# ---- alu_share_arb ----
==> alu_share_arb/gates.png <==
(2 px per um)
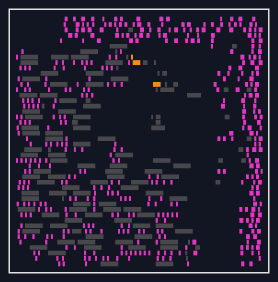

--- src/rtl/alu_share_arb.sv ---
// Arbiter time-sharing one combinational ALU between two requesters, each with a one-entry response slot.
// Optional round-robin tie-break enabled by defining ALU_ARB_RR_EN (default: fixed priority, port 0 wins ties).

module alu_share_slot #(
    parameter int TAG_W = 4
) (
    input  logic             clk,
    input  logic             rst,
    input  logic             load,
    input  logic             drain,
    input  logic [31:0]      alu_c,
    input  logic             alu_comp,
    input  logic [TAG_W-1:0] tag_next,
    output logic             valid,
    output logic [31:0]      c,
    output logic             comp,
    output logic [TAG_W-1:0] tag
);
    always_ff @(posedge clk or posedge rst) begin
        if (rst) begin
            valid <= 1'b0;
            c     <= '0;
            comp  <= 1'b0;
            tag   <= '0;
        end else if (load) begin
            // A load in the same cycle as a drain keeps the slot full with no bubble
            valid <= 1'b1;
            c     <= alu_c;
            comp  <= alu_comp;
            tag   <= tag_next;
        end else if (drain) begin
            valid <= 1'b0;
        end
    end
endmodule

module alu_share_arb #(
    parameter int TAG_W = 4
) (
    input  logic             clk,
    input  logic             rst,
    input  logic             req0_valid,
    output logic             req0_ready,
    input  logic [3:0]       req0_op,
    input  logic [31:0]      req0_a,
    input  logic [31:0]      req0_b,
    input  logic [TAG_W-1:0] req0_tag,
    output logic             rsp0_valid,
    input  logic             rsp0_ready,
    output logic [31:0]      rsp0_c,
    output logic             rsp0_comp,
    output logic [TAG_W-1:0] rsp0_tag,
    input  logic             req1_valid,
    output logic             req1_ready,
    input  logic [3:0]       req1_op,
    input  logic [31:0]      req1_a,
    input  logic [31:0]      req1_b,
    input  logic [TAG_W-1:0] req1_tag,
    output logic             rsp1_valid,
    input  logic             rsp1_ready,
    output logic [31:0]      rsp1_c,
    output logic             rsp1_comp,
    output logic [TAG_W-1:0] rsp1_tag,
    output logic [31:0]      alu_a,
    output logic [31:0]      alu_b,
    output logic [3:0]       alu_op,
    input  logic [31:0]      alu_c,
    input  logic             alu_comp,
    output logic [1:0]       grant
);
    typedef struct packed {
        logic [3:0]  op;
        logic [31:0] a;
        logic [31:0] b;
    } alu_req_t;

    alu_req_t [1:0]              req;
    logic [1:0]                  req_valid;
    logic [1:0][TAG_W-1:0]       req_tag;
    logic [1:0]                  rsp_valid;
    logic [1:0]                  rsp_ready;
    logic [1:0][31:0]            rsp_c;
    logic [1:0]                  rsp_comp;
    logic [1:0][TAG_W-1:0]       rsp_tag;
    logic [1:0]                  elig;
    logic [1:0]                  gnt;
    logic                        pick1;
    alu_req_t                    sel;

    assign req[0]    = '{op: req0_op, a: req0_a, b: req0_b};
    assign req[1]    = '{op: req1_op, a: req1_a, b: req1_b};
    assign req_valid = {req1_valid, req0_valid};
    assign req_tag   = {req1_tag, req0_tag};
    assign rsp_ready = {rsp1_ready, rsp0_ready};

    // Eligible when the slot is empty or being emptied this cycle
    assign elig = req_valid & (~rsp_valid | rsp_ready);

`ifdef ALU_ARB_RR_EN
    // last_grant: 0 = port 0 served last, 1 = port 1 served last
    logic last_grant;

    assign pick1 = ~last_grant;

    always_ff @(posedge clk or posedge rst) begin
        if (rst)
            last_grant <= 1'b1;
        else if (|gnt)
            last_grant <= gnt[1];
    end
`else
    assign pick1 = 1'b0;
`endif

    always_comb begin
        gnt = 2'b00;
        if (!rst) begin
            if (&elig)
                gnt = pick1 ? 2'b10 : 2'b01;
            else
                gnt = elig;
        end
    end

    always_comb begin
        sel = '0;
        if (gnt[0])
            sel = req[0];
        else if (gnt[1])
            sel = req[1];
    end

    assign alu_op     = sel.op;
    assign alu_a      = sel.a;
    assign alu_b      = sel.b;
    assign grant      = gnt;
    assign req0_ready = gnt[0];
    assign req1_ready = gnt[1];

    for (genvar i = 0; i < 2; i++) begin : g_slot
        alu_share_slot #(.TAG_W(TAG_W)) u_slot (
            .clk      (clk),
            .rst      (rst),
            .load     (gnt[i]),
            .drain    (rsp_valid[i] && rsp_ready[i]),
            .alu_c    (alu_c),
            .alu_comp (alu_comp),
            .tag_next (req_tag[i]),
            .valid    (rsp_valid[i]),
            .c        (rsp_c[i]),
            .comp     (rsp_comp[i]),
            .tag      (rsp_tag[i])
        );
    end

    assign rsp0_valid = rsp_valid[0];
    assign rsp0_c     = rsp_c[0];
    assign rsp0_comp  = rsp_comp[0];
    assign rsp0_tag   = rsp_tag[0];
    assign rsp1_valid = rsp_valid[1];
    assign rsp1_c     = rsp_c[1];
    assign rsp1_comp  = rsp_comp[1];
    assign rsp1_tag   = rsp_tag[1];
endmodule

--- config.mk ---
export PLATFORM = sky130hd
export DESIGN_NAME = alu_share_arb
export DESIGN_NICKNAME = d
export VERILOG_FILES = /design/src/rtl/alu_share_arb.sv
export SDC_FILE = /design/constraint.sdc
export NUM_CORES = 1
export LEC_CHECK = 0
export ABC_AREA = 1
export ABC_CLOCK_PERIOD_IN_PS = 2520
export CELL_PAD_IN_SITES_DETAIL_PLACEMENT = 1
export CELL_PAD_IN_SITES_GLOBAL_PLACEMENT = 2
export CORE_AREA = 2 2 127 129
export DETAILED_ROUTE_END_ITERATION = 12
export DIE_AREA = 0 0 129 131
export DONT_BUFFER_PORTS = 1
export PLACE_DENSITY_LB_ADDON = 0.3
export REMOVE_ABC_BUFFERS = 1
export SYNTH_ARGS = -nofsm -noshare
export SYNTH_HDL_FRONTEND = slang
export SYNTH_HIERARCHICAL = 1
export SYNTH_SLANG_ARGS = --single-unit
--- constraint.sdc ---
create_clock -name clk -period 2.52 [get_ports clk]
set_input_delay 0.378 -clock clk [delete_from_list [all_inputs] [get_ports clk]]
set_output_delay 0.378 -clock clk [all_outputs]
set_load 0.02 [all_outputs]
# ---- ne_addrgen_ctrl_et ----
$ cat config.mk
export PLATFORM = sky130hd
export DESIGN_NAME = ne_addrgen_ctrl_et
export DESIGN_NICKNAME = d
export VERILOG_FILES = /design/src/rtl/ne_ldpc_ctrl_pkg.sv /design/src/rtl/ne_lane_mask_gen.sv /design/src/rtl/ne_addrgen_ctrl_et.sv
export SDC_FILE = /design/constraint.sdc
export NUM_CORES = 1
export LEC_CHECK = 0
export CORE_MARGIN = 2
export CORE_UTILIZATION = 35
export DETAILED_ROUTE_END_ITERATION = 10
export MAX_ROUTING_LAYER = met4
export PLACE_DENSITY = 0.66
export SLEW_MARGIN = 20
export SYNTH_ARGS = -nofsm -noshare
export SYNTH_HDL_FRONTEND = slang
export SYNTH_SLANG_ARGS = --single-unit
$ cat constraint.sdc
create_clock -name clk -period 2.4 [get_ports clk]
set_input_delay 0.72 -clock clk [delete_from_list [all_inputs] [get_ports clk]]
set_output_delay 0.72 -clock clk [all_outputs]
set_load 0.005 [all_outputs]
$ cat src/rtl/ne_ldpc_ctrl_pkg.sv
// Shared constants, FSM state type and a width helper for the layered-decoder
// address-generation controller.
//   Z, P      : circulant size and parallel RCU lanes
//   ROWDEPTH  : row addresses per layer, ceil(Z/P)
//   P_LAST    : active lanes on the final row of a layer
package ne_ldpc_ctrl_pkg;

  localparam int unsigned Z        = 511;
  localparam int unsigned P        = 26;
  localparam int unsigned ROWDEPTH = (Z + P - 1) / P;
  localparam int unsigned P_LAST   = Z - P * (ROWDEPTH - 1);

  typedef enum logic [2:0] {
    IDLE  = 3'd0,
    RUN   = 3'd1,
    DRAIN = 3'd2,
    CHECK = 3'd3,
    DONE  = 3'd4
  } state_t;

  // Bits needed to index n values; never less than 1.
  function automatic int unsigned clog2_w(input int unsigned n);
    int unsigned w;
    w = 1;
    while (((32'd1 << w) < n) && (w < 31)) w++;
    return w;
  endfunction

endpackage

$ cat src/rtl/ne_lane_mask_gen.sv
// Per-lane enable mask for one row read.
//   last_row    : in  1  current row is the final row of the layer
//   lane_mask_c : out P  all ones, or only the low P_LAST lanes on the last row
module ne_lane_mask_gen #(
  parameter int unsigned P      = ne_ldpc_ctrl_pkg::P,
  parameter int unsigned P_LAST = ne_ldpc_ctrl_pkg::P_LAST
) (
  input  logic         last_row,
  output logic [P-1:0] lane_mask_c
);

  localparam logic [P-1:0] LAST_MASK = P'({P{1'b1}} >> (P - P_LAST));

  always_comb begin
    lane_mask_c = '1;
    if (last_row) lane_mask_c = LAST_MASK;
  end

endmodule

$ cat src/rtl/ne_addrgen_ctrl_et.sv
// Address-generation controller for the layered row computer: sequences row
// and layer reads for P lanes, drains the RCU pipeline between layers, and
// stops on an iteration limit or a satisfied syndrome.
//   clk, rst (sync, active-low)
//   start, loaden, et_en, itr_limit, parity_valid, parity_ok : control inputs
//   decoder_ready, firstprocessing_indicate, lyr_index, rowaddress,
//   rd_L, rcu_en, rden_E, itr_count, early_term             : registered outputs
module ne_addrgen_ctrl_et
  import ne_ldpc_ctrl_pkg::*;
#(
  parameter int unsigned Z              = ne_ldpc_ctrl_pkg::Z,
  parameter int unsigned P              = ne_ldpc_ctrl_pkg::P,
  parameter int unsigned LAYERS         = 2,
  parameter int unsigned ROWDEPTH       = ne_ldpc_ctrl_pkg::ROWDEPTH,
  parameter int unsigned ROWWIDTH       = clog2_w(ROWDEPTH),
  parameter int unsigned LYRWIDTH       = clog2_w(LAYERS),
  parameter int unsigned PIPESTAGES     = 13,
  parameter int unsigned PIPECOUNTWIDTH = 4,
  parameter int unsigned MAXITRS        = 10,
  parameter int unsigned ITRWIDTH       = 4
) (
  input  logic                clk,
  input  logic                rst,
  input  logic                start,
  input  logic                loaden,
  input  logic                et_en,
  input  logic [ITRWIDTH-1:0] itr_limit,
  input  logic                parity_valid,
  input  logic                parity_ok,
  output logic                decoder_ready,
  output logic                firstprocessing_indicate,
  output logic [LYRWIDTH-1:0] lyr_index,
  output logic [ROWWIDTH-1:0] rowaddress,
  output logic                rd_L,
  output logic [P-1:0]        rcu_en,
  output logic [P-1:0]        rden_E,
  output logic [ITRWIDTH-1:0] itr_count,
  output logic                early_term
);

  localparam int unsigned P_LAST_L = Z - P * (ROWDEPTH - 1);
  localparam logic [ROWWIDTH-1:0]       ROW_LAST  = ROWWIDTH'(ROWDEPTH - 1);
  localparam logic [LYRWIDTH-1:0]       LYR_LAST  = LYRWIDTH'(LAYERS - 1);
  localparam logic [PIPECOUNTWIDTH-1:0] PIPE_LAST = PIPECOUNTWIDTH'(PIPESTAGES - 1);
  localparam logic [ITRWIDTH-1:0]       ITR_MAX   = ITRWIDTH'(MAXITRS);

  state_t                    state_q, state_n;
  logic [ROWWIDTH-1:0]       row_n;
  logic [LYRWIDTH-1:0]       lyr_n;
  logic [PIPECOUNTWIDTH-1:0] pipe_q, pipe_n;
  logic [ITRWIDTH-1:0]       itr_n, limit_q, limit_n, limit_eff_c;
  logic                      et_n, first_n, go_c, limit_hit_c;
  logic [P-1:0]              lane_mask_c, rcu_en_n, rden_e_n;

  // Mask is evaluated for the row that will be presented next cycle.
  ne_lane_mask_gen #(
    .P      (P),
    .P_LAST (P_LAST_L)
  ) u_lane_mask (
    .last_row    (row_n == ROW_LAST),
    .lane_mask_c (lane_mask_c)
  );

  // Start is honoured only when idle or finished and Lmem is not loading.
  assign go_c        = start && !loaden && ((state_q == IDLE) || (state_q == DONE));
  assign limit_eff_c = ((itr_limit == '0) || (itr_limit > ITR_MAX)) ? ITR_MAX : itr_limit;
  assign limit_hit_c = (itr_count == limit_q);

  // Next-state and next-output logic.
  always_comb begin
    state_n = state_q;
    row_n   = rowaddress;
    lyr_n   = lyr_index;
    pipe_n  = pipe_q;
    itr_n   = itr_count;
    limit_n = limit_q;
    et_n    = early_term;
    first_n = firstprocessing_indicate;

    unique case (state_q)
      IDLE, DONE: begin
        if (go_c) begin
          state_n = RUN;
          row_n   = '0;
          lyr_n   = '0;
          pipe_n  = '0;
          itr_n   = '0;
          limit_n = limit_eff_c;
          et_n    = 1'b0;
          first_n = 1'b1;
        end
      end
      RUN: begin
        if (rowaddress == ROW_LAST) begin
          state_n = DRAIN;
          pipe_n  = '0;
          first_n = 1'b0;
        end else begin
          row_n = rowaddress + ROWWIDTH'(1);
        end
      end
      DRAIN: begin
        if (pipe_q == PIPE_LAST) begin
          if (lyr_index != LYR_LAST) begin
            state_n = RUN;
            row_n   = '0;
            lyr_n   = lyr_index + LYRWIDTH'(1);
          end else begin
            state_n = CHECK;
            lyr_n   = '0;
            // Saturate so the count never passes the latched limit.
            if (itr_count < limit_q) itr_n = itr_count + ITRWIDTH'(1);
          end
        end else begin
          pipe_n = pipe_q + PIPECOUNTWIDTH'(1);
        end
      end
      CHECK: begin
        if (!et_en || parity_valid) begin
          if (et_en && parity_ok) begin
            state_n = DONE;
            et_n    = 1'b1;
          end else if (limit_hit_c) begin
            state_n = DONE;
          end else begin
            state_n = RUN;
            row_n   = '0;
          end
        end
      end
      default: state_n = IDLE;
    endcase

    // First-pass E memory holds nothing, so it is only read from iteration 2.
    rcu_en_n = (state_n == RUN) ? lane_mask_c : '0;
    rden_e_n = (itr_n != '0) ? rcu_en_n : '0;
  end

  always_ff @(posedge clk) begin
    if (!rst) begin
      state_q                  <= IDLE;
      pipe_q                   <= '0;
      limit_q                  <= '0;
      rowaddress               <= '0;
      lyr_index                <= '0;
      itr_count                <= '0;
      early_term               <= 1'b0;
      firstprocessing_indicate <= 1'b0;
      decoder_ready            <= 1'b0;
      rd_L                     <= 1'b0;
      rcu_en                   <= '0;
      rden_E                   <= '0;
    end else begin
      state_q                  <= state_n;
      pipe_q                   <= pipe_n;
      limit_q                  <= limit_n;
      rowaddress               <= row_n;
      lyr_index                <= lyr_n;
      itr_count                <= itr_n;
      early_term               <= et_n;
      firstprocessing_indicate <= first_n;
      decoder_ready            <= (state_n == DONE);
      rd_L                     <= (state_n == RUN);
      rcu_en                   <= rcu_en_n;
      rden_E                   <= rden_e_n;
    end
  end

endmodule

# ---- digit_entry_sequencer ----
`src/rtl/digit_entry_sequencer_pkg.sv`:
```
// Shared types and constants for the digit entry sequencer.
package digit_entry_sequencer_pkg;

    localparam int unsigned DEF_NUM_DIGITS = 4;
    localparam int unsigned DEF_DIGIT_W    = 4;

    typedef enum logic [1:0] {
        IDLE  = 2'd0,
        ENTRY = 2'd1,
        FULL  = 2'd2
    } state_t;

    // Width needed to hold a count of 0..n
    function automatic int unsigned count_w(input int unsigned n);
        return $clog2(n + 1);
    endfunction

endpackage

```
`src/rtl/digit_slot.sv`:
```
// One digit register of the code bank: async reset, sync clear, load enable.
module digit_slot #(
    parameter int unsigned DIGIT_W = 4
) (
    input  logic               clk,
    input  logic               rst,
    input  logic               clr,
    input  logic               load,
    input  logic [DIGIT_W-1:0] d,
    output logic [DIGIT_W-1:0] q
);

    always_ff @(posedge clk or negedge rst) begin
        if (!rst) begin
            q <= '0;
        end else if (clr) begin
            q <= '0;
        end else if (load) begin
            q <= d;
        end
    end

endmodule

```
`src/rtl/digit_entry_sequencer.sv`:
```
// Steers strobed digits into a bank of slots and presents the full code.
// Optional idle abort of partial entries is built when DIGIT_TIMEOUT_EN is defined.
module digit_entry_sequencer
    import digit_entry_sequencer_pkg::*;
#(
    parameter int unsigned NUM_DIGITS     = DEF_NUM_DIGITS,
    parameter int unsigned DIGIT_W        = DEF_DIGIT_W,
    parameter int unsigned TIMEOUT_CYCLES = 1000
) (
    input  logic                            clk,
    input  logic                            rst,
    input  logic [DIGIT_W-1:0]              digit_in,
    input  logic                            digit_valid,
    input  logic                            clear,
    input  logic                            consume,
    output logic [NUM_DIGITS-1:0]           load_en,
    output logic [NUM_DIGITS*DIGIT_W-1:0]   code_out,
    output logic [count_w(NUM_DIGITS)-1:0]  digit_count,
    output logic                            code_ready,
    output logic                            timeout
);

    localparam int unsigned CW = count_w(NUM_DIGITS);

    state_t        state;
    logic [CW-1:0] count;
    logic          accept;
    logic          empty;
    logic          timeout_fire;

    // Reset gating keeps load_en quiet while rst is held low
    assign accept = rst && digit_valid && !clear && (state != FULL);
    assign empty  = clear || ((state == FULL) && consume) || timeout_fire;

    always_comb begin
        load_en = '0;
        for (int unsigned i = 0; i < NUM_DIGITS; i++) begin
            if (accept && (count == CW'(i))) begin
                load_en[i] = 1'b1;
            end
        end
    end

    always_ff @(posedge clk or negedge rst) begin
        if (!rst) begin
            state      <= IDLE;
            count      <= '0;
            code_ready <= 1'b0;
        end else if (empty) begin
            state      <= IDLE;
            count      <= '0;
            code_ready <= 1'b0;
        end else if (accept) begin
            count <= count + CW'(1);
            if (count == CW'(NUM_DIGITS - 1)) begin
                state      <= FULL;
                code_ready <= 1'b1;
            end else begin
                state <= ENTRY;
            end
        end
    end

    assign digit_count = count;

    for (genvar g = 0; g < NUM_DIGITS; g++) begin : g_slot
        digit_slot #(
            .DIGIT_W (DIGIT_W)
        ) u_slot (
            .clk  (clk),
            .rst  (rst),
            .clr  (empty),
            .load (load_en[g]),
            .d    (digit_in),
            .q    (code_out[g*DIGIT_W +: DIGIT_W])
        );
    end

`ifdef DIGIT_TIMEOUT_EN
    localparam int unsigned TW = $clog2(TIMEOUT_CYCLES + 1);

    logic [TW-1:0] idle_cnt;

    // A clear or accept in the expiring cycle wins over the abort
    assign timeout_fire = (state == ENTRY) && !clear && !accept &&
                          (idle_cnt == TW'(TIMEOUT_CYCLES - 1));

    always_ff @(posedge clk or negedge rst) begin
        if (!rst) begin
            idle_cnt <= '0;
            timeout  <= 1'b0;
        end else begin
            timeout <= timeout_fire;
            if ((state != ENTRY) || accept || empty) begin
                idle_cnt <= '0;
            end else begin
                idle_cnt <= idle_cnt + TW'(1);
            end
        end
    end
`else
    logic unused_timeout_cfg;

    assign unused_timeout_cfg = ^32'(TIMEOUT_CYCLES);
    assign timeout_fire       = 1'b0;
    assign timeout            = 1'b0;
`endif

endmodule

```
`config.mk`:
```
export PLATFORM = sky130hd
export DESIGN_NAME = digit_entry_sequencer
export DESIGN_NICKNAME = d
export VERILOG_FILES = /design/src/rtl/digit_entry_sequencer_pkg.sv /design/src/rtl/digit_slot.sv /design/src/rtl/digit_entry_sequencer.sv
export SDC_FILE = /design/constraint.sdc
export NUM_CORES = 1
export LEC_CHECK = 0
export CAP_MARGIN = 10
export CORE_MARGIN = 2
export CORE_UTILIZATION = 35
export CTS_BUF_LIST = sky130_fd_sc_hd__clkbuf_4
export DETAILED_ROUTE_END_ITERATION = 7
export GPL_TIMING_DRIVEN = 0
export PLACE_DENSITY = 0.73
export SETUP_SLACK_MARGIN = 0.5
export SYNTH_ARGS = -nofsm -noshare
export SYNTH_HDL_FRONTEND = slang
export SYNTH_HIERARCHICAL = 1
export SYNTH_SLANG_ARGS = --single-unit
```
`constraint.sdc`:
```
create_clock -name clk -period 1.67 [get_ports clk]
set_clock_uncertainty 0.15 [all_clocks]
set_input_delay 0.334 -clock clk [delete_from_list [all_inputs] [get_ports clk]]
set_output_delay 0.334 -clock clk [all_outputs]
set_load 0.02 [all_outputs]
```
# ---- uart_rx_os ----
===== src/rtl/uart_pkg.sv =====
// Shared types and constants for the oversampling UART receiver.
package uart_pkg;

  typedef enum logic [2:0] {
    ST_IDLE,
    ST_START,
    ST_DATA,
    ST_PARITY,
    ST_STOP
  } rx_state_e;

  localparam int unsigned PAR_NONE = 0;
  localparam int unsigned PAR_ODD  = 1;
  localparam int unsigned PAR_EVEN = 2;

  localparam int unsigned OS_RATE = 16;
  localparam int unsigned TICK_W  = 4;

  localparam logic [TICK_W-1:0] TICK_S0   = 4'd7;
  localparam logic [TICK_W-1:0] TICK_S1   = 4'd8;
  localparam logic [TICK_W-1:0] TICK_S2   = 4'd9;
  localparam logic [TICK_W-1:0] TICK_LAST = 4'd15;

  typedef struct packed {
    logic parity_err;
    logic frame_err;
    logic break_det;
  } rx_flags_t;

  // Clock cycles per oversample tick; zero means the clock is too slow.
  function automatic int unsigned os_div(input int unsigned clk_freq,
                                         input int unsigned baud_rate);
    return clk_freq / (baud_rate * OS_RATE);
  endfunction

endpackage


===== src/rtl/uart_os_tick.sv =====
// Free-running 16x oversample tick generator with a synchronous phase restart.
module uart_os_tick #(
  parameter int unsigned DIV = 1
) (
  input  logic clk,
  input  logic rst,
  input  logic restart,
  output logic tick_c
);

  localparam int unsigned CNT_W = (DIV > 1) ? $clog2(DIV) : 1;
  localparam logic [CNT_W-1:0] CNT_MAX = CNT_W'(DIV - 1);

  logic [CNT_W-1:0] cnt;

  always_ff @(posedge clk or negedge rst) begin
    if (!rst) begin
      cnt <= '0;
    end else if (restart || (cnt == CNT_MAX)) begin
      cnt <= '0;
    end else begin
      cnt <= cnt + CNT_W'(1);
    end
  end

  assign tick_c = (cnt == CNT_MAX);

endmodule


===== src/rtl/uart_rx_os.sv =====
// UART receiver: 16x oversampling, 3-sample majority vote, optional parity,
// single-entry output register with valid/ready handshake and overrun flag.
module uart_rx_os
  import uart_pkg::*;
#(
  parameter int unsigned CLK_FREQ  = 50_000_000,
  parameter int unsigned BAUD_RATE = 9_600,
  parameter int unsigned PARITY    = 0,
  parameter int unsigned DO_WIDTH  = 8
) (
  input  logic                clk,
  input  logic                rst,
  input  logic                uart_rx,
  input  logic                dout_rdy,
  output logic [DO_WIDTH-1:0] dout,
  output logic                dout_vld,
  output logic                parity_err,
  output logic                frame_err,
  output logic                break_det,
  output logic                overrun,
  output logic                busy
);

  localparam int unsigned OS_DIV = os_div(CLK_FREQ, BAUD_RATE);
  localparam int unsigned BIT_W  = $clog2(DO_WIDTH);
  localparam logic [BIT_W-1:0] LAST_BIT = BIT_W'(DO_WIDTH - 1);
  localparam bit HAS_PAR = (PARITY != PAR_NONE);
  localparam bit ODD_PAR = (PARITY == PAR_ODD);

  if (OS_DIV < 1) begin : g_div_chk
    $error("uart_rx_os: CLK_FREQ too low for 16x oversampling of BAUD_RATE");
  end
  if ((DO_WIDTH < 5) || (DO_WIDTH > 9)) begin : g_width_chk
    $error("uart_rx_os: DO_WIDTH must be 5..9");
  end

  rx_state_e           state, state_next;
  logic                rx_s1, rx_s2, rx_prev;
  logic                start_c, tick_c, maj_c, at_mid_c, at_end_c;
  logic                restart_c, shift_c, par_c, load_c, exp_par_c;
  logic [TICK_W-1:0]   tcnt;
  logic [BIT_W-1:0]    bit_cnt;
  logic                s0, s1;
  logic [DO_WIDTH-1:0] shreg;
  logic                par_err_q, par_low_q;
  rx_flags_t           flags_q, flags_c;

  // Two-flop synchronizer plus one history flop for falling-edge detection.
  always_ff @(posedge clk or negedge rst) begin
    if (!rst) begin
      rx_s1   <= 1'b1;
      rx_s2   <= 1'b1;
      rx_prev <= 1'b1;
    end else begin
      rx_s1   <= uart_rx;
      rx_s2   <= rx_s1;
      rx_prev <= rx_s2;
    end
  end

  assign start_c = rx_prev & ~rx_s2;

  uart_os_tick #(.DIV(OS_DIV)) u_tick (
    .clk     (clk),
    .rst     (rst),
    .restart (restart_c),
    .tick_c  (tick_c)
  );

  assign at_mid_c  = tick_c && (tcnt == TICK_S2);
  assign at_end_c  = tick_c && (tcnt == TICK_LAST);
  assign maj_c     = (s0 & s1) | (s0 & rx_s2) | (s1 & rx_s2);
  assign exp_par_c = ODD_PAR ? ~(^shreg) : ^shreg;

  always_ff @(posedge clk or negedge rst) begin
    if (!rst) state <= ST_IDLE;
    else      state <= state_next;
  end

  always_comb begin
    state_next = state;
    case (state)
      ST_IDLE:   if (start_c) state_next = ST_START;
      ST_START: begin
        if (at_mid_c && maj_c) state_next = ST_IDLE;
        else if (at_end_c)     state_next = ST_DATA;
      end
      ST_DATA: begin
        if (at_end_c && (bit_cnt == LAST_BIT))
          state_next = HAS_PAR ? ST_PARITY : ST_STOP;
      end
      ST_PARITY: if (at_end_c) state_next = ST_STOP;
      ST_STOP:   if (at_mid_c) state_next = ST_IDLE;
      default:   state_next = ST_IDLE;
    endcase
  end

  // Per-state strobes; the stop bit is decided at its mid-sample, not its end.
  always_comb begin
    restart_c = 1'b0;
    shift_c   = 1'b0;
    par_c     = 1'b0;
    load_c    = 1'b0;
    case (state)
      ST_IDLE:   restart_c = start_c;
      ST_DATA:   shift_c   = at_mid_c;
      ST_PARITY: par_c     = at_mid_c;
      ST_STOP:   load_c    = at_mid_c;
      default:   ;
    endcase
  end

  always_ff @(posedge clk or negedge rst) begin
    if (!rst) begin
      tcnt    <= '0;
      bit_cnt <= '0;
      s0      <= 1'b1;
      s1      <= 1'b1;
      busy    <= 1'b0;
    end else begin
      busy <= (state_next != ST_IDLE);
      if (restart_c || (state_next == ST_IDLE)) tcnt <= '0;
      else if (tick_c)                          tcnt <= tcnt + TICK_W'(1);
      if (tick_c && (tcnt == TICK_S0)) s0 <= rx_s2;
      if (tick_c && (tcnt == TICK_S1)) s1 <= rx_s2;
      if (state != ST_DATA) bit_cnt <= '0;
      else if (at_end_c)    bit_cnt <= bit_cnt + BIT_W'(1);
    end
  end

  always_ff @(posedge clk or negedge rst) begin
    if (!rst) begin
      shreg     <= '0;
      par_err_q <= 1'b0;
      par_low_q <= 1'b1;
    end else begin
      if (shift_c) shreg <= {maj_c, shreg[DO_WIDTH-1:1]};
      if (restart_c) begin
        par_err_q <= 1'b0;
        par_low_q <= 1'b1;
      end else if (par_c) begin
        par_err_q <= maj_c ^ exp_par_c;
        par_low_q <= ~maj_c;
      end
    end
  end

  always_comb begin
    flags_c            = '0;
    flags_c.parity_err = par_err_q;
    flags_c.frame_err  = ~maj_c;
    flags_c.break_det  = ~maj_c && (shreg == '0) && par_low_q;
  end

  // Single-entry output register: a pending unaccepted frame wins over a new one.
  always_ff @(posedge clk or negedge rst) begin
    if (!rst) begin
      dout     <= '0;
      dout_vld <= 1'b0;
      flags_q  <= '0;
      overrun  <= 1'b0;
    end else begin
      overrun <= 1'b0;
      if (load_c && dout_vld && !dout_rdy) begin
        overrun <= 1'b1;
      end else if (load_c) begin
        dout     <= shreg;
        flags_q  <= flags_c;
        dout_vld <= 1'b1;
      end else if (dout_vld && dout_rdy) begin
        dout_vld <= 1'b0;
      end
    end
  end

  assign parity_err = flags_q.parity_err;
  assign frame_err  = flags_q.frame_err;
  assign break_det  = flags_q.break_det;

endmodule

===== config.mk =====
export PLATFORM = sky130hd
export DESIGN_NAME = uart_rx_os
export DESIGN_NICKNAME = d
export VERILOG_FILES = /design/src/rtl/uart_pkg.sv /design/src/rtl/uart_os_tick.sv /design/src/rtl/uart_rx_os.sv
export SDC_FILE = /design/constraint.sdc
export NUM_CORES = 1
export LEC_CHECK = 0
export CAP_MARGIN = 5
export CORE_MARGIN = 2
export CORE_UTILIZATION = 39
export CTS_CLUSTER_DIAMETER = 100
export DETAILED_ROUTE_END_ITERATION = 6
export DONT_BUFFER_PORTS = 1
export HOLD_SLACK_MARGIN = 0.06
export PLACE_DENSITY = 0.63
export SYNTH_ARGS = -nofsm -noshare
export SYNTH_HDL_FRONTEND = slang
export SYNTH_HIERARCHICAL = 1
export SYNTH_SLANG_ARGS = --single-unit

===== constraint.sdc =====
create_clock -name clk -period 6.06 [get_ports clk]
set_input_delay 0.909 -clock clk [delete_from_list [all_inputs] [get_ports clk]]
set_output_delay 0.909 -clock clk [all_outputs]
set_load 0.02 [all_outputs]

==> ne_addrgen_ctrl_et/floorplan.png <==
(4 px per um) Pins as bars on the die edge.
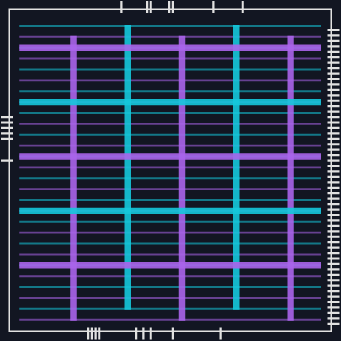
VDD -> cyan
VSS -> purple
met5 straps = 5
signal pins = 77
VDD IR-drop max: 0.000191 V
Die Height: 80.1 um

==> Slide: Implementation Results, ne_addrgen_ctrl_et <==
Synthesis and Place & Route Summary

Outcome
  – Status: finished clean

Global routing
  – First-pass GRT wire length: 7440 um
  – Most used routing layer: met2

Logic synthesis
  – Largest logic family: simple AND/OR/NAND/NOR gates
  – Yosys Instances: 246

Worst setup path
  – CP Cell Sequence: clkdlybuf4s50_1
  – CP Max Fanout: 18
  – Arr. time, crit path: 1.51 ns

Layout
  – Post-route cell area: 2570 um2
  – Non-Clock Buffer Count: 85
  – FF/Latch Area: 561 um2
  – Clk cell area share: 1.61%
  – Fin nets: 299

Pwr
  – Net Sw Frac: 25.4%
  – NetSw: 0.237 mW

Routing
  – Final wirelength: 4590 um
  – Final ANT Viol Nets: 0

Placed design
  – Post-DP HPWL: 3580 um
  – IO Port Bufs: 76

Clocking
  – CTS tree: yes
  – Clock tree buffer depth: 2
  – Late-Pin Clk Latency: 0.27 ns

Hold path
  – Hold path cells: 2
[ne_addrgen_ctrl_et: worst paths after layout]
check / from / endpoint
setup reg to reg: itr_count[1] / rden_E[24]
hold reg to reg: limit_q[2] / limit_q[2]
hold / removal: limit_q[2] / limit_q[2]
setup / recovery: rcu_en[16] / rcu_en[10]
[ne_addrgen_ctrl_et: sequential cells by signal, indices dropped and copies added (netlist names)]
register and flops:
rowaddress 5, itr_count 4, limit_q 4, pipe_q 4, state_q 3, rcu_en 2
rden_E 2, decoder_ready 1, early_term 1, firstprocessing_indicate 1, lyr_index 1
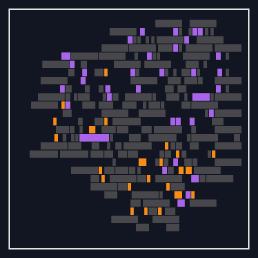
(uart_rx_os/gates.png)
(3 px per um)
aoi and oai cells -> purple  # cells 34, most used o21ai_0
nor cells -> orange  # cells 23, most used nor2_1
logic share of the area: 38.4%
Non-Filler Instances: 283
dominant logic cell type in the layout: dfrtp_1

==> uart_rx_os/layers.png <==
(6 px per um)
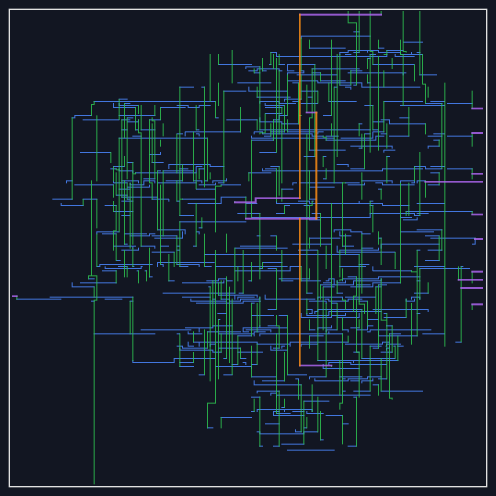
M2 -> green  # wire length 1,670 um
M4 -> orange  # wire length 72.8 um
M3 -> purple  # wire length 72.0 um
M1 -> blue  # wire length 1,760 um
final wirelength: 3580 um
Via Count: 1,397
post-DR wirelength/cell: 12.7 um
GRT Total Usage: 12.9%

==> Slide: Implementation Results, uart_rx_os <==
Synthesis and Place & Route Summary

Outcome
  – Status: finished clean

Clocking
  – CTS hold repair buffers: 0
  – Post-CTS Repair Setup Buffers: 0
  – Clk sink count: 48

Logic synthesis
  – Yosys simple share: 16.8%
  – Largest logic family: simple AND/OR/NAND/NOR gates
  – Largest cells by area after synthesis: dfrtp_1, dfstp_2, ha_1, o21ai_0, nand2_1
  – XOR/XNOR Area Share: 4.36%
  – Register area share after synthesis: 54.6%
  – Post-Syn Nets: 224

Final timing
  – Fmax achieved: 372 MHz
  – Final setup fails: 0
  – RSZ-0062 raised after global routing: no
  – Slew Limit Fails: 0
  – Final hold viol count: 0

Floorplan
  – Die Height: 79.3 um
  – Rows: 27

Routing
  – Drt via density: 4.94
  – Drt drc: 0

Worst setup path
  – Worst setup EP type: flop
  – CP Max Fanout: 21

Pwr
  – Comb group: 0.0614 mW
  – Power Internal: 0.454 mW
  – P per Cell Area: 268 nW/um2

Layout
  – Fin nets: 225
  – Clk cell area share: 3.72%

Global routing
  – Met2 usage: 21.3%
  – Number of global-route vias before repair: 1,404
  – Pin count of the biggest net entering global routing: 49

Hold path
  – Hold/Removal Path Class: in2async
==> uart_rx_os: worst max-delay path, stage by stage (launching register included) <==
cell and delay (ns):
dfrtp_1 0.41, inv_1 0.07, ha_1 0.14, nand2_1 0.09
nor4_1 0.24, buf_4 0.20, and4b_1 0.33, nand4_1 0.60
mux2_2 0.50
==> uart_rx_os: registers in the layout, indices dropped and copies added, names as in the netlist, 3 cells and up <==
register	flops
bit_cnt	3
dout	8
u_tick/cnt	9
shreg	8
tcnt	4
state	3
==> digit_entry_sequencer/clock_nets.png <==
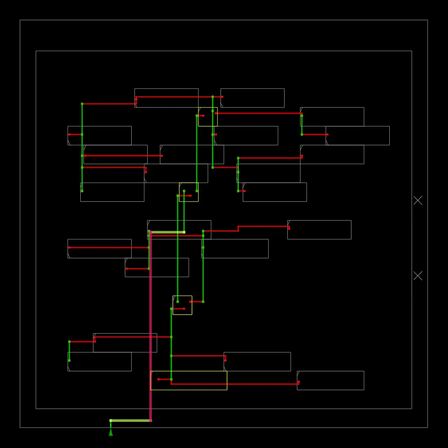
Late-Pin Clk Latency: 0.31 ns
Seq cells: 22
Power Clock: 0.417 mW
clk sink count: 22

==> Slide: Implementation Results, digit_entry_sequencer <==
Synthesis and Place & Route Summary

Clocking
  – Clock tree buffer depth: 2

Worst setup path
  – Crit path DRT: 1.19 ns

Outcome
  – Status: finished, violations left
  – Failing checks: design-rule violations, negative hold slack, negative setup slack

Routing
  – Post-DR wirelength/cell: 15.6 um
  – Drt drc: 2

Final timing
  – Final hold viol count: 22
  – Final setup margin: -0.489 ns
  – Hold Slack: -0.256 ns
  – Final setup fails: 26
  – Crit share post-route: 129%

Global routing
  – Pin count of the biggest net entering global routing: 26

Floorplan
  – DIE WIDTH: 58.9 um

Logic synthesis
  – Adder Area Share: 5.94%
  – Post-synth top cells: dfrtp_1, mux2i_1, nor2_1, ha_1, inv_1

Run
  – Tool warnings: 34

Pwr
  – VDD IR-drop max: 0.000394 V
  – Comb group: 0.180 mW
  – Power Sequential: 0.554 mW

Placed design
  – GP Congestion: 0.749
-- digit_entry_sequencer: final cells by class --
class | count | area, um2
multi-input combinational | 59 | 557
clock buffer | 3 | 22.5
inverter | 5 | 23.8
timing repair inverter | 2 | 12.5
tap | 31 | 38.8
sequential | 22 | 554
clock inverter | 1 | 30.0
timing repair buffer | 58 | 588
buffer | 5 | 67.6
fill | 220 | 911
-- digit_entry_sequencer: layer usage --
layer	global-route usage, %	share of wire (%)
met5	0	0
met4	10.4	2.6
met3	3.08	4.3
met2	28.1	49
met1	24.6	44
==> alu_share_arb/clock_nets.png <==
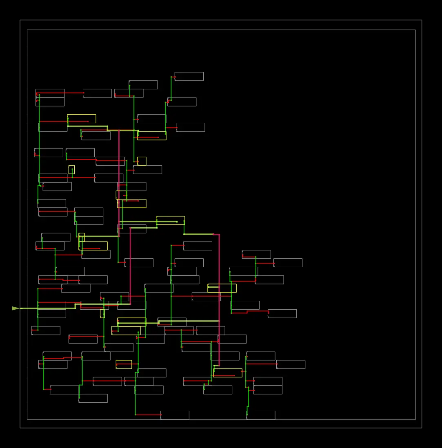
Late-Pin Clk Latency: 0.33 ns
Power Clock: 1.17 mW
clk sink count: 76

==> alu_share_arb/floorplan.png <==
(3 px per um) Pins as bars on the die edge.
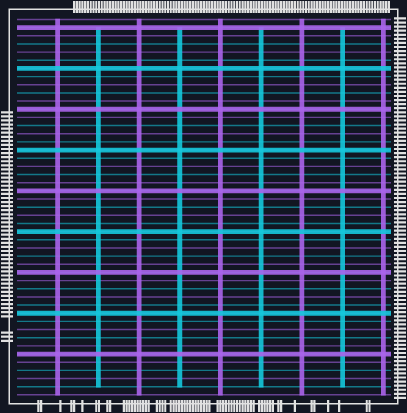
VSS -> purple
VDD -> cyan
signal pins = 331
rows = 46
met1 rails = 47
met4 straps = 9
met5 straps = 9
Die Height: 131 um
core area: 15,600 um2
VDD IR-drop max: 0.000435 V

Notes on alu_share_arb/gates.png above:
nor cells -> orange  # cells 3, most used nor2_4
nand cells -> magenta  # cells 435, most used nand2_1, where spread over the die
logic share of the area: 42.1%
dominant logic cell type in the layout: nand2_1

==> Slide: Implementation Results, alu_share_arb <==
Synthesis and Place & Route Summary

Outcome
  – Status: finished clean

Global routing
  – Met1 usage: 20.1%
  – Most used routing layer: met2
  – Grt ovf: 0
  – Met2 usage: 31.6%

Clocking
  – Root Driver: clkbuf_16
  – Clock tree buffer depth: 2
  – Clock-pin slew on the worst setup and hold paths: 0.06 ns

Layout
  – FF/Latch Area: 1900 um2
  – Flop share of the area: 41.5%
  – Clock buffers: 11
  – Seq cells: 76

Logic synthesis
  – Register area share after synthesis: 44.9%
  – Adder Area Share: 0%
  – Gate Count Post-Synth: 580
  – Count leader, synth: nand2_1
  – Synth cell types: 15

Worst setup path
  – Crit. Startpoint: g_slot[0].u_slot/valid
  – Worst setup EP type: output pin
  – R2R depth: 8
  – Crit Path Category: reg2out
  – CP Max Fanout: 68

Routing
  – Drt drc: 0
  – Via Count: 3,951
  – WL met1: 6190 um
  – Drt via density: 5.10

Final timing
  – Worst slew pin tran: 0.710 ns
  – Fin Setup TNS: 0 ns
  – Final setup margin: 0.132 ns
  – Skew final: 0.00534 ns
  – Fin crit period: 2.39 ns

Placed design
  – Post-DP HPWL: 12,200 um
  – Placed cell areas: 4310 um2

Floorplan
  – DIE AREA: 16,900 um2
  – Num tapcells: 216
  – DIE WIDTH: 129 um

Hold path
  – Hold/Removal Path Class: in2async
-- alu_share_arb: flip-flops by register name (all words and copies together), names as in the netlist --
register,count
g_slot.u_slot/comp,2
g_slot.u_slot/c,64
g_slot.u_slot/tag,8
g_slot.u_slot/valid,2
-- alu_share_arb: cells by family (layout without fill, tap and decap cells) --
family,Yosys count,after routing
buffers and inverters,65,44
DFF,76,76
and+or+nand+nor,439,439
-- alu_share_arb: report_power, final --
part | switching [mW] | internal, mW | leakage (nW)
Sequential | 0.758 | 1.57 | 0.942
Clock | 0.489 | 0.686 | 0.131
Combinational | 0.651 | 0.254 | 1.37

# ---- reduce_sub ----
**src/rtl/reduce_sub.sv**
```systemverilog
// reduce_sub: serial popcount subtractor, s = a - popcount(b) mod 2^A_size.
// One bit of b is examined per clock; the accumulator is decremented for
// each set bit. Start/done handshake, fixed latency of B_size cycles.
module reduce_sub #(
  parameter int A_size = 8,
  parameter int B_size = 8
) (
  input  logic              clk,
  input  logic              rst_n,
  input  logic              start,
  input  logic [A_size-1:0] a,
  input  logic [B_size-1:0] b,
  output logic [A_size-1:0] s,
  output logic              busy,
  output logic              done,
  output logic              borrow
);

  localparam int CW = $clog2(B_size + 1);

  typedef enum logic [1:0] {
    ST_IDLE = 2'd0,
    ST_RUN  = 2'd1,
    ST_DONE = 2'd2
  } state_t;

  state_t            r_state;
  logic [A_size-1:0] r_acc;
  logic [B_size-1:0] r_shreg;
  logic [CW-1:0]     r_cnt;
  logic              r_uf;
  logic [A_size-1:0] r_s;
  logic              r_borrow;
  logic              r_busy;
  logic              r_done;

  logic [A_size-1:0] w_acc_next;
  logic              w_uf_next;
  logic              w_last;

  // Next accumulator/underflow values for the bit currently at shreg[0].
  always_comb begin
    w_acc_next = r_acc;
    w_uf_next  = r_uf;
    if (r_shreg[0]) begin
      w_acc_next = r_acc - {{(A_size-1){1'b0}}, 1'b1};
      w_uf_next  = r_uf | (r_acc == {A_size{1'b0}});
    end else begin
      w_acc_next = r_acc;
      w_uf_next  = r_uf;
    end
    w_last = (r_cnt == CW'(B_size - 1));
  end

  // Control FSM with datapath registers and registered outputs.
  always_ff @(posedge clk or negedge rst_n) begin
    if (!rst_n) begin
      r_state  <= ST_IDLE;
      r_acc    <= {A_size{1'b0}};
      r_shreg  <= {B_size{1'b0}};
      r_cnt    <= {CW{1'b0}};
      r_uf     <= 1'b0;
      r_s      <= {A_size{1'b0}};
      r_borrow <= 1'b0;
      r_busy   <= 1'b0;
      r_done   <= 1'b0;
    end else begin
      case (r_state)
        ST_IDLE, ST_DONE: begin
          r_done <= 1'b0;
          if (start) begin
            r_acc   <= a;
            r_shreg <= b;
            r_cnt   <= {CW{1'b0}};
            r_uf    <= 1'b0;
            r_busy  <= 1'b1;
            r_state <= ST_RUN;
          end else begin
            r_busy  <= 1'b0;
            r_state <= ST_IDLE;
          end
        end
        ST_RUN: begin
          r_acc   <= w_acc_next;
          r_uf    <= w_uf_next;
          r_shreg <= r_shreg >> 1;
          r_cnt   <= r_cnt + CW'(1);
          if (w_last) begin
            // Final edge: publish the result including this edge's decrement.
            r_s      <= w_acc_next;
            r_borrow <= w_uf_next;
            r_busy   <= 1'b0;
            r_done   <= 1'b1;
            r_state  <= ST_DONE;
          end else begin
            r_busy  <= 1'b1;
            r_done  <= 1'b0;
            r_state <= ST_RUN;
          end
        end
        default: begin
          r_busy  <= 1'b0;
          r_done  <= 1'b0;
          r_state <= ST_IDLE;
        end
      endcase
    end
  end

  assign s      = r_s;
  assign borrow = r_borrow;
  assign busy   = r_busy;
  assign done   = r_done;

endmodule

```
**config.mk**
```make
export PLATFORM = sky130hd
export DESIGN_NAME = reduce_sub
export DESIGN_NICKNAME = d
export VERILOG_FILES = /design/src/rtl/reduce_sub.sv
export SDC_FILE = /design/constraint.sdc
export NUM_CORES = 1
export LEC_CHECK = 0
export CORE_MARGIN = 5
export CORE_UTILIZATION = 40
export CTS_CLUSTER_SIZE = 14
export DETAILED_ROUTE_END_ITERATION = 10
export SLEW_MARGIN = 20
export SYNTH_ARGS = -nofsm -noshare
export SYNTH_HDL_FRONTEND = slang
export SYNTH_SLANG_ARGS = --single-unit
```
**constraint.sdc**
```tcl
create_clock -name clk -period 3.86 [get_ports clk]
set_input_delay 0.772 -clock clk [delete_from_list [all_inputs] [get_ports clk]]
set_output_delay 0.772 -clock clk [all_outputs]
set_load 0.02 [all_outputs]
```
# ---- adc0808_scan_ctrl ----
**config.mk**
```make
export PLATFORM = sky130hd
export DESIGN_NAME = adc0808_scan_ctrl
export DESIGN_NICKNAME = d
export VERILOG_FILES = /design/src/rtl/adc0808_scan_ctrl_pkg.sv /design/src/rtl/adc0808_scan_ctrl_ch_picker.sv /design/src/rtl/adc0808_scan_ctrl.sv
export SDC_FILE = /design/constraint.sdc
export NUM_CORES = 1
export LEC_CHECK = 0
export CORE_MARGIN = 8
export CORE_UTILIZATION = 54
export CTS_CLUSTER_DIAMETER = 200
export DETAILED_ROUTE_END_ITERATION = 10
export PLACE_DENSITY = 0.92
export SETUP_SLACK_MARGIN = 0.02
export SLEW_MARGIN = 20
export SYNTH_ARGS = -nofsm -noshare
export SYNTH_HDL_FRONTEND = slang
export SYNTH_SLANG_ARGS = --single-unit
```
**constraint.sdc**
```tcl
create_clock -name clk_i -period 4.99 [get_ports clk_i]
set_input_delay 0.998 -clock clk_i [delete_from_list [all_inputs] [get_ports clk_i]]
set_output_delay 0.998 -clock clk_i [all_outputs]
set_load 0.02 [all_outputs]
```
**src/rtl/adc0808_scan_ctrl_pkg.sv**
```systemverilog
// Shared types and constants for the ADC0808 scan controller.
// Holds the FSM state encoding, bus widths and small elaboration helpers.
package adc0808_scan_ctrl_pkg;

    localparam int ADC_DATA_W = 8;
    localparam int ADC_ADDR_W = 3;

    typedef enum logic [2:0] {
        ST_IDLE     = 3'd0,
        ST_SETUP    = 3'd1,
        ST_PULSE    = 3'd2,
        ST_GUARD    = 3'd3,
        ST_WAIT_EOC = 3'd4,
        ST_READ     = 3'd5,
        ST_NEXT     = 3'd6
    } state_e;

    function automatic int max_int(input int a, input int b);
        return (a > b) ? a : b;
    endfunction

    function automatic logic [ADC_ADDR_W-1:0] wrap_inc(input logic [ADC_ADDR_W-1:0] ch,
                                                       input int num_ch);
        return (int'(ch) >= (num_ch - 1)) ? 3'd0 : (ch + 3'd1);
    endfunction

endpackage

```
**src/rtl/adc0808_scan_ctrl_ch_picker.sv**
```systemverilog
// Combinational round-robin channel picker: first enabled channel at or after ptr_i,
// wrapping modulo NUM_CH; any_en_o flags that at least one channel is enabled.
module adc0808_scan_ctrl_ch_picker
    import adc0808_scan_ctrl_pkg::*;
#(
    parameter int NUM_CH = 8
) (
    input  logic [ADC_DATA_W-1:0] mask_i,
    input  logic [ADC_ADDR_W-1:0] ptr_i,
    output logic [ADC_ADDR_W-1:0] ch_o,
    output logic                  any_en_o
);

    logic [3:0]            idx_s;
    logic                  hit_s;
    logic [ADC_ADDR_W-1:0] ch_s;
    logic                  any_s;

    // Scan from the farthest offset down so the nearest enabled channel wins.
    always_comb begin
        idx_s = 4'd0;
        hit_s = 1'b0;
        ch_s  = 3'd0;
        any_s = 1'b0;
        for (int k = NUM_CH - 1; k >= 0; k--) begin
            idx_s = {1'b0, ptr_i} + 4'(k);
            idx_s = (idx_s >= 4'(NUM_CH)) ? (idx_s - 4'(NUM_CH)) : idx_s;
            hit_s = mask_i[idx_s[2:0]];
            ch_s  = hit_s ? idx_s[2:0] : ch_s;
            any_s = any_s | hit_s;
        end
    end

    assign ch_o     = ch_s;
    assign any_en_o = any_s;

endmodule

```
**src/rtl/adc0808_scan_ctrl.sv**
```systemverilog
// ADC0808 scan controller: round-robins over masked channels, sequences ALE/START,
// waits on EOC with a timeout, reads via OE and emits tagged one-cycle samples.
module adc0808_scan_ctrl
    import adc0808_scan_ctrl_pkg::*;
#(
    parameter int NUM_CH      = 8,
    parameter int ALE_CYC     = 2,
    parameter int EOC_GUARD   = 10,
    parameter int OE_CYC      = 2,
    parameter int TIMEOUT_CYC = 1024
) (
    input  logic                  clk_i,
    input  logic                  reset_i,
    input  logic                  enable_i,
    input  logic [ADC_DATA_W-1:0] ch_mask_i,
    input  logic                  eoc_i,
    input  logic [ADC_DATA_W-1:0] data_in_i,
    output logic [ADC_ADDR_W-1:0] addr_o,
    output logic                  ale_o,
    output logic                  start_o,
    output logic                  oe_o,
    output logic [ADC_DATA_W-1:0] data_out_o,
    output logic [ADC_ADDR_W-1:0] data_ch_o,
    output logic                  data_valid_o,
    output logic                  timeout_err_o,
    output logic                  busy_o
);

    localparam int CNT_MAX    = max_int(max_int(ALE_CYC, EOC_GUARD), max_int(OE_CYC, TIMEOUT_CYC));
    localparam int CNT_W      = $clog2(CNT_MAX + 1);
    localparam int GUARD_LAST = (EOC_GUARD > 0) ? (EOC_GUARD - 1) : 0;
    localparam logic [ADC_DATA_W-1:0] MASK_LIM = ADC_DATA_W'((1 << NUM_CH) - 1);

    state_e                  state_q, state_d;
    logic [CNT_W-1:0]        cnt_q, cnt_d, cnt_inc_s;
    logic [ADC_ADDR_W-1:0]   addr_q, addr_d;
    logic [ADC_ADDR_W-1:0]   ptr_q, ptr_d;
    logic [ADC_DATA_W-1:0]   data_out_q, data_out_d;
    logic [ADC_ADDR_W-1:0]   data_ch_q, data_ch_d;
    logic                    valid_q, valid_d;
    logic                    tout_q, tout_d;
    logic                    ale_q, oe_q, busy_q;

    logic [ADC_DATA_W-1:0]   eff_mask_s;
    logic [ADC_ADDR_W-1:0]   nxt_ptr_s, pick_from_s, pick_ch_s;
    logic                    any_en_s;

    assign eff_mask_s  = ch_mask_i & MASK_LIM;
    assign nxt_ptr_s   = wrap_inc(addr_q, NUM_CH);
    assign pick_from_s = (state_q == ST_NEXT) ? nxt_ptr_s : ptr_q;
    assign cnt_inc_s   = (cnt_q == {CNT_W{1'b1}}) ? cnt_q : (cnt_q + CNT_W'(1));

    adc0808_scan_ctrl_ch_picker #(
        .NUM_CH (NUM_CH)
    ) u_picker (
        .mask_i   (eff_mask_s),
        .ptr_i    (pick_from_s),
        .ch_o     (pick_ch_s),
        .any_en_o (any_en_s)
    );

    // Next-state, channel sequencing and sample capture.
    always_comb begin
        state_d    = state_q;
        addr_d     = addr_q;
        ptr_d      = ptr_q;
        data_out_d = data_out_q;
        data_ch_d  = data_ch_q;
        valid_d    = 1'b0;
        tout_d     = 1'b0;
        cnt_d      = cnt_inc_s;
        case (state_q)
            ST_IDLE: begin
                if (enable_i && any_en_s) begin
                    addr_d  = pick_ch_s;
                    state_d = ST_SETUP;
                end else begin
                    state_d = ST_IDLE;
                end
            end
            ST_SETUP: begin
                state_d = ST_PULSE;
            end
            ST_PULSE: begin
                if (cnt_q >= CNT_W'(ALE_CYC - 1)) begin
                    state_d = ST_GUARD;
                end else begin
                    state_d = ST_PULSE;
                end
            end
            ST_GUARD: begin
                if (cnt_q >= CNT_W'(GUARD_LAST)) begin
                    state_d = ST_WAIT_EOC;
                end else begin
                    state_d = ST_GUARD;
                end
            end
            ST_WAIT_EOC: begin
                if (eoc_i) begin
                    state_d = ST_READ;
                end else if (cnt_q >= CNT_W'(TIMEOUT_CYC - 1)) begin
                    tout_d  = 1'b1;
                    state_d = ST_NEXT;
                end else begin
                    state_d = ST_WAIT_EOC;
                end
            end
            ST_READ: begin
                if (cnt_q >= CNT_W'(OE_CYC - 1)) begin
                    data_out_d = data_in_i;
                    data_ch_d  = addr_q;
                    valid_d    = 1'b1;
                    state_d    = ST_NEXT;
                end else begin
                    state_d = ST_READ;
                end
            end
            ST_NEXT: begin
                ptr_d = nxt_ptr_s;
                if (enable_i && any_en_s) begin
                    addr_d  = pick_ch_s;
                    state_d = ST_SETUP;
                end else begin
                    state_d = ST_IDLE;
                end
            end
            default: begin
                state_d = ST_IDLE;
            end
        endcase
        // Every state entry restarts its cycle counter from zero.
        if (state_d != state_q) begin
            cnt_d = {CNT_W{1'b0}};
        end else begin
            cnt_d = cnt_d;
        end
    end

    // State, datapath and pin registers; pins are decoded from the next state.
    always_ff @(posedge clk_i) begin
        if (reset_i) begin
            state_q    <= ST_IDLE;
            cnt_q      <= {CNT_W{1'b0}};
            addr_q     <= 3'd0;
            ptr_q      <= 3'd0;
            data_out_q <= 8'd0;
            data_ch_q  <= 3'd0;
            valid_q    <= 1'b0;
            tout_q     <= 1'b0;
            ale_q      <= 1'b0;
            oe_q       <= 1'b0;
            busy_q     <= 1'b0;
        end else begin
            state_q    <= state_d;
            cnt_q      <= cnt_d;
            addr_q     <= addr_d;
            ptr_q      <= ptr_d;
            data_out_q <= data_out_d;
            data_ch_q  <= data_ch_d;
            valid_q    <= valid_d;
            tout_q     <= tout_d;
            ale_q      <= (state_d == ST_PULSE);
            oe_q       <= (state_d == ST_READ);
            busy_q     <= (state_d != ST_IDLE);
        end
    end

    assign addr_o        = addr_q;
    assign ale_o         = ale_q;
    assign start_o       = ale_q;
    assign oe_o          = oe_q;
    assign data_out_o    = data_out_q;
    assign data_ch_o     = data_ch_q;
    assign data_valid_o  = valid_q;
    assign timeout_err_o = tout_q;
    assign busy_o        = busy_q;

endmodule
```
# ---- btb_update_ctrl ----
### config.mk
export PLATFORM = sky130hd
export DESIGN_NAME = btb_update_ctrl
export DESIGN_NICKNAME = d
export VERILOG_FILES = /design/src/rtl/btb_pkg.sv /design/src/rtl/btb_upd_fifo.sv /design/src/rtl/btb_update_ctrl.sv
export SDC_FILE = /design/constraint.sdc
export NUM_CORES = 1
export LEC_CHECK = 0
export CAP_MARGIN = 5
export CORE_MARGIN = 3
export CORE_UTILIZATION = 40
export CTS_CLUSTER_SIZE = 28
export DETAILED_ROUTE_END_ITERATION = 8
export HOLD_SLACK_MARGIN = 0.03
export PLACE_DENSITY = 0.72
export SETUP_SLACK_MARGIN = 0.4
export SLEW_MARGIN = 0
export SYNTH_ARGS = -nofsm -noshare
export SYNTH_HDL_FRONTEND = slang
export SYNTH_SLANG_ARGS = --single-unit
### constraint.sdc
create_clock -name clk -period 7.2 [get_ports clk]
set_clock_uncertainty 0.2 [all_clocks]
set_input_delay 2.16 -clock clk [delete_from_list [all_inputs] [get_ports clk]]
set_output_delay 2.16 -clock clk [all_outputs]
set_load 0.03 [all_outputs]
### src/rtl/btb_pkg.sv
// btb_pkg: shared types and helpers for the BTB write-side sequencer.
// Index is pc[4:2], tag is pc[31:5].
package btb_pkg;

    localparam int SET_BITS = 3;
    localparam int TAG_W    = 27;

    typedef struct packed {
        logic [31:0] pc;
        logic [31:0] target;
        logic        taken;
    } btb_upd_t;

    typedef enum logic [1:0] {
        IDLE,
        LOOKUP,
        WRITE,
        FLUSH
    } btb_state_e;

    function automatic logic [SET_BITS-1:0] btb_index(
        input logic [31:0] pc
    );
        return pc[SET_BITS+1:2];
    endfunction

    function automatic logic [TAG_W-1:0] btb_tag(
        input logic [31:0] pc
    );
        return pc[31:32-TAG_W];
    endfunction

endpackage

### src/rtl/btb_upd_fifo.sv
// btb_upd_fifo: small update buffer between execute and the BTB sequencer.
// Depth must be a power of two; clr empties it in one cycle.
module btb_upd_fifo
    import btb_pkg::*;
#(
    parameter int DEPTH = 2
) (
    input  logic     clk,
    input  logic     rst,
    input  logic     clr,
    input  logic     push,
    input  btb_upd_t din,
    input  logic     pop,
    output btb_upd_t dout,
    output logic     full,
    output logic     empty
);

    localparam int PW = $clog2(DEPTH);

    btb_upd_t      mem_q [DEPTH];
    btb_upd_t      mem_d [DEPTH];
    logic [PW-1:0] wp_q, wp_d;
    logic [PW-1:0] rp_q, rp_d;
    logic [PW:0]   cnt_q, cnt_d;
    logic          do_push;
    logic          do_pop;

    assign full    = (cnt_q == (PW+1)'(DEPTH));
    assign empty   = (cnt_q == '0);
    assign dout    = mem_q[rp_q];
    assign do_pop  = pop & !empty;
    assign do_push = push & (!full | do_pop);

    // Pointer/count update; clear wins over push and pop.
    always_comb begin
        mem_d = mem_q;
        wp_d  = wp_q;
        rp_d  = rp_q;
        cnt_d = cnt_q;
        if (do_push) begin
            mem_d[wp_q] = din;
            wp_d        = wp_q + 1'b1;
        end
        if (do_pop) begin
            rp_d = rp_q + 1'b1;
        end
        cnt_d = cnt_q + {{PW{1'b0}}, do_push} - {{PW{1'b0}}, do_pop};
        if (clr) begin
            wp_d  = '0;
            rp_d  = '0;
            cnt_d = '0;
        end
    end

    // Storage holds no reset; occupancy is tracked by the pointers.
    always_ff @(posedge clk) begin
        mem_q <= mem_d;
    end

    // Pointer and count registers.
    always_ff @(posedge clk) begin
        if (rst) begin
            wp_q  <= '0;
            rp_q  <= '0;
            cnt_q <= '0;
        end else begin
            wp_q  <= wp_d;
            rp_q  <= rp_d;
            cnt_q <= cnt_d;
        end
    end

endmodule

### src/rtl/btb_update_ctrl.sv
// btb_update_ctrl: read-check-write sequencer and invalidate sweep for the BTB.
// Define BTB_NT_EVICT_EN to invalidate the hit way on not-taken updates.
module btb_update_ctrl #(
    parameter int SETS       = 8,
    parameter int TAG_W      = 27,
    parameter int FIFO_DEPTH = 2
) (
    input  logic                     clk,
    input  logic                     rst,
    input  logic                     upd_valid,
    output logic                     upd_ready,
    input  logic [31:0]              upd_pc,
    input  logic [31:0]              upd_target,
    input  logic                     upd_taken,
    input  logic                     flush_req,
    output logic                     flush_busy,
    output logic [$clog2(SETS)-1:0]  rd_set,
    input  logic                     rd_v0,
    input  logic                     rd_v1,
    input  logic [TAG_W-1:0]         rd_tag0,
    input  logic [TAG_W-1:0]         rd_tag1,
    input  logic                     lru_bit,
    output logic                     wr_en,
    output logic [$clog2(SETS)-1:0]  wr_set,
    output logic                     wr_way,
    output logic                     wr_all,
    output logic                     wr_valid,
    output logic [TAG_W-1:0]         wr_tag,
    output logic [31:0]              wr_target,
    output logic                     lru_update,
    output logic [$clog2(SETS)-1:0]  lru_index,
    output logic                     lru_wbit
);

    import btb_pkg::*;

    localparam int            SB   = $clog2(SETS);
    localparam logic [SB-1:0] LAST = SB'(SETS - 1);

    btb_state_e    state_q, state_d;
    logic [SB-1:0] cnt_q, cnt_d;
    logic          pend_q, pend_d;

    btb_upd_t      upd_in;
    btb_upd_t      head;
    logic          full, empty;
    logic          push, pop, clr;
    logic [SB-1:0] head_idx;
    logic [TAG_W-1:0] head_tag;
    logic          hit0, hit1, hit;
    logic          hit_way, victim;
    logic          flush_now;

    assign upd_in    = '{pc: upd_pc, target: upd_target, taken: upd_taken};
    assign upd_ready = !rst & !full & (state_q != FLUSH);
    assign push      = upd_valid & upd_ready;
    assign pop       = !rst & (state_q == WRITE);
    assign clr       = (state_d == FLUSH);
    assign flush_now = pend_q | flush_req;

    assign head_idx = btb_index(head.pc);
    assign head_tag = btb_tag(head.pc);

    assign hit0    = rd_v0 & (rd_tag0 == head_tag);
    assign hit1    = rd_v1 & (rd_tag1 == head_tag);
    assign hit     = hit0 | hit1;
    assign hit_way = !hit0;
    assign victim  = !rd_v0 ? 1'b0 : (!rd_v1 ? 1'b1 : lru_bit);

    btb_upd_fifo #(
        .DEPTH (FIFO_DEPTH)
    ) u_fifo (
        .clk   (clk),
        .rst   (rst),
        .clr   (clr),
        .push  (push),
        .din   (upd_in),
        .pop   (pop),
        .dout  (head),
        .full  (full),
        .empty (empty)
    );

    // Next state, sweep counter and flush-pending flag.
    always_comb begin
        state_d = state_q;
        cnt_d   = cnt_q;
        unique case (state_q)
            IDLE: begin
                if (flush_now) begin
                    state_d = FLUSH;
                    cnt_d   = '0;
                end else if (!empty || push) begin
                    state_d = LOOKUP;
                end
            end
            LOOKUP: state_d = WRITE;
            WRITE: begin
                state_d = flush_now ? FLUSH : IDLE;
                cnt_d   = '0;
            end
            FLUSH: begin
                if (flush_req) begin
                    cnt_d = '0;
                end else if (cnt_q == LAST) begin
                    state_d = IDLE;
                    cnt_d   = '0;
                end else begin
                    cnt_d = cnt_q + 1'b1;
                end
            end
            default: state_d = IDLE;
        endcase
        pend_d = (state_d == FLUSH) ? 1'b0 : flush_now;
    end

    // Output decode from registered state, FIFO head and array read data.
    always_comb begin
        rd_set     = '0;
        wr_en      = 1'b0;
        wr_set     = '0;
        wr_way     = 1'b0;
        wr_all     = 1'b0;
        wr_valid   = 1'b0;
        wr_tag     = '0;
        wr_target  = '0;
        lru_update = 1'b0;
        lru_index  = '0;
        lru_wbit   = 1'b0;
        flush_busy = 1'b0;
        if (!rst) begin
            unique case (state_q)
                IDLE: ;
                LOOKUP: rd_set = head_idx;
                WRITE: begin
                    wr_set    = head_idx;
                    wr_tag    = head_tag;
                    wr_target = head.target;
                    lru_index = head_idx;
                    if (head.taken) begin
                        wr_en      = 1'b1;
                        wr_valid   = 1'b1;
                        wr_way     = hit ? hit_way : victim;
                        lru_update = 1'b1;
                        lru_wbit   = ~wr_way;
                    end
`ifdef BTB_NT_EVICT_EN
                    else if (hit) begin
                        wr_en      = 1'b1;
                        wr_way     = hit_way;
                        lru_update = 1'b1;
                        lru_wbit   = hit_way;
                    end
`endif
                end
                FLUSH: begin
                    flush_busy = 1'b1;
                    wr_en      = 1'b1;
                    wr_all     = 1'b1;
                    wr_set     = cnt_q;
                    lru_update = 1'b1;
                    lru_index  = cnt_q;
                end
                default: ;
            endcase
        end
    end

    // State registers; reset lands in the sweep at set 0.
    always_ff @(posedge clk) begin
        if (rst) begin
            state_q <= FLUSH;
            cnt_q   <= '0;
            pend_q  <= 1'b0;
        end else begin
            state_q <= state_d;
            cnt_q   <= cnt_d;
            pend_q  <= pend_d;
        end
    end

endmodule
==> reduce_sub/clock_nets.png <==
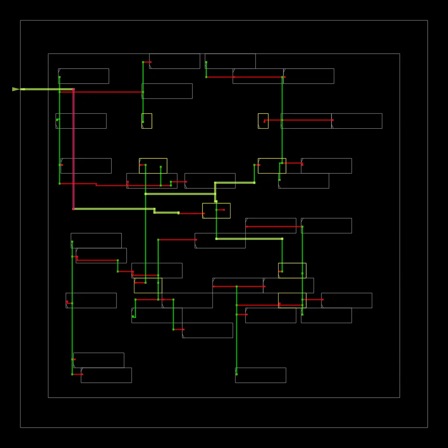
Seq cells: 32
Num CTS Buffers: 5
clock buffers: 6

==> Slide: Implementation Results, reduce_sub <==
Synthesis and Place & Route Summary

Global routing
  – Grt ovf: 0
  – Pin count of the biggest net entering global routing: 33

Pwr
  – Net Sw Frac: 40.2%
  – VDD IR-drop max: 0.000505 V

Worst setup path
  – Arr. time, crit path: 1.37 ns
  – Crit path buffers/inverters: 1
  – CP top delay family: buffers and inverters

Logic synthesis
  – Mux share of post-synthesis cell area: 4.42%
  – EDFF count, synth: 0
  – Register area share after synthesis: 48.8%
  – Gate Count Post-Synth: 160
  – XOR/XNOR Area Share: 2.13%
  – Mapped Area: 1640 um2
  – Count leader, synth: dfrtp_1
  – Largest logic family: simple AND/OR/NAND/NOR gates

Layout
  – Non-Filler Instances: 236
  – Finished Core Util: 51.2%
  – Clk cell area share: 4.52%
  – Non-CTS inverters: 2
  – Non-Clock Buffer Count: 32
  – Comb gates: 112

Final timing
  – Fin Setup TNS: 0 ns
  – Skew final: 0.00659 ns
  – Fin crit period: 2.14 ns
  – Slew HR: 38.3%
  – Final setup margin: 1.72 ns
  – Fmax achieved: 466 MHz

Outcome
  – Status: finished clean

Floorplan
  – Core area: 4000 um2

Routing
  – Final wirelength: 3770 um
  – Met2 WL post-DR: 1770 um
  – First drt pass iteration count: 4

Placed design
  – Placed cell areas: 1950 um2
  – Placed instance count: 228
reduce_sub: registers in the layout (all words and copies together), names as in the netlist:
signal	cells
r_cnt	4
borrow	1
r_state	1
s	8
r_shreg	8
done	1
r_acc	8
r_uf	1
reduce_sub: path summary, 6_finish.rpt:
kind,from,end,slack [ns],cells past startpoint
worst max-delay path,r_state[0],busy,1.72,1
worst min-delay path,r_cnt[3],r_cnt[3],0.47,1
worst max register to register,r_state[0],s[1],1.74,3
worst min register to register,r_cnt[3],r_cnt[3],0.47,1
max in group asynchronous,rst_n,r_acc[3],2.68,2
min in group asynchronous,rst_n,r_acc[1],0.89,2
==> adc0808_scan_ctrl/gates.png <==
(3 px per um)
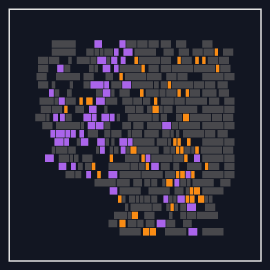
nor cells -> orange  # cells 47, most used nor2_1
aoi and oai cells -> purple  # cells 56
Non-Filler Instances: 381
dominant logic cell type in the layout: clkdlybuf4s50_1
logic share of the area: 54.9%

==> adc0808_scan_ctrl/clock_nets.png <==
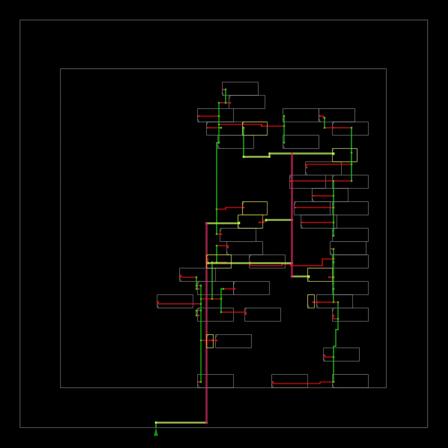
Late-Pin Clk Latency: 0.28 ns
Power Clock: 0.210 mW
skew final: 0.00355 ns
clock buffers: 8

==> Slide: Implementation Results, adc0808_scan_ctrl <==
Synthesis and Place & Route Summary

Pwr
  – Combinational group share of total power: 21.2%
  – Power Sequential: 0.313 mW
  – NetSw: 0.190 mW

Layout
  – Fin nets: 353
  – Area growth syn-to-layout: 19.2%

Floorplan
  – Io pins: 40
  – Die Height: 83.4 um

Logic synthesis
  – Count leader, synth: dfxtp_1
  – Yosys chip area: 2450 um2
  – Largest cells by area after synthesis: dfxtp_1, mux2i_1, nor2_1, nand2_1, mux4_2
  – Adder Area Share: 2.55%
  – Mux share of post-synthesis cell area: 15.0%
  – Max-area cell share: 29.4%

Global routing
  – Grt met3 use: 5.18%
  – Initial antenna violation count: 0
  – Most used routing layer: met2

Routing
  – Via Count: 2,385
  – Met3 wire len: 513 um
  – Post-DR wirelength/cell: 17.3 um
  – Top Layer Used: met4
  – Met2 WL post-DR: 3120 um
  – Final wirelength: 6570 um

Final timing
  – Crit share post-route: 85.7%
  – RSZ-0062 raised after global routing: no

Worst setup path
  – Worst R2R Start: addr_o[0]
  – Arr. time, crit path: 4.48 ns
  – Worst setup EP type: flop

Clocking
  – Clock tree buffer depth: 2
  – Post-CTS Repair Setup Buffers: 0
  – Clk sink count: 36
  – Root Driver: clkbuf_8
  – CTS tree: yes

Outcome
  – Status: finished clean
## adc0808_scan_ctrl: layout make-up
class                      instances  area, um2
sequential                        36        721
clock buffer                       8       90.1
timing repair buffer              40        398
inverter                          12       45.0
tap                               52       65.1
multi-input combinational        233       1610
fill                             336       1430
## adc0808_scan_ctrl: critical path: cells and delay by family, from the launching register on
family                   cells  cell delay, ns
AND-OR/OR-AND                5            1.49
adder cells (fa/ha/maj)      3            0.85
buffers and inverters        2            0.47
flip-flops                   1            0.47
multiplexers                 2            0.80
AND/OR/NAND/NOR              1            0.12
==> btb_update_ctrl/gates.png <==
(2 px per um)
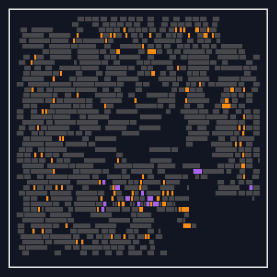
aoi and oai cells -> purple  # cells 12, most used o21ai_0, where bottom centre
nor cells -> orange  # cells 95, most used nor2_1, where spread over the die
logic share of the area: 21.4%
dominant logic cell type in the layout: clkdlybuf4s50_1
Non-Filler Instances: 820

==> Slide: Implementation Results, btb_update_ctrl <==
Synthesis and Place & Route Summary

Worst setup path
  – Crit. Startpoint: rst
  – Crit path top cell by count: clkdlybuf4s50_1
  – Worst R2R Start: state_q[1]
  – CP Cell Sequence: clkdlybuf4s50_1 -> or3b_2 -> o21ai_0 -> clkdlybuf4s50_1
  – Worst setup EP type: output pin
  – Critical Path Max Stage Delay: 0.77 ns

Logic synthesis
  – EDFF count, synth: 126
  – Yosys top cell by area: edfxtp_1
  – Largest logic family: multiplexers
  – Flops after synth: 136
  – Ys async rst share: 0%
  – Ys flop type: edfxtp_1
  – XOR/XNOR Area Share: 8.50%

Layout
  – Comb gates: 254
  – FF/Latch Area: 3990 um2
  – Post-route cell area: 8700 um2
  – Fin nets: 753
  – Area growth syn-to-layout: 45.5%
  – Largest cell class by area: flip-flops and latches

Global routing
  – Grt met3 use: 6.63%
  – Grt ovf: 0

Pwr
  – Tot Pwr: 1.76 mW
  – P per Cell Area: 202 nW/um2
  – Combinational group share of total power: 6.0%
  – NetSw: 0.374 mW
  – VDD IR-drop max: 0.000151 V
  – Net Sw Frac: 21.3%
  – Clock share of power: 44.9%
  – Register share of total power: 49.1%

Clocking
  – H-tree depth: 4
  – Late-Pin Clk Latency: 0.41 ns
  – Num CTS Buffers: 17
  – CTS tree: yes
  – Clk sink count: 136
  – Post-CTS Resized: 0
  – CTS hold repair buffers: 0
  – Post-CTS Repair Setup Buffers: 0

Outcome
  – Status: finished clean

Final timing
  – Crit share post-route: 92.4%
  – Slew Limit Fails: 0

Floorplan
  – Num tapcells: 184

Hold path
  – Hold/Removal Path Class: reg2reg

Routing
  – Met3 wire len: 1290 um
==> btb_update_ctrl: registers in the layout, indices dropped and copies added (netlist names) <==
signal,flops
u_fifo.cnt_q,2
cnt_q,3
pend_q,1
u_fifo.mem_q,126
u_fifo.wp_q,1
u_fifo.rp_q,1
state_q,2
==> btb_update_ctrl: final timing paths <==
path,endpoint,slack [ns],depth (start not counted)
worst max-delay path,wr_set[1],0.54,4
worst max register to register,u_fifo.cnt_q[1],4.56,9
worst min-delay path,cnt_q[1],0.35,2
worst min register to register,cnt_q[1],0.35,2


==> notes/layouts.md <==
Pictures saved along the way, in no particular order.

Clock wires, drivers and flops.
shot_01.png
(3 px per um)
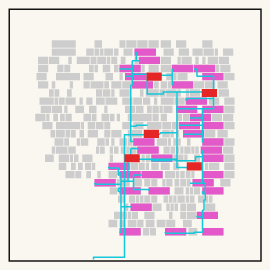
shot_02.png
(4 px per um)
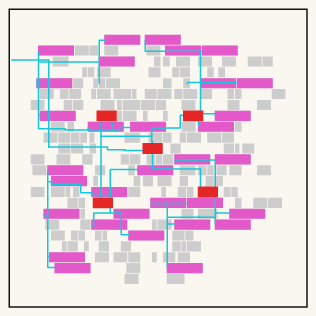
shot_03.png
(2 px per um)
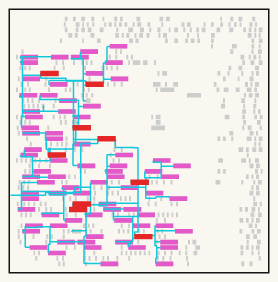
shot_04.png
(3 px per um)
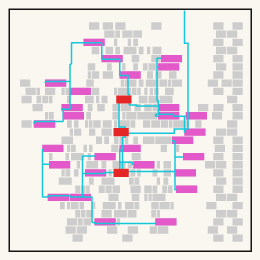
shot_05.png
(3 px per um)
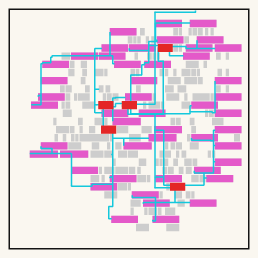
shot_06.png
(4 px per um)
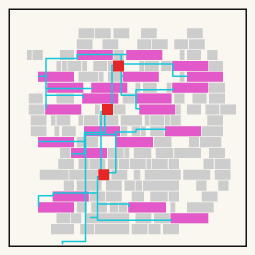
- fewest sequential cells: shot_06.png
- most sequential cells: shot_03.png
reduce_sub -> shot_02.png
ne_addrgen_ctrl_et -> shot_04.png
alu_share_arb -> shot_03.png
adc0808_scan_ctrl -> shot_01.png
uart_rx_os -> shot_05.png
digit_entry_sequencer -> shot_06.png

Key to shot_05.png:
clock wires -> cyan  # length 587 um
clock-net drivers -> red  # count 5
flip-flops -> magenta  # count 48
routed clock nets = 6


## Gallery

Routed metal, one colour a layer.
picture 1
(4 px per um)
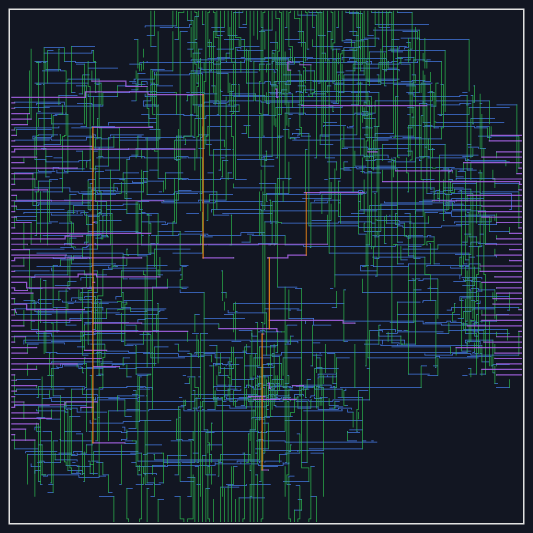
picture 2
(4 px per um)
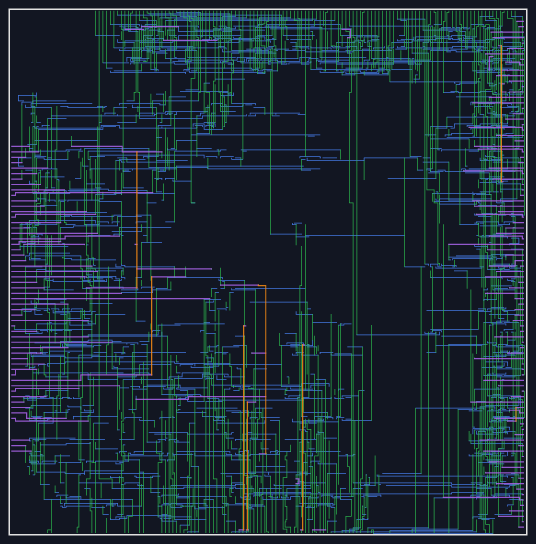
picture 3
(6 px per um)
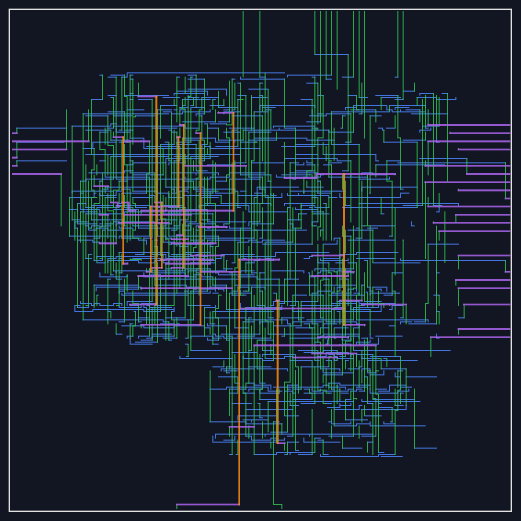
picture 4
(6 px per um)
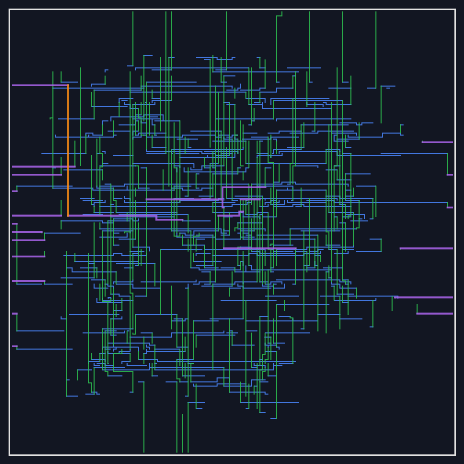
picture 5
(8 px per um)
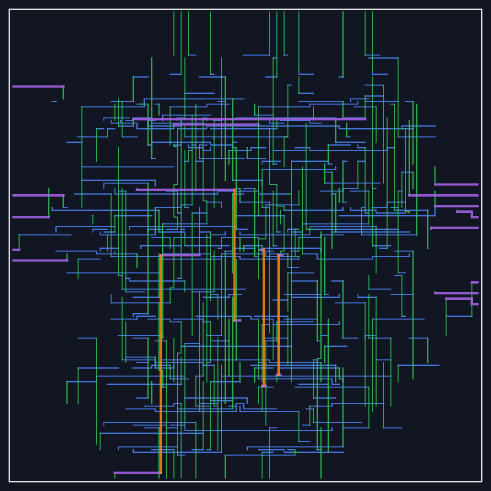
picture 6
(6 px per um)
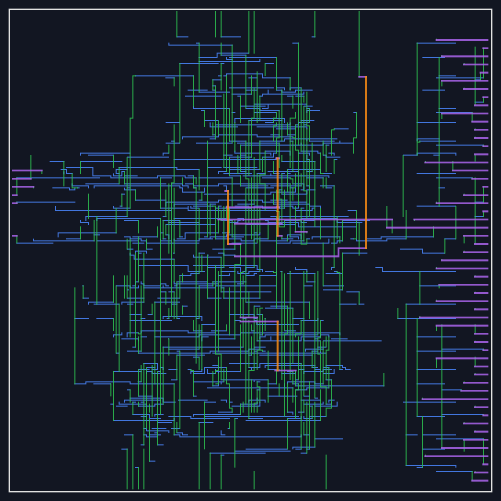
btb_update_ctrl: picture 1
ne_addrgen_ctrl_et: picture 6
digit_entry_sequencer: picture 5
adc0808_scan_ctrl: picture 3
reduce_sub: picture 4
alu_share_arb: picture 2
The one with the smallest die is picture 5.

Key to picture 3:
M3 -> purple  # wire length 513 um
M2 -> green  # wire length 3,120 um
M4 -> orange  # wire length 251 um
M1 -> blue  # wire length 2,690 um

Power figures rest on the tool's default switching activity, not on a simulated workload.
